######## design 1 ########
$ cat src/rtl/reg_bus_pkg.sv
`default_nettype none
// ============================================================================
// Module      : reg_bus_pkg
// Description : Shared types and constants for the register-bus initiator.
//               It provides the FSM state encoding and the address/data widths.
//               It also lists the register-bank address map and a predicate
//               that reports whether an address is mapped.
// Revision    : 1.0 - initial release
// ============================================================================
package reg_bus_pkg;

   localparam int c_addr_w = 4;
   localparam int c_data_w = 8;

   typedef logic [c_addr_w-1:0] addr_t;
   typedef logic [c_data_w-1:0] data_t;

   // Register-bank address map. Addresses 3..7 are not populated.
   localparam addr_t c_adr_ctrl0 = 4'd0;
   localparam addr_t c_adr_ctrl1 = 4'd1;
   localparam addr_t c_adr_ctrl2 = 4'd2;
   localparam addr_t c_adr_data1 = 4'd8;
   localparam addr_t c_adr_data2 = 4'd9;
   localparam addr_t c_adr_data3 = 4'd10;
   localparam addr_t c_adr_data4 = 4'd11;
   localparam addr_t c_adr_data5 = 4'd12;
   localparam addr_t c_adr_data6 = 4'd13;
   localparam addr_t c_adr_data7 = 4'd14;
   localparam addr_t c_adr_data8 = 4'd15;

   typedef enum logic [2:0] {
      S_IDLE   = 3'd0,
      S_ADDR   = 3'd1,
      S_LATCH  = 3'd2,
      S_ENABLE = 3'd3,
      S_RESP   = 3'd4
   } state_t;

   // The predicate returns true when the address hits a populated register.
   function automatic logic is_mapped(input addr_t addr);
      return (addr <= c_adr_ctrl2) || (addr >= c_adr_data1);
   endfunction

endpackage
`default_nettype wire

$ cat src/rtl/reg_bus_initiator_if.sv
`default_nettype none
// ============================================================================
// Module      : reg_bus_initiator_if
// Description : Bundles the host request/response handshake and the
//               register-bank bus that the initiator drives.
//   master : the initiator. It drives req_ready, the rsp_* signals, regAdr,
//            clk_AdrLatch, enable_output, bus_wdata and bus_we.
//   slave  : the host and decoder side. It drives the req_* signals and
//            bus_rdata.
// Revision    : 1.0 - initial release
// ============================================================================
interface reg_bus_initiator_if;
   import reg_bus_pkg::*;

   // host side
   logic  req_valid;
   logic  req_ready;
   logic  req_write;
   addr_t req_addr;
   data_t req_wdata;
   logic  rsp_valid;
   data_t rsp_rdata;
   logic  rsp_err;

   // register-bank side
   addr_t regAdr;
   logic  clk_AdrLatch;
   logic  enable_output;
   data_t bus_wdata;
   logic  bus_we;
   data_t bus_rdata;

   modport master (
      input  req_valid, req_write, req_addr, req_wdata, bus_rdata,
      output req_ready, rsp_valid, rsp_rdata, rsp_err,
             regAdr, clk_AdrLatch, enable_output, bus_wdata, bus_we
   );

   modport slave (
      output req_valid, req_write, req_addr, req_wdata, bus_rdata,
      input  req_ready, rsp_valid, rsp_rdata, rsp_err,
             regAdr, clk_AdrLatch, enable_output, bus_wdata, bus_we
   );

endinterface
`default_nettype wire

$ cat src/rtl/reg_bus_initiator.sv
`default_nettype none
// ============================================================================
// Module      : reg_bus_initiator
// Description : This module accepts one register access at a time from a host.
//               It runs the access on a strobed register bus with these phases:
//                 1. address setup
//                 2. address-latch strobe
//                 3. ENABLE_CYCLES of enable
//               A one-cycle response follows the enable phase.
// Ports       : clk   - system clock, rising edge
//               rst_n - asynchronous active-low reset
//               bus   - reg_bus_initiator_if.master (host handshake + reg bus)
// Parameter   : ENABLE_CYCLES - enable_output high time per access (1..15)
// Option      : REG_BUS_ADDR_CHECK_EN - when defined, accesses to unmapped
//               addresses (3..7) are answered at once with rsp_err=1. In that
//               case no strobe or enable is driven.
// Revision    : 1.0 - initial release
// ============================================================================
module reg_bus_initiator
   import reg_bus_pkg::*;
#(
   parameter int ENABLE_CYCLES = 2
)
(
   input  logic                clk,
   input  logic                rst_n,
   reg_bus_initiator_if.master bus
);

   localparam logic [3:0] c_cnt_load = 4'(ENABLE_CYCLES - 1);

   // FSM and captured request
   state_t     r_state,  w_state_nxt;
   logic [3:0] r_cnt,    w_cnt_nxt;
   addr_t      r_addr,   w_addr_nxt;
   data_t      r_wdata,  w_wdata_nxt;
   logic       r_write,  w_write_nxt;
   logic       r_err,    w_err_nxt;

   // Registered bus/response outputs. The next values are decoded from the
   // current state, so every output lags its state by one cycle. As a result,
   // the enable output is still high while the FSM sits in RESP. That is why
   // read data is sampled in RESP.
   addr_t r_reg_adr,   w_reg_adr_nxt;
   logic  r_adr_latch, w_adr_latch_nxt;
   logic  r_enable,    w_enable_nxt;
   logic  r_bus_we,    w_bus_we_nxt;
   data_t r_bus_wdata, w_bus_wdata_nxt;
   logic  r_rsp_valid, w_rsp_valid_nxt;
   logic  r_rsp_err,   w_rsp_err_nxt;
   data_t r_rsp_rdata, w_rsp_rdata_nxt;

   logic  w_accept;

   assign w_accept = bus.req_valid && (r_state == S_IDLE);

   always_comb begin
      w_state_nxt     = r_state;
      w_cnt_nxt       = r_cnt;
      w_addr_nxt      = r_addr;
      w_wdata_nxt     = r_wdata;
      w_write_nxt     = r_write;
      w_err_nxt       = r_err;
      w_reg_adr_nxt   = '0;
      w_adr_latch_nxt = 1'b0;
      w_enable_nxt    = 1'b0;
      w_bus_we_nxt    = 1'b0;
      w_bus_wdata_nxt = '0;
      w_rsp_valid_nxt = 1'b0;
      w_rsp_err_nxt   = 1'b0;
      w_rsp_rdata_nxt = r_rsp_rdata;

      case (r_state)
         S_IDLE: begin
            if (w_accept) begin
               w_addr_nxt  = bus.req_addr;
               w_wdata_nxt = bus.req_wdata;
               w_write_nxt = bus.req_write;
`ifdef REG_BUS_ADDR_CHECK_EN
               w_err_nxt   = !is_mapped(bus.req_addr);
`else
               w_err_nxt   = 1'b0;
`endif
               w_state_nxt = w_err_nxt ? S_RESP : S_ADDR;
            end
         end
         S_ADDR: begin
            w_reg_adr_nxt = r_addr;
            w_state_nxt   = S_LATCH;
         end
         S_LATCH: begin
            w_reg_adr_nxt   = r_addr;
            w_adr_latch_nxt = 1'b1;
            w_cnt_nxt       = c_cnt_load;
            w_state_nxt     = S_ENABLE;
         end
         S_ENABLE: begin
            w_reg_adr_nxt   = r_addr;
            w_enable_nxt    = 1'b1;
            w_bus_we_nxt    = r_write;
            w_bus_wdata_nxt = r_wdata;
            if (r_cnt == 4'd0) begin
               w_state_nxt = S_RESP;
            end else begin
               w_cnt_nxt = r_cnt - 4'd1;
            end
         end
         S_RESP: begin
            // A rejected access never drove the bus, so it keeps regAdr at 0.
            w_reg_adr_nxt   = r_err ? '0 : r_addr;
            w_rsp_valid_nxt = 1'b1;
            w_rsp_err_nxt   = r_err;
            // The final enable cycle is on the bus now, so the decoder is
            // presenting the read data.
            if (!r_write && !r_err) begin
               w_rsp_rdata_nxt = bus.bus_rdata;
            end
            w_state_nxt = S_IDLE;
         end
         default: begin
            w_state_nxt = S_IDLE;
         end
      endcase
   end

   always_ff @(posedge clk or negedge rst_n) begin
      if (!rst_n) begin
         r_state     <= S_IDLE;
         r_cnt       <= 4'd0;
         r_addr      <= '0;
         r_wdata     <= '0;
         r_write     <= 1'b0;
         r_err       <= 1'b0;
         r_reg_adr   <= '0;
         r_adr_latch <= 1'b0;
         r_enable    <= 1'b0;
         r_bus_we    <= 1'b0;
         r_bus_wdata <= '0;
         r_rsp_valid <= 1'b0;
         r_rsp_err   <= 1'b0;
         r_rsp_rdata <= '0;
      end else begin
         r_state     <= w_state_nxt;
         r_cnt       <= w_cnt_nxt;
         r_addr      <= w_addr_nxt;
         r_wdata     <= w_wdata_nxt;
         r_write     <= w_write_nxt;
         r_err       <= w_err_nxt;
         r_reg_adr   <= w_reg_adr_nxt;
         r_adr_latch <= w_adr_latch_nxt;
         r_enable    <= w_enable_nxt;
         r_bus_we    <= w_bus_we_nxt;
         r_bus_wdata <= w_bus_wdata_nxt;
         r_rsp_valid <= w_rsp_valid_nxt;
         r_rsp_err   <= w_rsp_err_nxt;
         r_rsp_rdata <= w_rsp_rdata_nxt;
      end
   end

   assign bus.req_ready     = (r_state == S_IDLE);
   assign bus.regAdr        = r_reg_adr;
   assign bus.clk_AdrLatch  = r_adr_latch;
   assign bus.enable_output = r_enable;
   assign bus.bus_we        = r_bus_we;
   assign bus.bus_wdata     = r_bus_wdata;
   assign bus.rsp_valid     = r_rsp_valid;
   assign bus.rsp_err       = r_rsp_err;
   assign bus.rsp_rdata     = r_rsp_rdata;

endmodule
`default_nettype wire

$ cat src/flat_wrapper.sv
// flat-port wrapper written by rule: the top's interface ports become plain ports
module reg_bus_initiator_flat import reg_bus_pkg::*;
#(
   parameter int ENABLE_CYCLES = 2
)
  (clk, rst_n, bus_req_valid, bus_req_write, bus_req_addr, bus_req_wdata, bus_bus_rdata, bus_req_ready, bus_rsp_valid, bus_rsp_rdata, bus_rsp_err, bus_regAdr, bus_clk_AdrLatch, bus_enable_output, bus_bus_wdata, bus_bus_we);
  reg_bus_initiator_if bus_i ();
  input  logic clk;
  input  logic rst_n;
  input wire logic [$bits(bus_i.req_valid)-1:0] bus_req_valid;
  input wire logic [$bits(bus_i.req_write)-1:0] bus_req_write;
  input wire logic [$bits(bus_i.req_addr)-1:0] bus_req_addr;
  input wire logic [$bits(bus_i.req_wdata)-1:0] bus_req_wdata;
  input wire logic [$bits(bus_i.bus_rdata)-1:0] bus_bus_rdata;
  output wire logic [$bits(bus_i.req_ready)-1:0] bus_req_ready;
  output wire logic [$bits(bus_i.rsp_valid)-1:0] bus_rsp_valid;
  output wire logic [$bits(bus_i.rsp_rdata)-1:0] bus_rsp_rdata;
  output wire logic [$bits(bus_i.rsp_err)-1:0] bus_rsp_err;
  output wire logic [$bits(bus_i.regAdr)-1:0] bus_regAdr;
  output wire logic [$bits(bus_i.clk_AdrLatch)-1:0] bus_clk_AdrLatch;
  output wire logic [$bits(bus_i.enable_output)-1:0] bus_enable_output;
  output wire logic [$bits(bus_i.bus_wdata)-1:0] bus_bus_wdata;
  output wire logic [$bits(bus_i.bus_we)-1:0] bus_bus_we;
  assign bus_i.req_valid = bus_req_valid;
  assign bus_i.req_write = bus_req_write;
  assign bus_i.req_addr = bus_req_addr;
  assign bus_i.req_wdata = bus_req_wdata;
  assign bus_i.bus_rdata = bus_bus_rdata;
  assign bus_req_ready = bus_i.req_ready;
  assign bus_rsp_valid = bus_i.rsp_valid;
  assign bus_rsp_rdata = bus_i.rsp_rdata;
  assign bus_rsp_err = bus_i.rsp_err;
  assign bus_regAdr = bus_i.regAdr;
  assign bus_clk_AdrLatch = bus_i.clk_AdrLatch;
  assign bus_enable_output = bus_i.enable_output;
  assign bus_bus_wdata = bus_i.bus_wdata;
  assign bus_bus_we = bus_i.bus_we;
  reg_bus_initiator #(.ENABLE_CYCLES(ENABLE_CYCLES)) u_core (.clk(clk), .rst_n(rst_n), .bus(bus_i));
endmodule
$ cat config.mk
export PLATFORM = sky130hd
export DESIGN_NAME = reg_bus_initiator_flat
export DESIGN_NICKNAME = d
export VERILOG_FILES = /design/src/rtl/reg_bus_pkg.sv /design/src/rtl/reg_bus_initiator_if.sv /design/src/rtl/reg_bus_initiator.sv /design/src/flat_wrapper.sv
export SDC_FILE = /design/constraint.sdc
export NUM_CORES = 1
export LEC_CHECK = 0
export ABC_AREA = 1
export CAP_MARGIN = 25
export CORE_UTILIZATION = 42
export CTS_CLUSTER_DIAMETER = 50
export CTS_CLUSTER_SIZE = 10
export DETAILED_ROUTE_END_ITERATION = 10
export PLACE_DENSITY_LB_ADDON = 0.1
export SKIP_CTS_REPAIR_TIMING = 1
export SLEW_MARGIN = 25
export SYNTH_ARGS = -nofsm -noshare
export SYNTH_HDL_FRONTEND = slang
export SYNTH_SLANG_ARGS = --single-unit
$ cat constraint.sdc
create_clock -name clk -period 1.2 [get_ports clk]
set_input_delay 0.24 -clock clk [delete_from_list [all_inputs] [get_ports clk]]
set_output_delay 0.24 -clock clk [all_outputs]
set_load 0.01 [all_outputs]
######## design 2 ########
File: src/rtl/right_shift_iter_if.sv
// rtl/right_shift_iter_if.sv - request/result handshake bundle for right_shift_iter
// Optional i_arith signal is present only when RSHIFT_ARITH_EN is defined.
interface right_shift_iter_if #(
  parameter int width = 8
);
  localparam int SW = $clog2(width);

  logic             i_valid;
  logic             i_ready;
  logic [width-1:0] i_bits;
  logic [SW-1:0]    shift;
`ifdef RSHIFT_ARITH_EN
  logic             i_arith;
`endif
  logic             o_valid;
  logic             o_ready;
  logic [width-1:0] o_bits;

  modport master (
    output i_valid,
    output i_bits,
    output shift,
`ifdef RSHIFT_ARITH_EN
    output i_arith,
`endif
    output o_ready,
    input  i_ready,
    input  o_valid,
    input  o_bits
  );

  modport slave (
    input  i_valid,
    input  i_bits,
    input  shift,
`ifdef RSHIFT_ARITH_EN
    input  i_arith,
`endif
    input  o_ready,
    output i_ready,
    output o_valid,
    output o_bits
  );
endinterface

File: src/rtl/right_shift_iter.sv
// rtl/right_shift_iter.sv - iterative log2 right shifter, one barrel stage per clock
// Define RSHIFT_ARITH_EN to add the i_arith (sign-fill) option.
module right_shift_iter #(
  parameter int width = 8
) (
  input  logic              clk,
  input  logic              rst,
  right_shift_iter_if.slave bus
);
  localparam int SW = $clog2(width);

  typedef enum logic [1:0] {
    IDLE  = 2'd0,
    SHIFT = 2'd1,
    DONE  = 2'd2
  } state_t;

  state_t           state;
  state_t           state_nxt;
  logic [width-1:0] data;
  logic [width-1:0] res;
  logic [width-1:0] stage_out;
  logic [SW-1:0]    shamt;
  logic [SW-1:0]    k;
  logic [SW-1:0]    stage_amt;
  logic             last;
  logic             take;
  logic             stage_en;
`ifdef RSHIFT_ARITH_EN
  logic             arith_q;
  logic             sign_q;
  logic [width-1:0] fill;
`endif

  assign take      = (state == IDLE) && bus.i_valid;
  assign stage_amt = SW'(1) << k;
  assign last      = (k == SW'(SW - 1));
  assign stage_en  = shamt[k];

  // Every stage fills with the original MSB, so cumulative stages compose into one arithmetic shift.
`ifdef RSHIFT_ARITH_EN
  assign fill      = {width{arith_q & sign_q}};
  assign stage_out = (data >> stage_amt) | (fill & ~({width{1'b1}} >> stage_amt));
`else
  assign stage_out = data >> stage_amt;
`endif

  always_ff @(posedge clk or posedge rst) begin
    if (rst) begin
      state <= IDLE;
    end else begin
      state <= state_nxt;
    end
  end

  always_comb begin
    state_nxt = state;
    case (state)
      IDLE:    if (bus.i_valid) state_nxt = SHIFT;
      SHIFT:   if (last)        state_nxt = DONE;
      DONE:    if (bus.o_ready) state_nxt = IDLE;
      default:                  state_nxt = IDLE;
    endcase
  end

  always_comb begin
    bus.i_ready = 1'b0;
    bus.o_valid = 1'b0;
    case (state)
      IDLE:    bus.i_ready = 1'b1;
      DONE:    bus.o_valid = 1'b1;
      default: ;
    endcase
  end

  // res is loaded only on the final stage, so o_bits stays put through backpressure and idle.
  always_ff @(posedge clk or posedge rst) begin
    if (rst) begin
      data    <= '0;
      res     <= '0;
      shamt   <= '0;
      k       <= '0;
`ifdef RSHIFT_ARITH_EN
      arith_q <= 1'b0;
      sign_q  <= 1'b0;
`endif
    end else if (take) begin
      data    <= bus.i_bits;
      shamt   <= bus.shift;
      k       <= '0;
`ifdef RSHIFT_ARITH_EN
      arith_q <= bus.i_arith;
      sign_q  <= bus.i_bits[width-1];
`endif
    end else if (state == SHIFT) begin
      if (stage_en) data <= stage_out;
      if (last)     res  <= stage_en ? stage_out : data;
      k <= k + SW'(1);
    end
  end

  assign bus.o_bits = res;
endmodule
File: src/flat_wrapper.sv
// flat-port wrapper written by rule: the top's interface ports become plain ports
module right_shift_iter_flat 
#(
  parameter int width = 8
)
  (clk, rst, bus_i_valid, bus_i_bits, bus_shift, bus_o_ready, bus_i_ready, bus_o_valid, bus_o_bits);
  right_shift_iter_if #(.width(width)) bus_i ();
  input  logic clk;
  input  logic rst;
  input wire logic [$bits(bus_i.i_valid)-1:0] bus_i_valid;
  input wire logic [$bits(bus_i.i_bits)-1:0] bus_i_bits;
  input wire logic [$bits(bus_i.shift)-1:0] bus_shift;
  input wire logic [$bits(bus_i.o_ready)-1:0] bus_o_ready;
  output wire logic [$bits(bus_i.i_ready)-1:0] bus_i_ready;
  output wire logic [$bits(bus_i.o_valid)-1:0] bus_o_valid;
  output wire logic [$bits(bus_i.o_bits)-1:0] bus_o_bits;
  assign bus_i.i_valid = bus_i_valid;
  assign bus_i.i_bits = bus_i_bits;
  assign bus_i.shift = bus_shift;
  assign bus_i.o_ready = bus_o_ready;
  assign bus_i_ready = bus_i.i_ready;
  assign bus_o_valid = bus_i.o_valid;
  assign bus_o_bits = bus_i.o_bits;
  right_shift_iter #(.width(width)) u_core (.clk(clk), .rst(rst), .bus(bus_i));
endmodule
File: config.mk
export PLATFORM = sky130hd
export DESIGN_NAME = right_shift_iter_flat
export DESIGN_NICKNAME = d
export VERILOG_FILES = /design/src/rtl/right_shift_iter_if.sv /design/src/rtl/right_shift_iter.sv /design/src/flat_wrapper.sv
export SDC_FILE = /design/constraint.sdc
export NUM_CORES = 1
export LEC_CHECK = 0
export CAP_MARGIN = 20
export CORE_ASPECT_RATIO = 1.25
export CORE_MARGIN = 10
export CORE_UTILIZATION = 45
export CTS_CLUSTER_DIAMETER = 100
export DETAILED_ROUTE_END_ITERATION = 10
export GPL_TIMING_DRIVEN = 0
export HOLD_SLACK_MARGIN = 0.08
export PLACE_DENSITY = 0.71
export SYNTH_ARGS = -nofsm -noshare
export SYNTH_HDL_FRONTEND = slang
export SYNTH_SLANG_ARGS = --single-unit
File: constraint.sdc
create_clock -name clk -period 1.9 [get_ports clk]
set_clock_uncertainty 0.05 [all_clocks]
set_input_delay 0.285 -clock clk [delete_from_list [all_inputs] [get_ports clk]]
set_output_delay 0.285 -clock clk [all_outputs]
set_load 0.03 [all_outputs]
######## design 3 ########
`config.mk`:
```
export PLATFORM = sky130hd
export DESIGN_NAME = mat_rd_streamer
export DESIGN_NICKNAME = d
export VERILOG_FILES = /design/src/rtl/mfa_pkg.sv /design/src/rtl/rd_skid_fifo.sv /design/src/rtl/mat_rd_streamer.sv
export SDC_FILE = /design/constraint.sdc
export NUM_CORES = 1
export LEC_CHECK = 0
export CAP_MARGIN = 20
export CORE_ASPECT_RATIO = 0.5
export CORE_MARGIN = 2
export CORE_UTILIZATION = 45
export CTS_BUF_LIST = sky130_fd_sc_hd__clkbuf_8
export CTS_CLUSTER_DIAMETER = 50
export DETAILED_ROUTE_END_ITERATION = 12
export GPL_ROUTABILITY_DRIVEN = 0
export PLACE_DENSITY = 0.8
export SKIP_CTS_REPAIR_TIMING = 1
export SLEW_MARGIN = 0
export SYNTH_ARGS = -nofsm -noshare
export SYNTH_HDL_FRONTEND = slang
export SYNTH_SLANG_ARGS = --single-unit
```
`constraint.sdc`:
```
create_clock -name CLK -period 3 [get_ports CLK]
set_input_delay 0.45 -clock CLK [delete_from_list [all_inputs] [get_ports CLK]]
set_output_delay 0.45 -clock CLK [all_outputs]
set_load 0.02 [all_outputs]
```
`src/rtl/mfa_pkg.sv`:
```
// Shared definitions for the matrix-fabric read path.
// Contents: FSM state encoding, default geometry, skid FIFO depth and the
// width of its occupancy counter.
package mfa_pkg;

  localparam int ADDR_LEN_DEF  = 6;
  localparam int DATA_LEN_DEF  = 8;
  localparam int RD_FIFO_DEPTH = 2;
  localparam int RD_FIFO_CNT_W = $clog2(RD_FIFO_DEPTH + 1);

  typedef enum logic [1:0] {
    IDLE = 2'd0,
    RUN  = 2'd1,
    DONE = 2'd2
  } state_t;

endpackage

```
`src/rtl/rd_skid_fifo.sv`:
```
// Two-entry skid FIFO between the RAM read port and the output stream.
// The head entry is a register that drives the stream directly.
// Ports:
//   CLK, rst_n : clock, asynchronous active-low reset
//   push, din  : write strobe and data (RAM Q of the previous cycle's read)
//   pop        : head consumed this cycle (valid & ready)
//   head       : registered head word
//   valid      : FIFO not empty
//   count      : occupancy 0..RD_FIFO_DEPTH
module rd_skid_fifo
  import mfa_pkg::*;
#(
  parameter int DATA_LEN = DATA_LEN_DEF
) (
  input  logic                     CLK,
  input  logic                     rst_n,
  input  logic                     push,
  input  logic                     pop,
  input  logic [DATA_LEN-1:0]      din,
  output logic [DATA_LEN-1:0]      head,
  output logic                     valid,
  output logic [RD_FIFO_CNT_W-1:0] count
);

  localparam logic [RD_FIFO_CNT_W-1:0] ONE  = RD_FIFO_CNT_W'(1);
  localparam logic [RD_FIFO_CNT_W-1:0] FULL = RD_FIFO_CNT_W'(RD_FIFO_DEPTH);

  logic [DATA_LEN-1:0] tail;

  always_ff @(posedge CLK or negedge rst_n) begin
    if (!rst_n) begin
      head  <= '0;
      tail  <= '0;
      count <= '0;
    end else begin
      unique case ({push, pop})
        2'b10: begin
          if (count == '0) head <= din;
          else             tail <= din;
          count <= count + ONE;
        end
        2'b01: begin
          head  <= tail;
          count <= count - ONE;
        end
        2'b11: begin
          // Occupancy unchanged; on a full FIFO the tail shifts up.
          if (count == FULL) begin
            head <= tail;
            tail <= din;
          end else begin
            head <= din;
          end
        end
        default: ;
      endcase
    end
  end

  assign valid = (count != '0);

endmodule

```
`src/rtl/mat_rd_streamer.sv`:
```
// Read-side master for the matrix data RAM (1-cycle synchronous read).
// Walks len words from base_addr, captures Q and streams the words out
// over valid/ready through a 2-entry skid FIFO.
// Build option: macro STRIDE_EN adds a stride input (address step per
// word); without it the step is 1.
// Ports:
//   CLK, rst_n        : clock, asynchronous active-low reset
//   start             : transfer request, honoured only in IDLE
//   base_addr, len    : first address and word count, sampled with start
//   stride            : address step (STRIDE_EN builds only)
//   rd_addr, Q        : RAM read address / read data (one cycle later)
//   out_data/valid/ready/last : output stream
//   busy, done        : transfer in progress / one-cycle completion pulse
module mat_rd_streamer
  import mfa_pkg::*;
#(
  parameter int ADDR_LEN = ADDR_LEN_DEF,
  parameter int DATA_LEN = DATA_LEN_DEF
) (
  input  logic                CLK,
  input  logic                rst_n,
  input  logic                start,
  input  logic [ADDR_LEN:0]   base_addr,
  input  logic [ADDR_LEN+1:0] len,
`ifdef STRIDE_EN
  input  logic [ADDR_LEN:0]   stride,
`endif
  output logic [ADDR_LEN:0]   rd_addr,
  input  logic [DATA_LEN-1:0] Q,
  output logic [DATA_LEN-1:0] out_data,
  output logic                out_valid,
  input  logic                out_ready,
  output logic                out_last,
  output logic                busy,
  output logic                done
);

  localparam int LW = ADDR_LEN + 2;
  localparam int OW = RD_FIFO_CNT_W + 1;

  state_t                   state, state_nxt;
  logic [ADDR_LEN:0]        addr;
  logic [ADDR_LEN:0]        step;
  logic [LW-1:0]            issue_left;
  logic [LW-1:0]            beat_left;
  logic                     inflight;
  logic [RD_FIFO_CNT_W-1:0] fifo_cnt;
  logic [OW-1:0]            occ;
  logic                     pop;
  logic                     fire;
  logic                     accept;

`ifdef STRIDE_EN
  logic [ADDR_LEN:0] stride_q;
  assign step = stride_q;
`else
  assign step = (ADDR_LEN+1)'(1);
`endif

  assign accept  = (state == IDLE) && start;
  assign pop     = out_valid && out_ready;
  assign rd_addr = addr;

  // Credit: a read may only be issued if the word it returns is guaranteed
  // a FIFO slot, counting the read already in flight and this cycle's pop.
  assign occ  = OW'(fifo_cnt) + OW'(inflight) - OW'(pop);
  assign fire = (state == RUN) && (issue_left != '0) && (occ < OW'(RD_FIFO_DEPTH));

  always_ff @(posedge CLK or negedge rst_n) begin
    if (!rst_n) state <= IDLE;
    else        state <= state_nxt;
  end

  always_comb begin
    state_nxt = state;
    unique case (state)
      IDLE:    if (start) state_nxt = (len != '0) ? RUN : DONE;
      RUN:     if (pop && beat_left == LW'(1)) state_nxt = DONE;
      DONE:    state_nxt = IDLE;
      default: state_nxt = IDLE;
    endcase
  end

  always_comb begin
    busy = (state != IDLE);
    done = (state == DONE);
  end

  always_ff @(posedge CLK or negedge rst_n) begin
    if (!rst_n) begin
      addr       <= '0;
      issue_left <= '0;
      beat_left  <= '0;
      inflight   <= 1'b0;
`ifdef STRIDE_EN
      stride_q   <= '0;
`endif
    end else begin
      inflight <= fire;
      if (accept) begin
        addr       <= base_addr;
        issue_left <= len;
        beat_left  <= len;
`ifdef STRIDE_EN
        stride_q   <= stride;
`endif
      end else begin
        if (fire) begin
          addr       <= addr + step;
          issue_left <= issue_left - LW'(1);
        end
        if (pop) beat_left <= beat_left - LW'(1);
      end
    end
  end

  rd_skid_fifo #(.DATA_LEN(DATA_LEN)) u_fifo (
    .CLK   (CLK),
    .rst_n (rst_n),
    .push  (inflight),
    .pop   (pop),
    .din   (Q),
    .head  (out_data),
    .valid (out_valid),
    .count (fifo_cnt)
  );

  assign out_last = out_valid && (beat_left == LW'(1));

endmodule

```

==> layout pictures side by side <==
Port wiring.
(a)
(4 px per um)
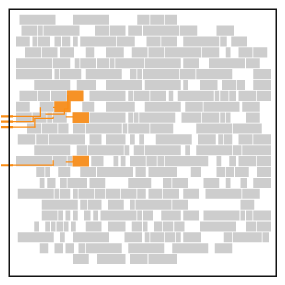
(b)
(3 px per um)
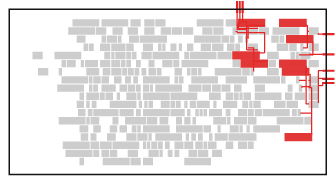
(c)
(3 px per um)
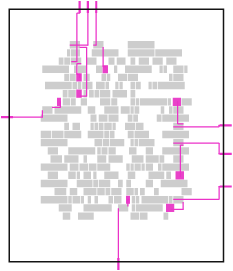
(c) is design 2.
(a) is design 1.
(b) is design 3.
The one with the smallest die is (a).
The one with the fewest cells is (c).

Key to (c):
- `bus_i_bits`: magenta (direction input; edge 3 top, 3 right, 1 left, 1 bottom; end cells 8; buffers 8; wire 205 um)

Design 3, cell sizes after repair:
(6 px per um)
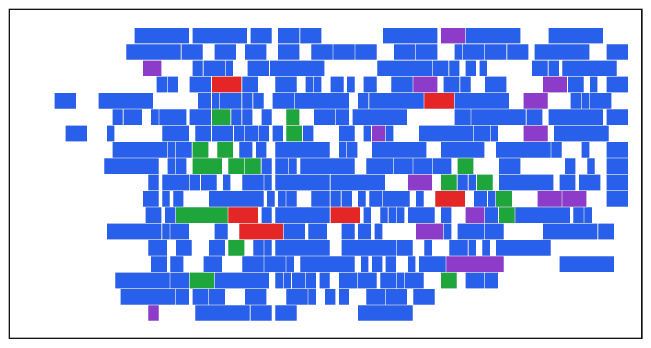
- x2: purple (cells 14; most used mux2_2)
- x6 and larger: red (cells 6; most used clkbuf_8)
- x3 and x4: green (cells 17; most used buf_4)
- x1 and smaller: blue (cells 248; most used clkdlybuf4s50_1)

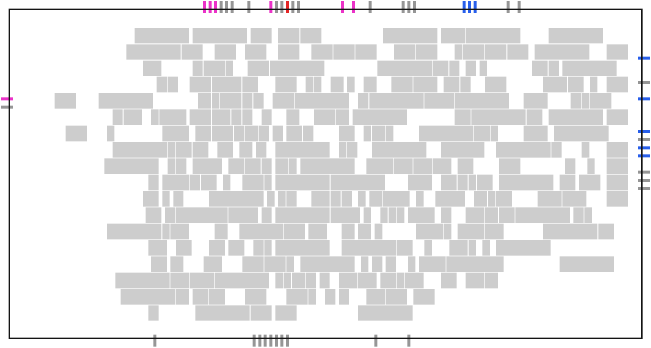
Design 3: I/O pins on the die edge
(6 px per um) Pins as bars across the die edge, other pins in gray.
- `rd_addr`: magenta (pins 7; direction output; edge 6 top, 1 left)
- `out_data`: blue (pins 8; direction output; edge 5 right, 3 top)
- `busy`: red (pins 1; direction output; edge top)
- all pins by edge: 24 top, 10 right, 10 bottom, 2 left

==> Changelog: implementation, design 3 <==
## Implementation

* Clock power share at 12.3%
* Critical-path cell with the highest stage delay: clkdlybuf4s50_1
* Distinct lib cells used at 43
* DRT Pass-1 Iters at 4
* Biggest area cells: dfrtp_1, o21ai_0, ha_1
* Ys flops at 44
* Launch point of the worst reg-to-reg path: u_fifo.count[0]$_DFFE_PN0P_
* Yosys chip area at 2300 um2
* Number of diodes at 0
* Area grow syn2layout at 29.7%
* Crit path from: out_ready
* CTS H-tree depth at 2
* Busiest grt layer: met2
* Logic pwr share at 52.4%
* Fin nets at 320
* Synth top cell by count: dfrtp_1
* R2R setup slack at 0.30 ns
* WS Path Type: in2reg
* Number of synthesized flops with an enable pin at 0
* Outcome: complete, no violations
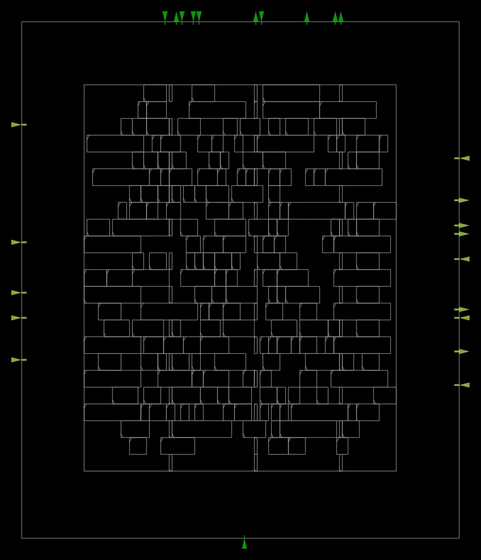
Design 2: cell outlines without signal wires
fraction of area in registers: 31.3%
Tap Cells: 37

==> Changelog: implementation, design 2 <==
## Implementation

* Largest net degree at the start of global routing at 25
* Multi-input logic area at 862 um2
* CP Buf/Inv Count at 1
* WL per Instance at 17.2 um
* Root buffer cell: clkbuf_8
* Worst Hold Depth at 2
* Final Power at 3.97 mW
* Top-area cell share at 41.2%
* Total CTS buffers at 3
* Internal Dissipation at 2.09 mW
* Post-synth seq share at 41.2%
* Setup violators final at 0
* First-pass GRT wire length at 6.67 mm
* Vias per Instance at 5.69
* Adder Share, Synth at 3.43%
* Critical Path RT at 2.00 ns
* Outcome: complete, no violations
* Worst-path fanout max at 5
* Yosys chip area at 1460 um2
* Post-Route WL at 4.10 mm
* Core ar. at 3170 um2
* R2r endpoint: u_core.data[0]$_DFFE_PP0P_
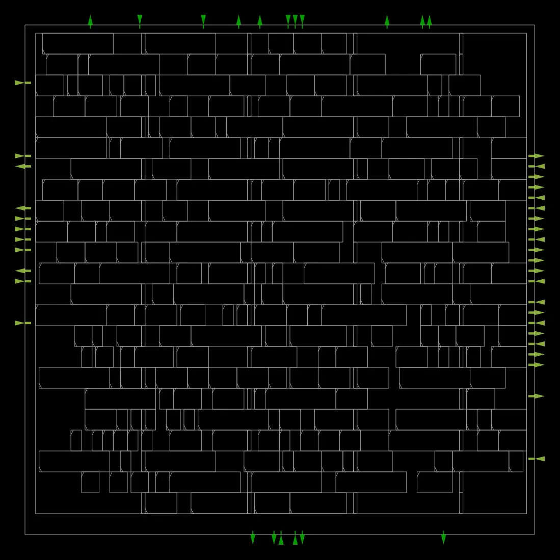
Design 1: cell outlines without signal wires
fill count: 246
number of cells in the finished layout apart from fillers: 306
row count: 23
Tap Cells: 50
final cell utilization of the core: 76.7%

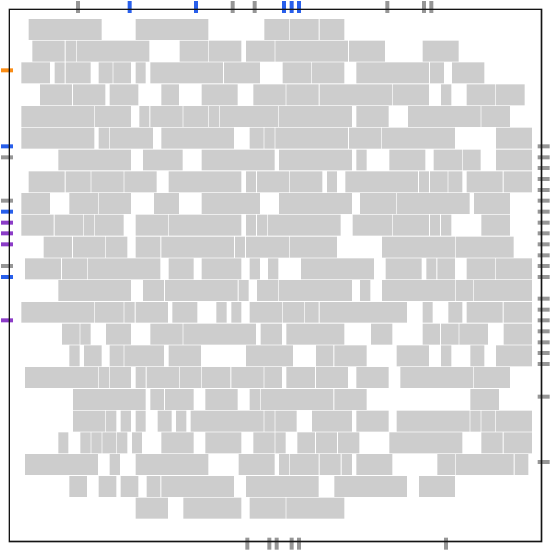
Design 1: I/O pins on the die edge
(8 px per um) Pins as bars across the die edge, other pins in gray.
- `bus_req_addr`: purple (pins 4; direction input; edge left)
- `bus_req_wdata`: blue (pins 8; direction input; edge 5 top, 3 left)
- `clk`: orange (pins 1; direction input; edge left)
Die H: 66.4 um
buffers added on ports: 48
Die W: 66.4 um

==> Changelog: implementation, design 1 <==
## Implementation

* Pre-Place Util at 43.5%
* Sequential logic power at 2.44 mW
* Outcome: complete, but fails checks
* Worst Slack Setup Final at -0.206 ns
* Cell area after placement at 2330 um2
* Critical-path cell with the highest stage delay: dfrtp_1
* Total GRT Usage at 17.3%
* Combinational power at 4.39 mW
* Combinational Gates at 106
* Iter 0 DRT Violations at 30
* Max stage delay on crit path at 0.41 ns
* XORs/XNORs by Area at 0%
* Setup violators final at 39
* Asr flop ratio synth at 100%
* Area grow syn2layout at 76.4%
* Via count of the routed design at 1,466
* Violated checks: setup timing
* Mux area share at 0%

######## design 4 ########
Design 4, wiring by layer:
(6 px per um) Two of the layers only.
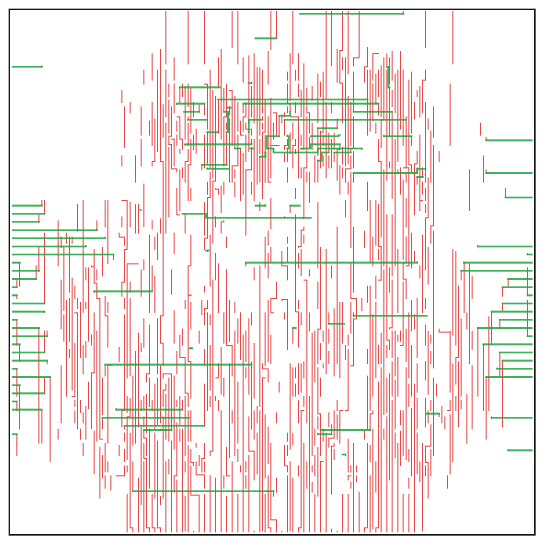

$ cat src/rtl/bus_sched_pkg.sv
// Shared FSM encoding and destination-field constants for the round-robin bus scheduler.
package bus_sched_pkg;

    typedef enum logic [1:0] {
        IDLE = 2'd0,
        POP  = 2'd1,
        PUSH = 2'd2
    } sched_state_t;

    localparam logic [7:0]  BCAST_DEFAULT = 8'hFF;
    localparam int unsigned DEST_W        = 8;

endpackage

$ cat src/rtl/bus_rr_scheduler_rr_pick.sv
// Combinational round-robin picker: first set request strictly above `last`, else wrap to the lowest.
module rr_pick #(
    parameter int unsigned n = 4
) (
    input  logic [n-1:0] req,
    input  logic [7:0]   last,
    output logic [7:0]   next,
    output logic         valid
);

    logic [7:0] hi_idx;
    logic [7:0] lo_idx;
    logic       hi_valid;

    // Descending scan so the final write in each class is its lowest index.
    always_comb begin
        hi_idx   = '0;
        lo_idx   = '0;
        hi_valid = 1'b0;
        valid    = 1'b0;
        for (int unsigned i = n; i > 0; i--) begin
            if (req[i-1]) begin
                lo_idx = 8'(i - 1);
                valid  = 1'b1;
                if ((i - 1) > 32'(last)) begin
                    hi_idx   = 8'(i - 1);
                    hi_valid = 1'b1;
                end
            end
        end
        next = hi_valid ? hi_idx : lo_idx;
    end

endmodule

$ cat src/rtl/bus_rr_scheduler.sv
// Round-robin bus scheduler: picks a pending port, pops its head packet and
// forwards it to the addressed port(s), counting undeliverable packets.
module bus_rr_scheduler
    import bus_sched_pkg::*;
#(
    parameter int unsigned bits      = 1,
    parameter int unsigned drvrs     = 4,
    parameter int unsigned pckg_sz   = 16,
    parameter logic [7:0]  broadcast = BCAST_DEFAULT
) (
    input  logic                            clk,
    input  logic                            reset,
    input  logic [drvrs-1:0]                pndng,
    input  logic [drvrs-1:0][pckg_sz-1:0]   D_pop,
    output logic [drvrs-1:0]                pop,
    output logic [drvrs-1:0]                push,
    output logic [pckg_sz-1:0]              D_push,
    output logic [7:0]                      grant_id,
    output logic                            busy,
    output logic [15:0]                     drop_cnt
);

    // Only a single lane is implemented; any other setting keeps the bus parked.
    localparam logic LANE_OK = (bits == 1);

    sched_state_t       state;
    logic [7:0]         last_grant;
    logic [7:0]         pick_idx;
    logic               pick_valid;
    logic               gnt_pend;
    logic [pckg_sz-1:0] gnt_pkt;
    logic [DEST_W-1:0]  dest;
    logic               is_uni;
    logic               drop_now;
    logic [drvrs-1:0]   push_map;
    logic [15:0]        drop_q;

    rr_pick #(.n(drvrs)) u_pick (
        .req   (pndng),
        .last  (last_grant),
        .next  (pick_idx),
        .valid (pick_valid)
    );

    always_comb begin
        gnt_pend = 1'b0;
        gnt_pkt  = '0;
        for (int unsigned i = 0; i < drvrs; i++) begin
            if (grant_id == 8'(i)) begin
                gnt_pend = pndng[i];
                gnt_pkt  = D_pop[i];
            end
        end
    end

    // Destination decode works on the latched packet so it is stable during PUSH.
    assign dest   = D_push[pckg_sz-1 -: DEST_W];
    assign is_uni = (32'(dest) < drvrs);

    always_comb begin
        push_map = '0;
        drop_now = 1'b0;
        if (is_uni) begin
            for (int unsigned i = 0; i < drvrs; i++) begin
                push_map[i] = (dest == 8'(i));
            end
        end else if (dest == broadcast) begin
            for (int unsigned i = 0; i < drvrs; i++) begin
                push_map[i] = (grant_id != 8'(i));
            end
        end else begin
            drop_now = 1'b1;
        end
    end

    always_comb begin
        pop = '0;
        if (state == POP && gnt_pend) begin
            for (int unsigned i = 0; i < drvrs; i++) begin
                pop[i] = (grant_id == 8'(i));
            end
        end
    end

    assign push     = (state == PUSH) ? push_map : '0;
    assign busy     = (state != IDLE);
    assign drop_cnt = drop_q;

    always_ff @(posedge clk or negedge reset) begin
        if (!reset) begin
            state      <= IDLE;
            grant_id   <= '0;
            last_grant <= 8'(drvrs - 1);
            D_push     <= '0;
            drop_q     <= '0;
        end else begin
            case (state)
                IDLE: begin
                    if (pick_valid && LANE_OK) begin
                        grant_id <= pick_idx;
                        state    <= POP;
                    end
                end
                POP: begin
                    if (gnt_pend) begin
                        D_push     <= gnt_pkt;
                        last_grant <= grant_id;
                        state      <= PUSH;
                    end else begin
                        state <= IDLE;
                    end
                end
                PUSH: begin
                    if (drop_now && drop_q != '1) begin
                        drop_q <= drop_q + 16'd1;
                    end
                    state <= IDLE;
                end
                default: state <= IDLE;
            endcase
        end
    end

endmodule

$ cat config.mk
export PLATFORM = sky130hd
export DESIGN_NAME = bus_rr_scheduler
export DESIGN_NICKNAME = d
export VERILOG_FILES = /design/src/rtl/bus_sched_pkg.sv /design/src/rtl/bus_rr_scheduler_rr_pick.sv /design/src/rtl/bus_rr_scheduler.sv
export SDC_FILE = /design/constraint.sdc
export NUM_CORES = 1
export LEC_CHECK = 0
export ABC_AREA = 1
export ABC_CLOCK_PERIOD_IN_PS = 2100
export CAP_MARGIN = 10
export CORE_MARGIN = 4
export CORE_UTILIZATION = 42
export CTS_CLUSTER_DIAMETER = 40
export DETAILED_ROUTE_END_ITERATION = 12
export PLACE_DENSITY = 0.81
export SETUP_SLACK_MARGIN = 0.5
export SLEW_MARGIN = 10
export SYNTH_ARGS = -nofsm -noshare
export SYNTH_HDL_FRONTEND = slang
export SYNTH_SLANG_ARGS = --single-unit
$ cat constraint.sdc
create_clock -name clk -period 2.1 [get_ports clk]
set_clock_uncertainty 0.05 [all_clocks]
set_input_delay 0.315 -clock clk [delete_from_list [all_inputs] [get_ports clk]]
set_output_delay 0.315 -clock clk [all_outputs]
set_load 0.05 [all_outputs]
######## design 5 ########
File: src/rtl/req_pending_tracker_pkg.sv
// Shared definitions for the request pending tracker: default sizing and
// the per-requester count-update encoding.
package req_trk_pkg;

  localparam int unsigned N_DEF            = 4;
  localparam int unsigned CNT_W_DEF        = 3;
  localparam int unsigned AGE_W_DEF        = 8;
  localparam int unsigned STARVE_LIMIT_DEF = 16;

  // Count update chosen for one requester on one edge.
  // SAT means "wanted to increment but the count is already at max".
  typedef enum logic [1:0] {
    HOLD = 2'd0,
    INC  = 2'd1,
    DEC  = 2'd2,
    SAT  = 2'd3
  } cnt_op_e;

  // A simultaneous request and retire cancel out, even at max, so that
  // case never reports a lost request.
  function automatic cnt_op_e cnt_op_sel(input logic inc, input logic dec,
                                         input logic at_max);
    cnt_op_e op;
    op = HOLD;
    if (inc && !dec) begin
      op = at_max ? SAT : INC;
    end else if (!inc && dec) begin
      op = DEC;
    end else begin
      op = HOLD;
    end
    return op;
  endfunction

endpackage

File: src/rtl/req_pending_slot.sv
// One requester of the pending tracker: saturating pending count, sticky
// overflow / spurious-grant flags and, when REQ_TRK_STARVE_EN is defined,
// an age counter that drives the starve flag. Without the macro no age
// state exists and starve is tied low.
module req_pending_slot
  import req_trk_pkg::*;
#(
  parameter int unsigned CNT_W        = CNT_W_DEF,
  parameter int unsigned AGE_W        = AGE_W_DEF,
  parameter int unsigned STARVE_LIMIT = STARVE_LIMIT_DEF
) (
  input  logic             clk,
  input  logic             rst_n,
  input  logic             req_pulse,
  input  logic             gnt,
  input  logic             ovf_clr,
  output logic [CNT_W-1:0] cnt,
  output logic             req,
  output logic             ovf,
  output logic             spur_gnt,
  output logic             starve
);

  localparam logic [CNT_W-1:0] CNT_ZERO = {CNT_W{1'b0}};
  localparam logic [CNT_W-1:0] CNT_ONE  = CNT_W'(1);
  localparam logic [CNT_W-1:0] CNT_MAX  = {CNT_W{1'b1}};

  logic [CNT_W-1:0] cnt_q;
  logic [CNT_W-1:0] cnt_nxt;
  logic             ovf_q;
  logic             ovf_nxt;
  logic             spur_q;
  logic             spur_nxt;
  logic             nz;
  logic             dec;
  cnt_op_e          op;

  // Decide this edge's count update and the next sticky flag values.
  always_comb begin
    nz       = (cnt_q != CNT_ZERO);
    dec      = gnt & nz;
    op       = cnt_op_sel(req_pulse, dec, (cnt_q == CNT_MAX));
    cnt_nxt  = cnt_q;
    case (op)
      INC:     cnt_nxt = cnt_q + CNT_ONE;
      DEC:     cnt_nxt = cnt_q - CNT_ONE;
      SAT:     cnt_nxt = cnt_q;
      HOLD:    cnt_nxt = cnt_q;
      default: cnt_nxt = cnt_q;
    endcase
    // A set in the same cycle as the clear must survive.
    if (op == SAT) begin
      ovf_nxt = 1'b1;
    end else if (ovf_clr) begin
      ovf_nxt = 1'b0;
    end else begin
      ovf_nxt = ovf_q;
    end
    // A grant with nothing pending is dropped but remembered.
    if (gnt && !nz) begin
      spur_nxt = 1'b1;
    end else if (ovf_clr) begin
      spur_nxt = 1'b0;
    end else begin
      spur_nxt = spur_q;
    end
  end

  // Count and sticky-flag registers with synchronous reset.
  always_ff @(posedge clk) begin
    if (!rst_n) begin
      cnt_q  <= CNT_ZERO;
      ovf_q  <= 1'b0;
      spur_q <= 1'b0;
    end else begin
      cnt_q  <= cnt_nxt;
      ovf_q  <= ovf_nxt;
      spur_q <= spur_nxt;
    end
  end

  assign cnt      = cnt_q;
  assign req      = (cnt_q != CNT_ZERO);
  assign ovf      = ovf_q;
  assign spur_gnt = spur_q;

`ifdef REQ_TRK_STARVE_EN
  localparam logic [AGE_W-1:0] AGE_ZERO  = {AGE_W{1'b0}};
  localparam logic [AGE_W-1:0] AGE_ONE   = AGE_W'(1);
  localparam logic [AGE_W-1:0] AGE_MAX   = {AGE_W{1'b1}};
  localparam logic [AGE_W-1:0] AGE_LIMIT = AGE_W'(STARVE_LIMIT);

  logic [AGE_W-1:0] age_q;
  logic [AGE_W-1:0] age_nxt;
  logic             starve_q;
  logic             starve_nxt;

  // Age grows while something is pending and restarts on every retire or
  // when the slot empties; starve is registered from the next age value
  // so it moves on the same edge as the age itself.
  always_comb begin
    if (dec || (cnt_nxt == CNT_ZERO)) begin
      age_nxt = AGE_ZERO;
    end else if (nz && (age_q != AGE_MAX)) begin
      age_nxt = age_q + AGE_ONE;
    end else begin
      age_nxt = age_q;
    end
    starve_nxt = (age_nxt >= AGE_LIMIT);
  end

  // Age and starve registers with synchronous reset.
  always_ff @(posedge clk) begin
    if (!rst_n) begin
      age_q    <= AGE_ZERO;
      starve_q <= 1'b0;
    end else begin
      age_q    <= age_nxt;
      starve_q <= starve_nxt;
    end
  end

  assign starve = starve_q;
`else
  assign starve = 1'b0;
`endif

endmodule

File: src/rtl/req_pending_tracker.sv
// Request pending tracker: turns per-requester request pulses into level
// REQ lines for a fixed-priority arbiter and retires one pending request
// per returned GNT bit. Optional starvation detection is compiled in with
// the macro REQ_TRK_STARVE_EN; the port list is the same either way.
module req_pending_tracker
  import req_trk_pkg::*;
#(
  parameter int unsigned N            = N_DEF,
  parameter int unsigned CNT_W        = CNT_W_DEF,
  parameter int unsigned AGE_W        = AGE_W_DEF,
  parameter int unsigned STARVE_LIMIT = STARVE_LIMIT_DEF
) (
  input  logic               clk,
  input  logic               rst_n,
  input  logic [N-1:0]       req_pulse,
  input  logic [N-1:0]       GNT,
  input  logic               ovf_clr,
  output logic [N-1:0]       REQ,
  output logic [N*CNT_W-1:0] pend_cnt,
  output logic [N-1:0]       ovf,
  output logic [N-1:0]       spur_gnt,
  output logic [N-1:0]       starve
);

  // Requesters share nothing but the clock, reset and flag clear.
  for (genvar i = 0; i < N; i++) begin : g_slot
    logic [CNT_W-1:0] slot_cnt;

    req_pending_slot #(
      .CNT_W        (CNT_W),
      .AGE_W        (AGE_W),
      .STARVE_LIMIT (STARVE_LIMIT)
    ) u_slot (
      .clk       (clk),
      .rst_n     (rst_n),
      .req_pulse (req_pulse[i]),
      .gnt       (GNT[i]),
      .ovf_clr   (ovf_clr),
      .cnt       (slot_cnt),
      .req       (REQ[i]),
      .ovf       (ovf[i]),
      .spur_gnt  (spur_gnt[i]),
      .starve    (starve[i])
    );

    assign pend_cnt[i*CNT_W +: CNT_W] = slot_cnt;
  end

endmodule

File: config.mk
export PLATFORM = sky130hd
export DESIGN_NAME = req_pending_tracker
export DESIGN_NICKNAME = d
export VERILOG_FILES = /design/src/rtl/req_pending_tracker_pkg.sv /design/src/rtl/req_pending_slot.sv /design/src/rtl/req_pending_tracker.sv
export SDC_FILE = /design/constraint.sdc
export NUM_CORES = 1
export LEC_CHECK = 0
export ABC_AREA = 1
export CAP_MARGIN = 20
export CORE_MARGIN = 2
export CORE_UTILIZATION = 49
export DETAILED_ROUTE_END_ITERATION = 16
export PLACE_DENSITY = 0.84
export REMOVE_ABC_BUFFERS = 1
export SLEW_MARGIN = 20
export SYNTH_ARGS = -nofsm -noshare
export SYNTH_HDL_FRONTEND = slang
export SYNTH_HIERARCHICAL = 1
export SYNTH_SLANG_ARGS = --single-unit
File: constraint.sdc
create_clock -name clk -period 4.2 [get_ports clk]
set_input_delay 0.84 -clock clk [delete_from_list [all_inputs] [get_ports clk]]
set_output_delay 0.84 -clock clk [all_outputs]
set_load 0.01 [all_outputs]
######## design 6 ########
===== src/rtl/comb_decimator_if.sv =====
// Sample-stream bundle between the integrator cascade and the comb section.
// Signals:
//   i_en    input sample qualifier
//   i_data  signed accumulator sample from the integrators
//   o_data  signed decimated, differentiated sample (held between strobes)
//   o_valid one-cycle strobe marking a new o_data
// The master drives i_en/i_data and observes o_data/o_valid; the comb
// section itself uses the slave view.
interface comb_decimator_if #(
    parameter int unsigned DATA_WIDTH = 18
);
    logic                         i_en;
    logic signed [DATA_WIDTH-1:0] i_data;
    logic signed [DATA_WIDTH-1:0] o_data;
    logic                         o_valid;

    modport master (
        output i_en,
        output i_data,
        input  o_data,
        input  o_valid
    );

    modport slave (
        input  i_en,
        input  i_data,
        output o_data,
        output o_valid
    );
endinterface


===== src/rtl/comb_decimator.sv =====
// Decimating comb (differentiator) section of a CIC decimator.
// Keeps one of every DECIM enabled input samples and pushes each kept sample
// through STAGES pipelined first-difference stages (differential delay 1).
// All arithmetic wraps modulo 2^DATA_WIDTH; the integrator sizes the width.
// Ports:
//   i_clk  clock, rising edge
//   i_rst  synchronous, active-high reset
//   bus    comb_decimator_if slave: i_en, i_data in; o_data, o_valid out
module comb_decimator #(
    parameter int unsigned DATA_WIDTH = 18,
    parameter int unsigned DECIM      = 4,
    parameter int unsigned STAGES     = 2
) (
    input  logic              i_clk,
    input  logic              i_rst,
    comb_decimator_if.slave   bus
);

    // A one-bit counter is kept even for DECIM=1; it simply never leaves 0.
    localparam int unsigned CNT_W = (DECIM > 1) ? $clog2(DECIM) : 1;
    localparam logic [CNT_W-1:0] CNT_LAST = CNT_W'(DECIM - 1);

    logic [CNT_W-1:0]             r_cnt;
    logic signed [DATA_WIDTH-1:0] r_dec;
    logic                         r_dec_vld;

    // Per-stage delay register, output register and token.
    logic signed [DATA_WIDTH-1:0] r_d   [STAGES];
    logic signed [DATA_WIDTH-1:0] r_y   [STAGES];
    logic                         r_vld [STAGES];

    // Per-stage input word and incoming token.
    logic signed [DATA_WIDTH-1:0] stg_x_c   [STAGES];
    logic                         stg_tok_c [STAGES];

    logic cnt_last_c;
    logic keep_c;

    // Keep decision: the DECIM-th enabled sample of each group.
    always_comb begin
        cnt_last_c = (r_cnt == CNT_LAST);
        keep_c     = bus.i_en && cnt_last_c;
    end

    // Stage chaining: stage 0 is fed from the decimator register.
    always_comb begin
        for (int k = 0; k < int'(STAGES); k++) begin
            stg_x_c[k]   = r_dec;
            stg_tok_c[k] = r_dec_vld;
        end
        for (int k = 1; k < int'(STAGES); k++) begin
            stg_x_c[k]   = r_y[k-1];
            stg_tok_c[k] = r_vld[k-1];
        end
    end

    // Decimation counter and kept-sample register.
    always_ff @(posedge i_clk) begin
        if (i_rst) begin
            r_cnt     <= '0;
            r_dec     <= '0;
            r_dec_vld <= 1'b0;
        end else begin
            if (bus.i_en) begin
                r_cnt <= cnt_last_c ? '0 : CNT_W'(r_cnt + CNT_W'(1));
            end
            if (keep_c) begin
                r_dec <= bus.i_data;
            end
            r_dec_vld <= keep_c;
        end
    end

    // Comb stages: each token updates its stage once, then moves on a register.
    always_ff @(posedge i_clk) begin
        if (i_rst) begin
            for (int k = 0; k < int'(STAGES); k++) begin
                r_d[k]   <= '0;
                r_y[k]   <= '0;
                r_vld[k] <= 1'b0;
            end
        end else begin
            for (int k = 0; k < int'(STAGES); k++) begin
                if (stg_tok_c[k]) begin
                    r_y[k] <= stg_x_c[k] - r_d[k];
                    r_d[k] <= stg_x_c[k];
                end
                r_vld[k] <= stg_tok_c[k];
            end
        end
    end

    assign bus.o_data  = r_y[STAGES-1];
    assign bus.o_valid = r_vld[STAGES-1];

endmodule


===== src/flat_wrapper.sv =====
// flat-port wrapper written by rule: the top's interface ports become plain ports
module comb_decimator_flat 
#(
    parameter int unsigned DATA_WIDTH = 18,
    parameter int unsigned DECIM      = 4,
    parameter int unsigned STAGES     = 2
)
  (i_clk, i_rst, bus_i_en, bus_i_data, bus_o_data, bus_o_valid);
  comb_decimator_if #(.DATA_WIDTH(DATA_WIDTH)) bus_i ();
  input  logic i_clk;
  input  logic i_rst;
  input wire logic [$bits(bus_i.i_en)-1:0] bus_i_en;
  input wire logic [$bits(bus_i.i_data)-1:0] bus_i_data;
  output wire logic [$bits(bus_i.o_data)-1:0] bus_o_data;
  output wire logic [$bits(bus_i.o_valid)-1:0] bus_o_valid;
  assign bus_i.i_en = bus_i_en;
  assign bus_i.i_data = bus_i_data;
  assign bus_o_data = bus_i.o_data;
  assign bus_o_valid = bus_i.o_valid;
  comb_decimator #(.DATA_WIDTH(DATA_WIDTH), .DECIM(DECIM), .STAGES(STAGES)) u_core (.i_clk(i_clk), .i_rst(i_rst), .bus(bus_i));
endmodule

===== config.mk =====
export PLATFORM = sky130hd
export DESIGN_NAME = comb_decimator_flat
export DESIGN_NICKNAME = d
export VERILOG_FILES = /design/src/rtl/comb_decimator_if.sv /design/src/rtl/comb_decimator.sv /design/src/flat_wrapper.sv
export SDC_FILE = /design/constraint.sdc
export NUM_CORES = 1
export LEC_CHECK = 0
export CAP_MARGIN = 10
export CORE_MARGIN = 2
export CORE_UTILIZATION = 53
export DETAILED_ROUTE_END_ITERATION = 10
export PLACE_DENSITY = 0.76
export RECOVER_POWER = 50
export SETUP_SLACK_MARGIN = 0.15
export SYNTH_ARGS = -nofsm -noshare
export SYNTH_HDL_FRONTEND = slang
export SYNTH_SLANG_ARGS = --single-unit

===== constraint.sdc =====
create_clock -name i_clk -period 2 [get_ports i_clk]
set_input_delay 0.2 -clock i_clk [delete_from_list [all_inputs] [get_ports i_clk]]
set_output_delay 0.2 -clock i_clk [all_outputs]
set_load 0.01 [all_outputs]

Design 4, I/O pins on the die edge:
(6 px per um) Pins as bars across the die edge, other pins in gray.
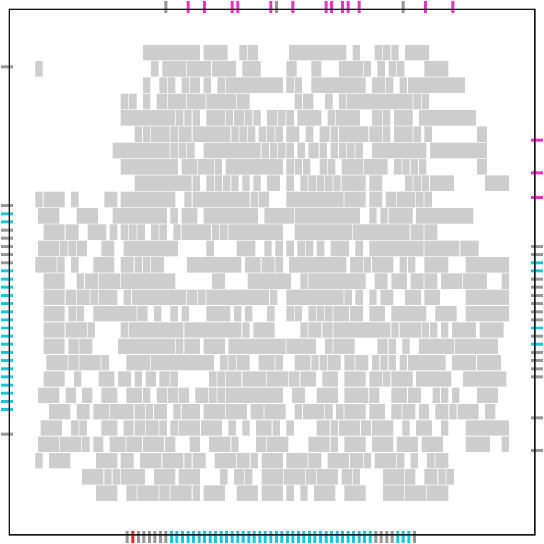
- `busy`: red (pins 1; direction output; edge bottom)
- `D_pop`: cyan (pins 64; direction input; edge 40 bottom, 20 left, 4 right)
- `drop_cnt`: magenta (pins 16; direction output; edge 13 top, 3 right)
- all pins by edge: 53 bottom, 28 left, 22 right, 16 top
buffers added on ports: 112
Die W: 87.3 um
Die H: 87.3 um

## Picture notes: 'wiring by layer' of design 4
- M3: green (wire length 668 um)
- M2: red (wire length 4,900 um)

==> Changelog: implementation, design 4 <==
## Implementation

* Fill count at 465
* Crit path from: grant_id[0]$_DFFE_PN0P_
* Distinct lib cells used at 29
* Routed wl met3 at 667 um
* Outcome: complete, no violations
* Flop Count at 38
* Post-CTS Hold Fix Bufs at 0
* DRT Pass-1 Iters at 4
* Number of cells in the finished layout apart from fillers at 605
* Total GRT Usage at 24.2%
* CTS Buffer Depth at 2
* Simple-Gate Fraction of Synth Area at 48.2%
* Top cells excl fill/tap: nand2_1, clkdlybuf4s50_1, buf_4
* Grt met3 use at 3.69%
* Top cell class by occupied area: logic gates
* Iter 0 DRT Violations at 322
* Post-synth seq share at 36.1%
* First-pass GRT wire length at 14.5 mm
* Setup violators final at 0
* Nonclk inv count at 27
* CLK BUF at 5
* Met2 usage at 44.7%
* LEAKAGE at 1.91 nW
* XORs/XNORs by Area at 2.32%
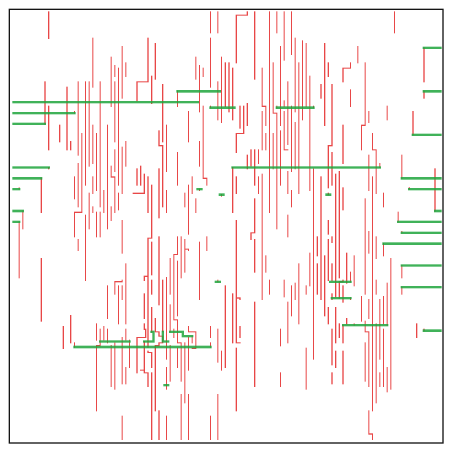
Design 5: wiring by layer
(8 px per um) Two of the layers only.
- M2: red (wire length 1,370 um)
- M3: green (wire length 162 um)

==> Changelog: implementation, design 5 <==
## Implementation

* Max FFs per register at 12
* Clock power share at 16.1%
* Post-synth seq share at 32.7%
* CTS Buffer Depth at 2
* CTS tree: built
* Worst Slack Setup Final at 1.88 ns
* Fill count at 213
* Yosys chip area at 1230 um2
* Combinational power at 0.325 mW
* Most frequent logic cell in the layout: clkdlybuf4s50_1
* GR Overflow Total at 0
* Crit share post-route at 55.2%
* Slew headroom at 61.2%
* Internal Dissipation at 0.426 mW
* WP data arrival at 1.48 ns
* Endpoint, Worst Hold: g_slot[2].u_slot/spur_gnt$_SDFFE_PN0P_
* CP Cell Sequence: nor2_2, nand2_2, clkdlybuf4s50_1
* Sw frac at 38.2%
* Min-delay src: g_slot[2].u_slot/spur_gnt$_SDFFE_PN0P_
* Outcome: complete, no violations
* DRT Pass-1 Iters at 4
* Met2 wire length at 1.37 mm
* Synth Area per Inst at 7.13 um2
* Via count of the routed design at 1,228
* Critical Path RT at 3.36 ns
* Setup TNS at 0 ns
* Busiest grt layer: met2
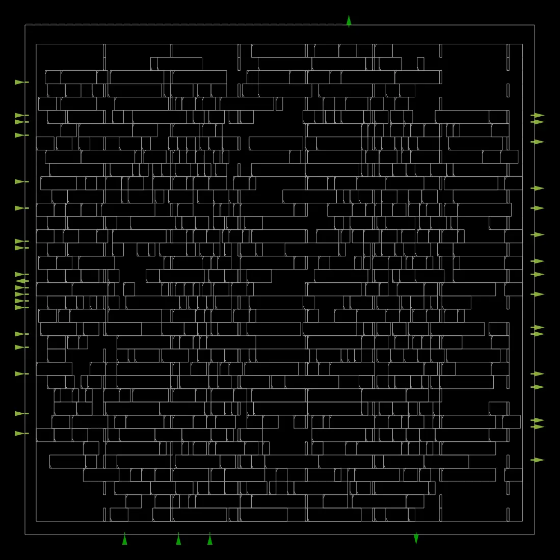
Design 6: cell outlines without signal wires
Flop Count: 95
number of cells in the finished layout apart from fillers: 728

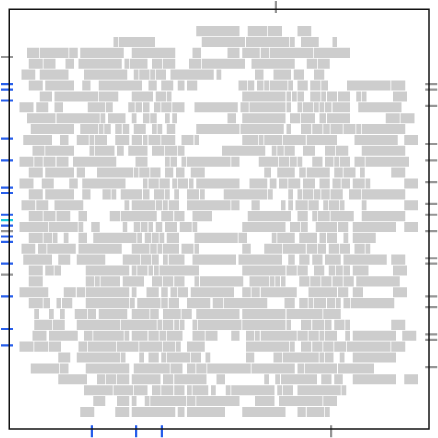
Design 6: I/O pins on the die edge
(4 px per um) Pins as bars across the die edge, other pins in gray.
- `bus_i_data`: blue (pins 18; direction input; edge 15 left, 3 bottom)
- `bus_o_valid`: cyan (pins 1; direction output; edge left)

==> Changelog: implementation, design 6 <==
## Implementation

* Layout cells sized above 1 at 25.9%
* First-pass GRT wire length at 17.3 mm
* Violated checks: setup timing
* Tool Warnings at 29
* Max-Cap Viols at 0
* Number of global-route vias before repair at 3,873
* Adder Share, Synth at 8.92%
* Number of diodes at 0
* Outcome: complete, but fails checks
* Fin area at 6790 um2
* CTS Buffer Depth at 2
* Syn Inst Count at 508
* Setup violators final at 17
* Setup TNS at -2.33 ns
* Top-area cell share at 40.3%
* Via count of the routed design at 3,926
* Grt met3 use at 4.62%
* Ys flops at 95
* Worst Slack Setup Final at -0.279 ns
* Cell area after placement at 6180 um2
* Worst Setup End Kind: flop
* Post-synth seq share at 48.9%
* Crit share post-route at 114%
* Sequential logic power at 2.21 mW

######## design 7 ########
Design 7, cell sizes after repair:
(6 px per um)
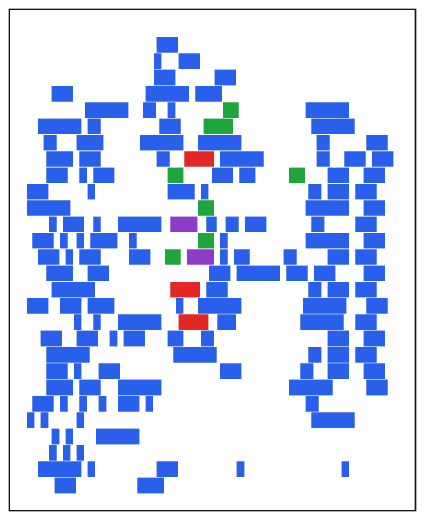
$ cat src/rtl/keypad_bus_master_if.sv
// rtl/keypad_bus_master_if.sv - CPU request, peripheral bus and key FIFO signal bundle for keypad_bus_master
interface keypad_bus_master_if;
    // CPU request side
    logic       cpu_req;
    logic       cpu_we;
    logic [3:0] cpu_addr;
    logic [7:0] cpu_wdata;
    logic       cpu_ready;
    logic [7:0] cpu_rdata;

    // Peripheral bus side
    logic [3:0] address;
    logic [7:0] din;
    logic       writeEnable;
    logic [7:0] dout;

    // Buffered key codes
    logic       key_valid;
    logic [7:0] key_data;
    logic       key_pop;

    modport master (
        input  cpu_req, cpu_we, cpu_addr, cpu_wdata, dout, key_pop,
        output cpu_ready, cpu_rdata, address, din, writeEnable, key_valid, key_data
    );

    modport slave (
        output cpu_req, cpu_we, cpu_addr, cpu_wdata, dout, key_pop,
        input  cpu_ready, cpu_rdata, address, din, writeEnable, key_valid, key_data
    );
endinterface

$ cat src/rtl/keypad_bus_master.sv
// rtl/keypad_bus_master.sv - CPU-to-peripheral bus bridge; key autopoll and FIFO built when KEYPAD_AUTOPOLL_EN is defined
module keypad_bus_master #(
    parameter int         FIFO_DEPTH = 4,
    parameter int         POLL_DIV   = 1000,
    parameter logic [3:0] KEY_ADDR   = 4'h0,
    parameter logic [3:0] IDLE_ADDR  = 4'hF
) (
    input logic                 clk,
    input logic                 reset,
    keypad_bus_master_if.master bus
);

`ifdef KEYPAD_AUTOPOLL_EN
    typedef enum logic [2:0] {
        S_IDLE,
        S_WR,
        S_DONE,
        S_RD_ISSUE,
        S_RD_WAIT,
        S_PL_ISSUE,
        S_PL_WAIT
    } state_t;
`else
    typedef enum logic [2:0] {
        S_IDLE,
        S_WR,
        S_DONE,
        S_RD_ISSUE,
        S_RD_WAIT
    } state_t;
`endif

    state_t state;

    // The request is still held high while cpu_ready pulses; ignoring it in
    // that cycle keeps one request from being accepted twice.
    logic cpu_take;
    assign cpu_take = bus.cpu_req && !bus.cpu_ready;

`ifdef KEYPAD_AUTOPOLL_EN
    localparam int AW = $clog2(FIFO_DEPTH);
    localparam int CW = $clog2(POLL_DIV);
    localparam logic [CW-1:0] POLL_TERM = CW'(POLL_DIV - 1);

    logic [CW-1:0] poll_cnt;
    logic [7:0]    fifo_mem [FIFO_DEPTH];
    logic [AW:0]   wr_ptr;
    logic [AW:0]   rd_ptr;
    logic          fifo_empty;
    logic          fifo_full;
    logic          poll_start;
    logic          key_push;
    logic          key_pop_eff;

    // The extra pointer bit separates full (same slot, different lap) from empty.
    assign fifo_empty  = (wr_ptr == rd_ptr);
    assign fifo_full   = (wr_ptr[AW] != rd_ptr[AW]) && (wr_ptr[AW-1:0] == rd_ptr[AW-1:0]);

    // A due poll only goes out from IDLE with no CPU work pending and room to
    // store the result; otherwise it simply waits at terminal count.
    assign poll_start  = (state == S_IDLE) && !cpu_take && (poll_cnt == POLL_TERM) && !fifo_full;

    // A zero code means no key was pressed, so it is never buffered.
    assign key_push    = (state == S_PL_WAIT) && (bus.dout != 8'h00);
    assign key_pop_eff = bus.key_pop && !fifo_empty;

    assign bus.key_valid = !fifo_empty;
    assign bus.key_data  = fifo_empty ? 8'h00 : fifo_mem[rd_ptr[AW-1:0]];

    // Poll interval counter: free-running, parks at terminal count until a poll issues.
    always_ff @(posedge clk) begin
        if (!reset) begin
            poll_cnt <= '0;
        end else if (poll_start) begin
            poll_cnt <= '0;
        end else if (poll_cnt != POLL_TERM) begin
            poll_cnt <= poll_cnt + CW'(1);
        end
    end

    // FIFO pointers: push and pop are independent, so a simultaneous pair keeps occupancy.
    always_ff @(posedge clk) begin
        if (!reset) begin
            wr_ptr <= '0;
            rd_ptr <= '0;
        end else begin
            if (key_push) begin
                wr_ptr <= wr_ptr + (AW+1)'(1);
            end
            if (key_pop_eff) begin
                rd_ptr <= rd_ptr + (AW+1)'(1);
            end
        end
    end

    // FIFO storage: contents need no reset because key_data is masked while empty.
    always_ff @(posedge clk) begin
        if (reset && key_push) begin
            fifo_mem[wr_ptr[AW-1:0]] <= bus.dout;
        end
    end
`else
    assign bus.key_valid = 1'b0;
    assign bus.key_data  = 8'h00;

    logic unused_cfg;
    assign unused_cfg = &{1'b0, bus.key_pop, FIFO_DEPTH[0], POLL_DIV[0], KEY_ADDR[0]};
`endif

    // Transfer sequencer: owns every bus output so each one is a register and
    // the key register address is never presented for more than one cycle.
    always_ff @(posedge clk) begin
        if (!reset) begin
            state           <= S_IDLE;
            bus.address     <= IDLE_ADDR;
            bus.din         <= 8'h00;
            bus.writeEnable <= 1'b0;
            bus.cpu_ready   <= 1'b0;
            bus.cpu_rdata   <= 8'h00;
        end else begin
            bus.cpu_ready <= 1'b0;
            case (state)
                S_IDLE: begin
                    if (cpu_take) begin
                        bus.address <= bus.cpu_addr;
                        if (bus.cpu_we) begin
                            bus.din         <= bus.cpu_wdata;
                            bus.writeEnable <= 1'b1;
                            state           <= S_WR;
                        end else begin
                            state <= S_RD_ISSUE;
                        end
                    end
`ifdef KEYPAD_AUTOPOLL_EN
                    else if (poll_start) begin
                        bus.address <= KEY_ADDR;
                        state       <= S_PL_ISSUE;
                    end
`endif
                end

                S_WR: begin
                    bus.address     <= IDLE_ADDR;
                    bus.writeEnable <= 1'b0;
                    bus.cpu_ready   <= 1'b1;
                    state           <= S_DONE;
                end

                S_DONE: begin
                    state <= S_IDLE;
                end

                // The peripheral registers dout, so data for this address
                // appears one cycle after the address is withdrawn.
                S_RD_ISSUE: begin
                    bus.address <= IDLE_ADDR;
                    state       <= S_RD_WAIT;
                end

                S_RD_WAIT: begin
                    bus.cpu_rdata <= bus.dout;
                    bus.cpu_ready <= 1'b1;
                    state         <= S_IDLE;
                end

`ifdef KEYPAD_AUTOPOLL_EN
                S_PL_ISSUE: begin
                    bus.address <= IDLE_ADDR;
                    state       <= S_PL_WAIT;
                end

                S_PL_WAIT: begin
                    state <= S_IDLE;
                end
`endif

                default: begin
                    bus.address     <= IDLE_ADDR;
                    bus.writeEnable <= 1'b0;
                    state           <= S_IDLE;
                end
            endcase
        end
    end

endmodule

$ cat src/flat_wrapper.sv
// flat-port wrapper written by rule: the top's interface ports become plain ports
module keypad_bus_master_flat 
#(
    parameter int         FIFO_DEPTH = 4,
    parameter int         POLL_DIV   = 1000,
    parameter logic [3:0] KEY_ADDR   = 4'h0,
    parameter logic [3:0] IDLE_ADDR  = 4'hF
)
  (clk, reset, bus_cpu_req, bus_cpu_we, bus_cpu_addr, bus_cpu_wdata, bus_dout, bus_key_pop, bus_cpu_ready, bus_cpu_rdata, bus_address, bus_din, bus_writeEnable, bus_key_valid, bus_key_data);
  keypad_bus_master_if bus_i ();
  input logic clk;
  input logic reset;
  input wire logic [$bits(bus_i.cpu_req)-1:0] bus_cpu_req;
  input wire logic [$bits(bus_i.cpu_we)-1:0] bus_cpu_we;
  input wire logic [$bits(bus_i.cpu_addr)-1:0] bus_cpu_addr;
  input wire logic [$bits(bus_i.cpu_wdata)-1:0] bus_cpu_wdata;
  input wire logic [$bits(bus_i.dout)-1:0] bus_dout;
  input wire logic [$bits(bus_i.key_pop)-1:0] bus_key_pop;
  output wire logic [$bits(bus_i.cpu_ready)-1:0] bus_cpu_ready;
  output wire logic [$bits(bus_i.cpu_rdata)-1:0] bus_cpu_rdata;
  output wire logic [$bits(bus_i.address)-1:0] bus_address;
  output wire logic [$bits(bus_i.din)-1:0] bus_din;
  output wire logic [$bits(bus_i.writeEnable)-1:0] bus_writeEnable;
  output wire logic [$bits(bus_i.key_valid)-1:0] bus_key_valid;
  output wire logic [$bits(bus_i.key_data)-1:0] bus_key_data;
  assign bus_i.cpu_req = bus_cpu_req;
  assign bus_i.cpu_we = bus_cpu_we;
  assign bus_i.cpu_addr = bus_cpu_addr;
  assign bus_i.cpu_wdata = bus_cpu_wdata;
  assign bus_i.dout = bus_dout;
  assign bus_i.key_pop = bus_key_pop;
  assign bus_cpu_ready = bus_i.cpu_ready;
  assign bus_cpu_rdata = bus_i.cpu_rdata;
  assign bus_address = bus_i.address;
  assign bus_din = bus_i.din;
  assign bus_writeEnable = bus_i.writeEnable;
  assign bus_key_valid = bus_i.key_valid;
  assign bus_key_data = bus_i.key_data;
  keypad_bus_master #(.FIFO_DEPTH(FIFO_DEPTH), .POLL_DIV(POLL_DIV), .KEY_ADDR(KEY_ADDR), .IDLE_ADDR(IDLE_ADDR)) u_core (.clk(clk), .reset(reset), .bus(bus_i));
endmodule
$ cat config.mk
export PLATFORM = sky130hd
export DESIGN_NAME = keypad_bus_master_flat
export DESIGN_NICKNAME = d
export VERILOG_FILES = /design/src/rtl/keypad_bus_master_if.sv /design/src/rtl/keypad_bus_master.sv /design/src/flat_wrapper.sv
export SDC_FILE = /design/constraint.sdc
export NUM_CORES = 1
export LEC_CHECK = 0
export CELL_PAD_IN_SITES_DETAIL_PLACEMENT = 1
export CELL_PAD_IN_SITES_GLOBAL_PLACEMENT = 2
export CORE_ASPECT_RATIO = 1.25
export CORE_MARGIN = 2
export CORE_UTILIZATION = 22
export CTS_CLUSTER_DIAMETER = 150
export CTS_CLUSTER_SIZE = 14
export DETAILED_ROUTE_END_ITERATION = 6
export PLACE_DENSITY = 0.75
export SYNTH_ARGS = -nofsm -noshare
export SYNTH_HDL_FRONTEND = slang
export SYNTH_SLANG_ARGS = --single-unit
$ cat constraint.sdc
create_clock -name clk -period 1.5 [get_ports clk]
set_input_delay 0.3 -clock clk [delete_from_list [all_inputs] [get_ports clk]]
set_output_delay 0.3 -clock clk [all_outputs]
set_load 0.01 [all_outputs]
==> Changelog: implementation <==
## Implementation

* Distinct lib cells used at 21
* Post-Route WL at 2.57 mm
* WP data arrival at 1.15 ns
* Outcome: complete, no violations
* Antenna violations before repair at 0
* Post-Place Worst Slack at -0.136 ns
* Psw at 0.333 mW
* Mapped Area at 1110 um2
* Gpl congestion at 0.647
* Yosys cell count at 112
* Clock tree sinks at 25
* Number of global-route vias before repair at 917
* Tap Cells at 60
* XORs/XNORs by Area at 0.791%
* Group with the largest share of power: sequential cells
* Most area-hungry cell type in the Yosys netlist: dfxtp_1
* First-pass GRT wire length at 4.20 mm
* Reg area at 500 um2
* Number of cells in the finished layout apart from fillers at 218
* Tool Warnings at 27
* Crit share post-route at 96.6%
About 'cell sizes after repair' of design 7:
- x1 and smaller: blue (cells 146; most used clkdlybuf4s50_1)
- x3 and x4: green (cells 7; most used buf_4)
- x6 and larger: red (cells 3; most used clkbuf_8)
- x2: purple (cells 2)
fin area: 1660 um2
Non-Clock Buffer Count: 51
Worst Slack Setup Final: 0.0514 ns
area grow syn2layout: 49.7%



## Gallery

Wiring by layer.
panel A
(6 px per um) Two of the layers only.
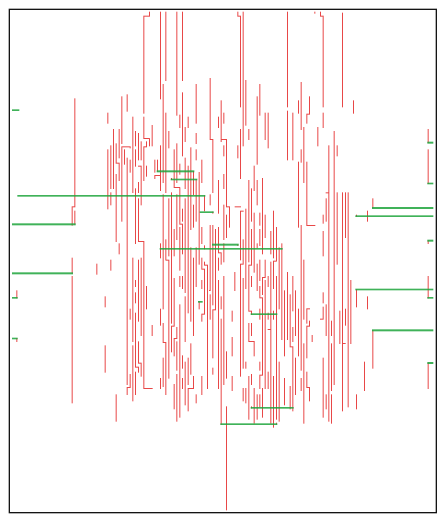
panel B
(4 px per um) Two of the layers only.
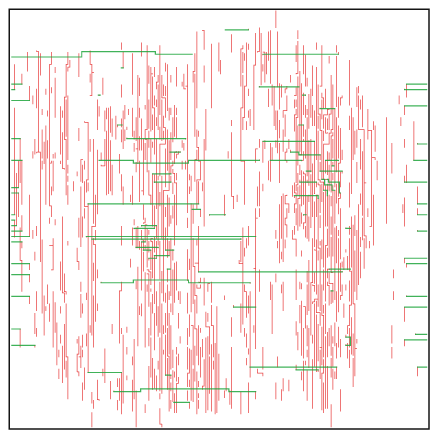
panel C
(6 px per um) Two of the layers only.
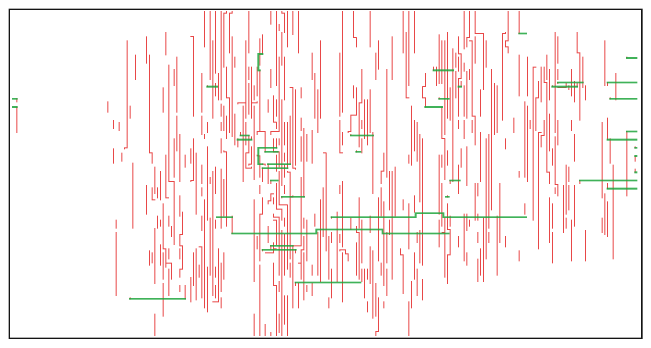
panel D
(8 px per um) Two of the layers only.
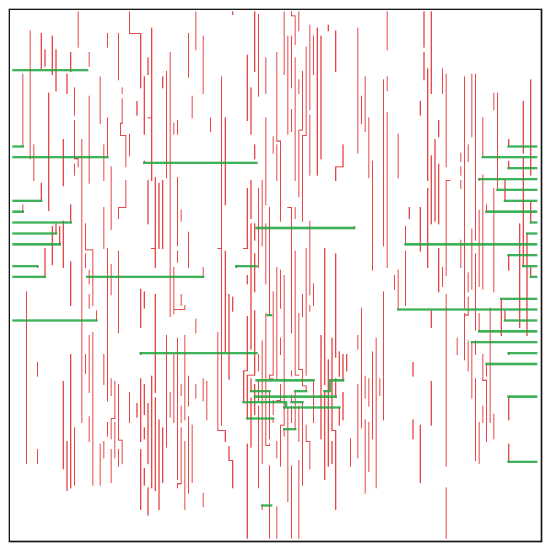
panel E
(6 px per um) Two of the layers only.
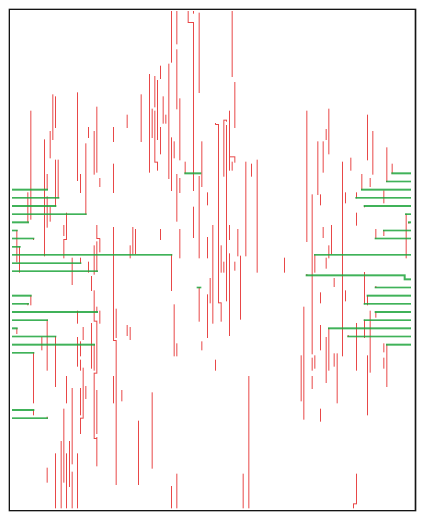
- design 7 = panel E
- design 6 = panel B
- design 1 = panel D
- design 3 = panel C
- design 2 = panel A

Key to panel A:
- M3: green (wire length 159 um)
- M2: red (wire length 2,120 um)


==> layout pictures side by side <==
I/O pins on the die edge.
image #1
(6 px per um) Pins as bars across the die edge, other pins in gray.
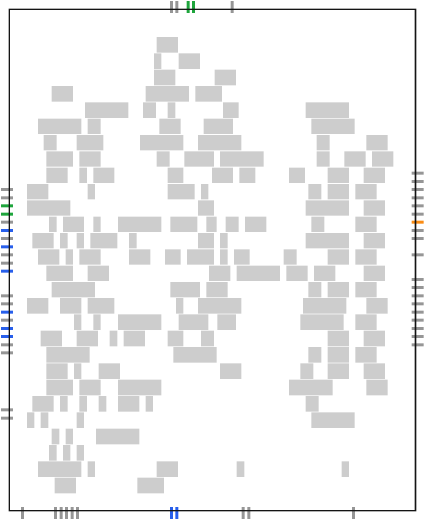
image #2
(6 px per um) Pins as bars across the die edge, other pins in gray.
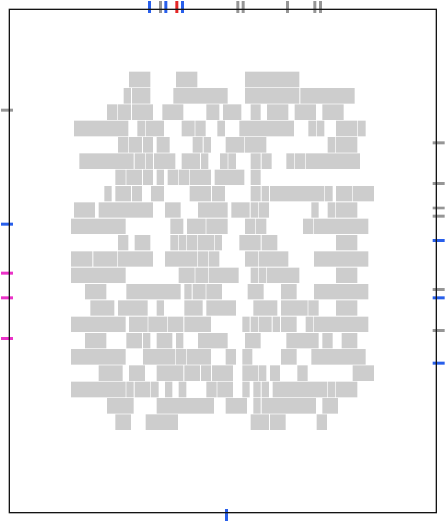
image #3
(8 px per um) Pins as bars across the die edge, other pins in gray.
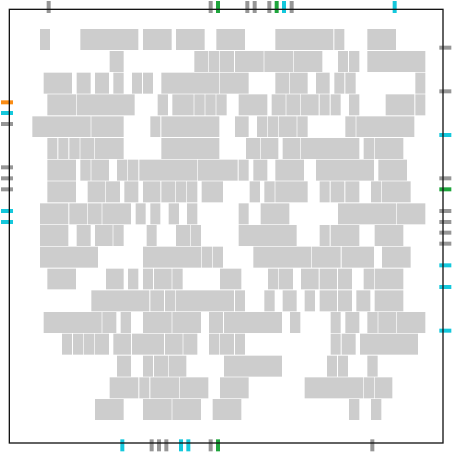
- fewest pins: image #2
- smallest die: image #3
design 2: image #2
design 5: image #3
design 7: image #1

Power figures rest on the tool's default switching activity, not on a simulated workload.
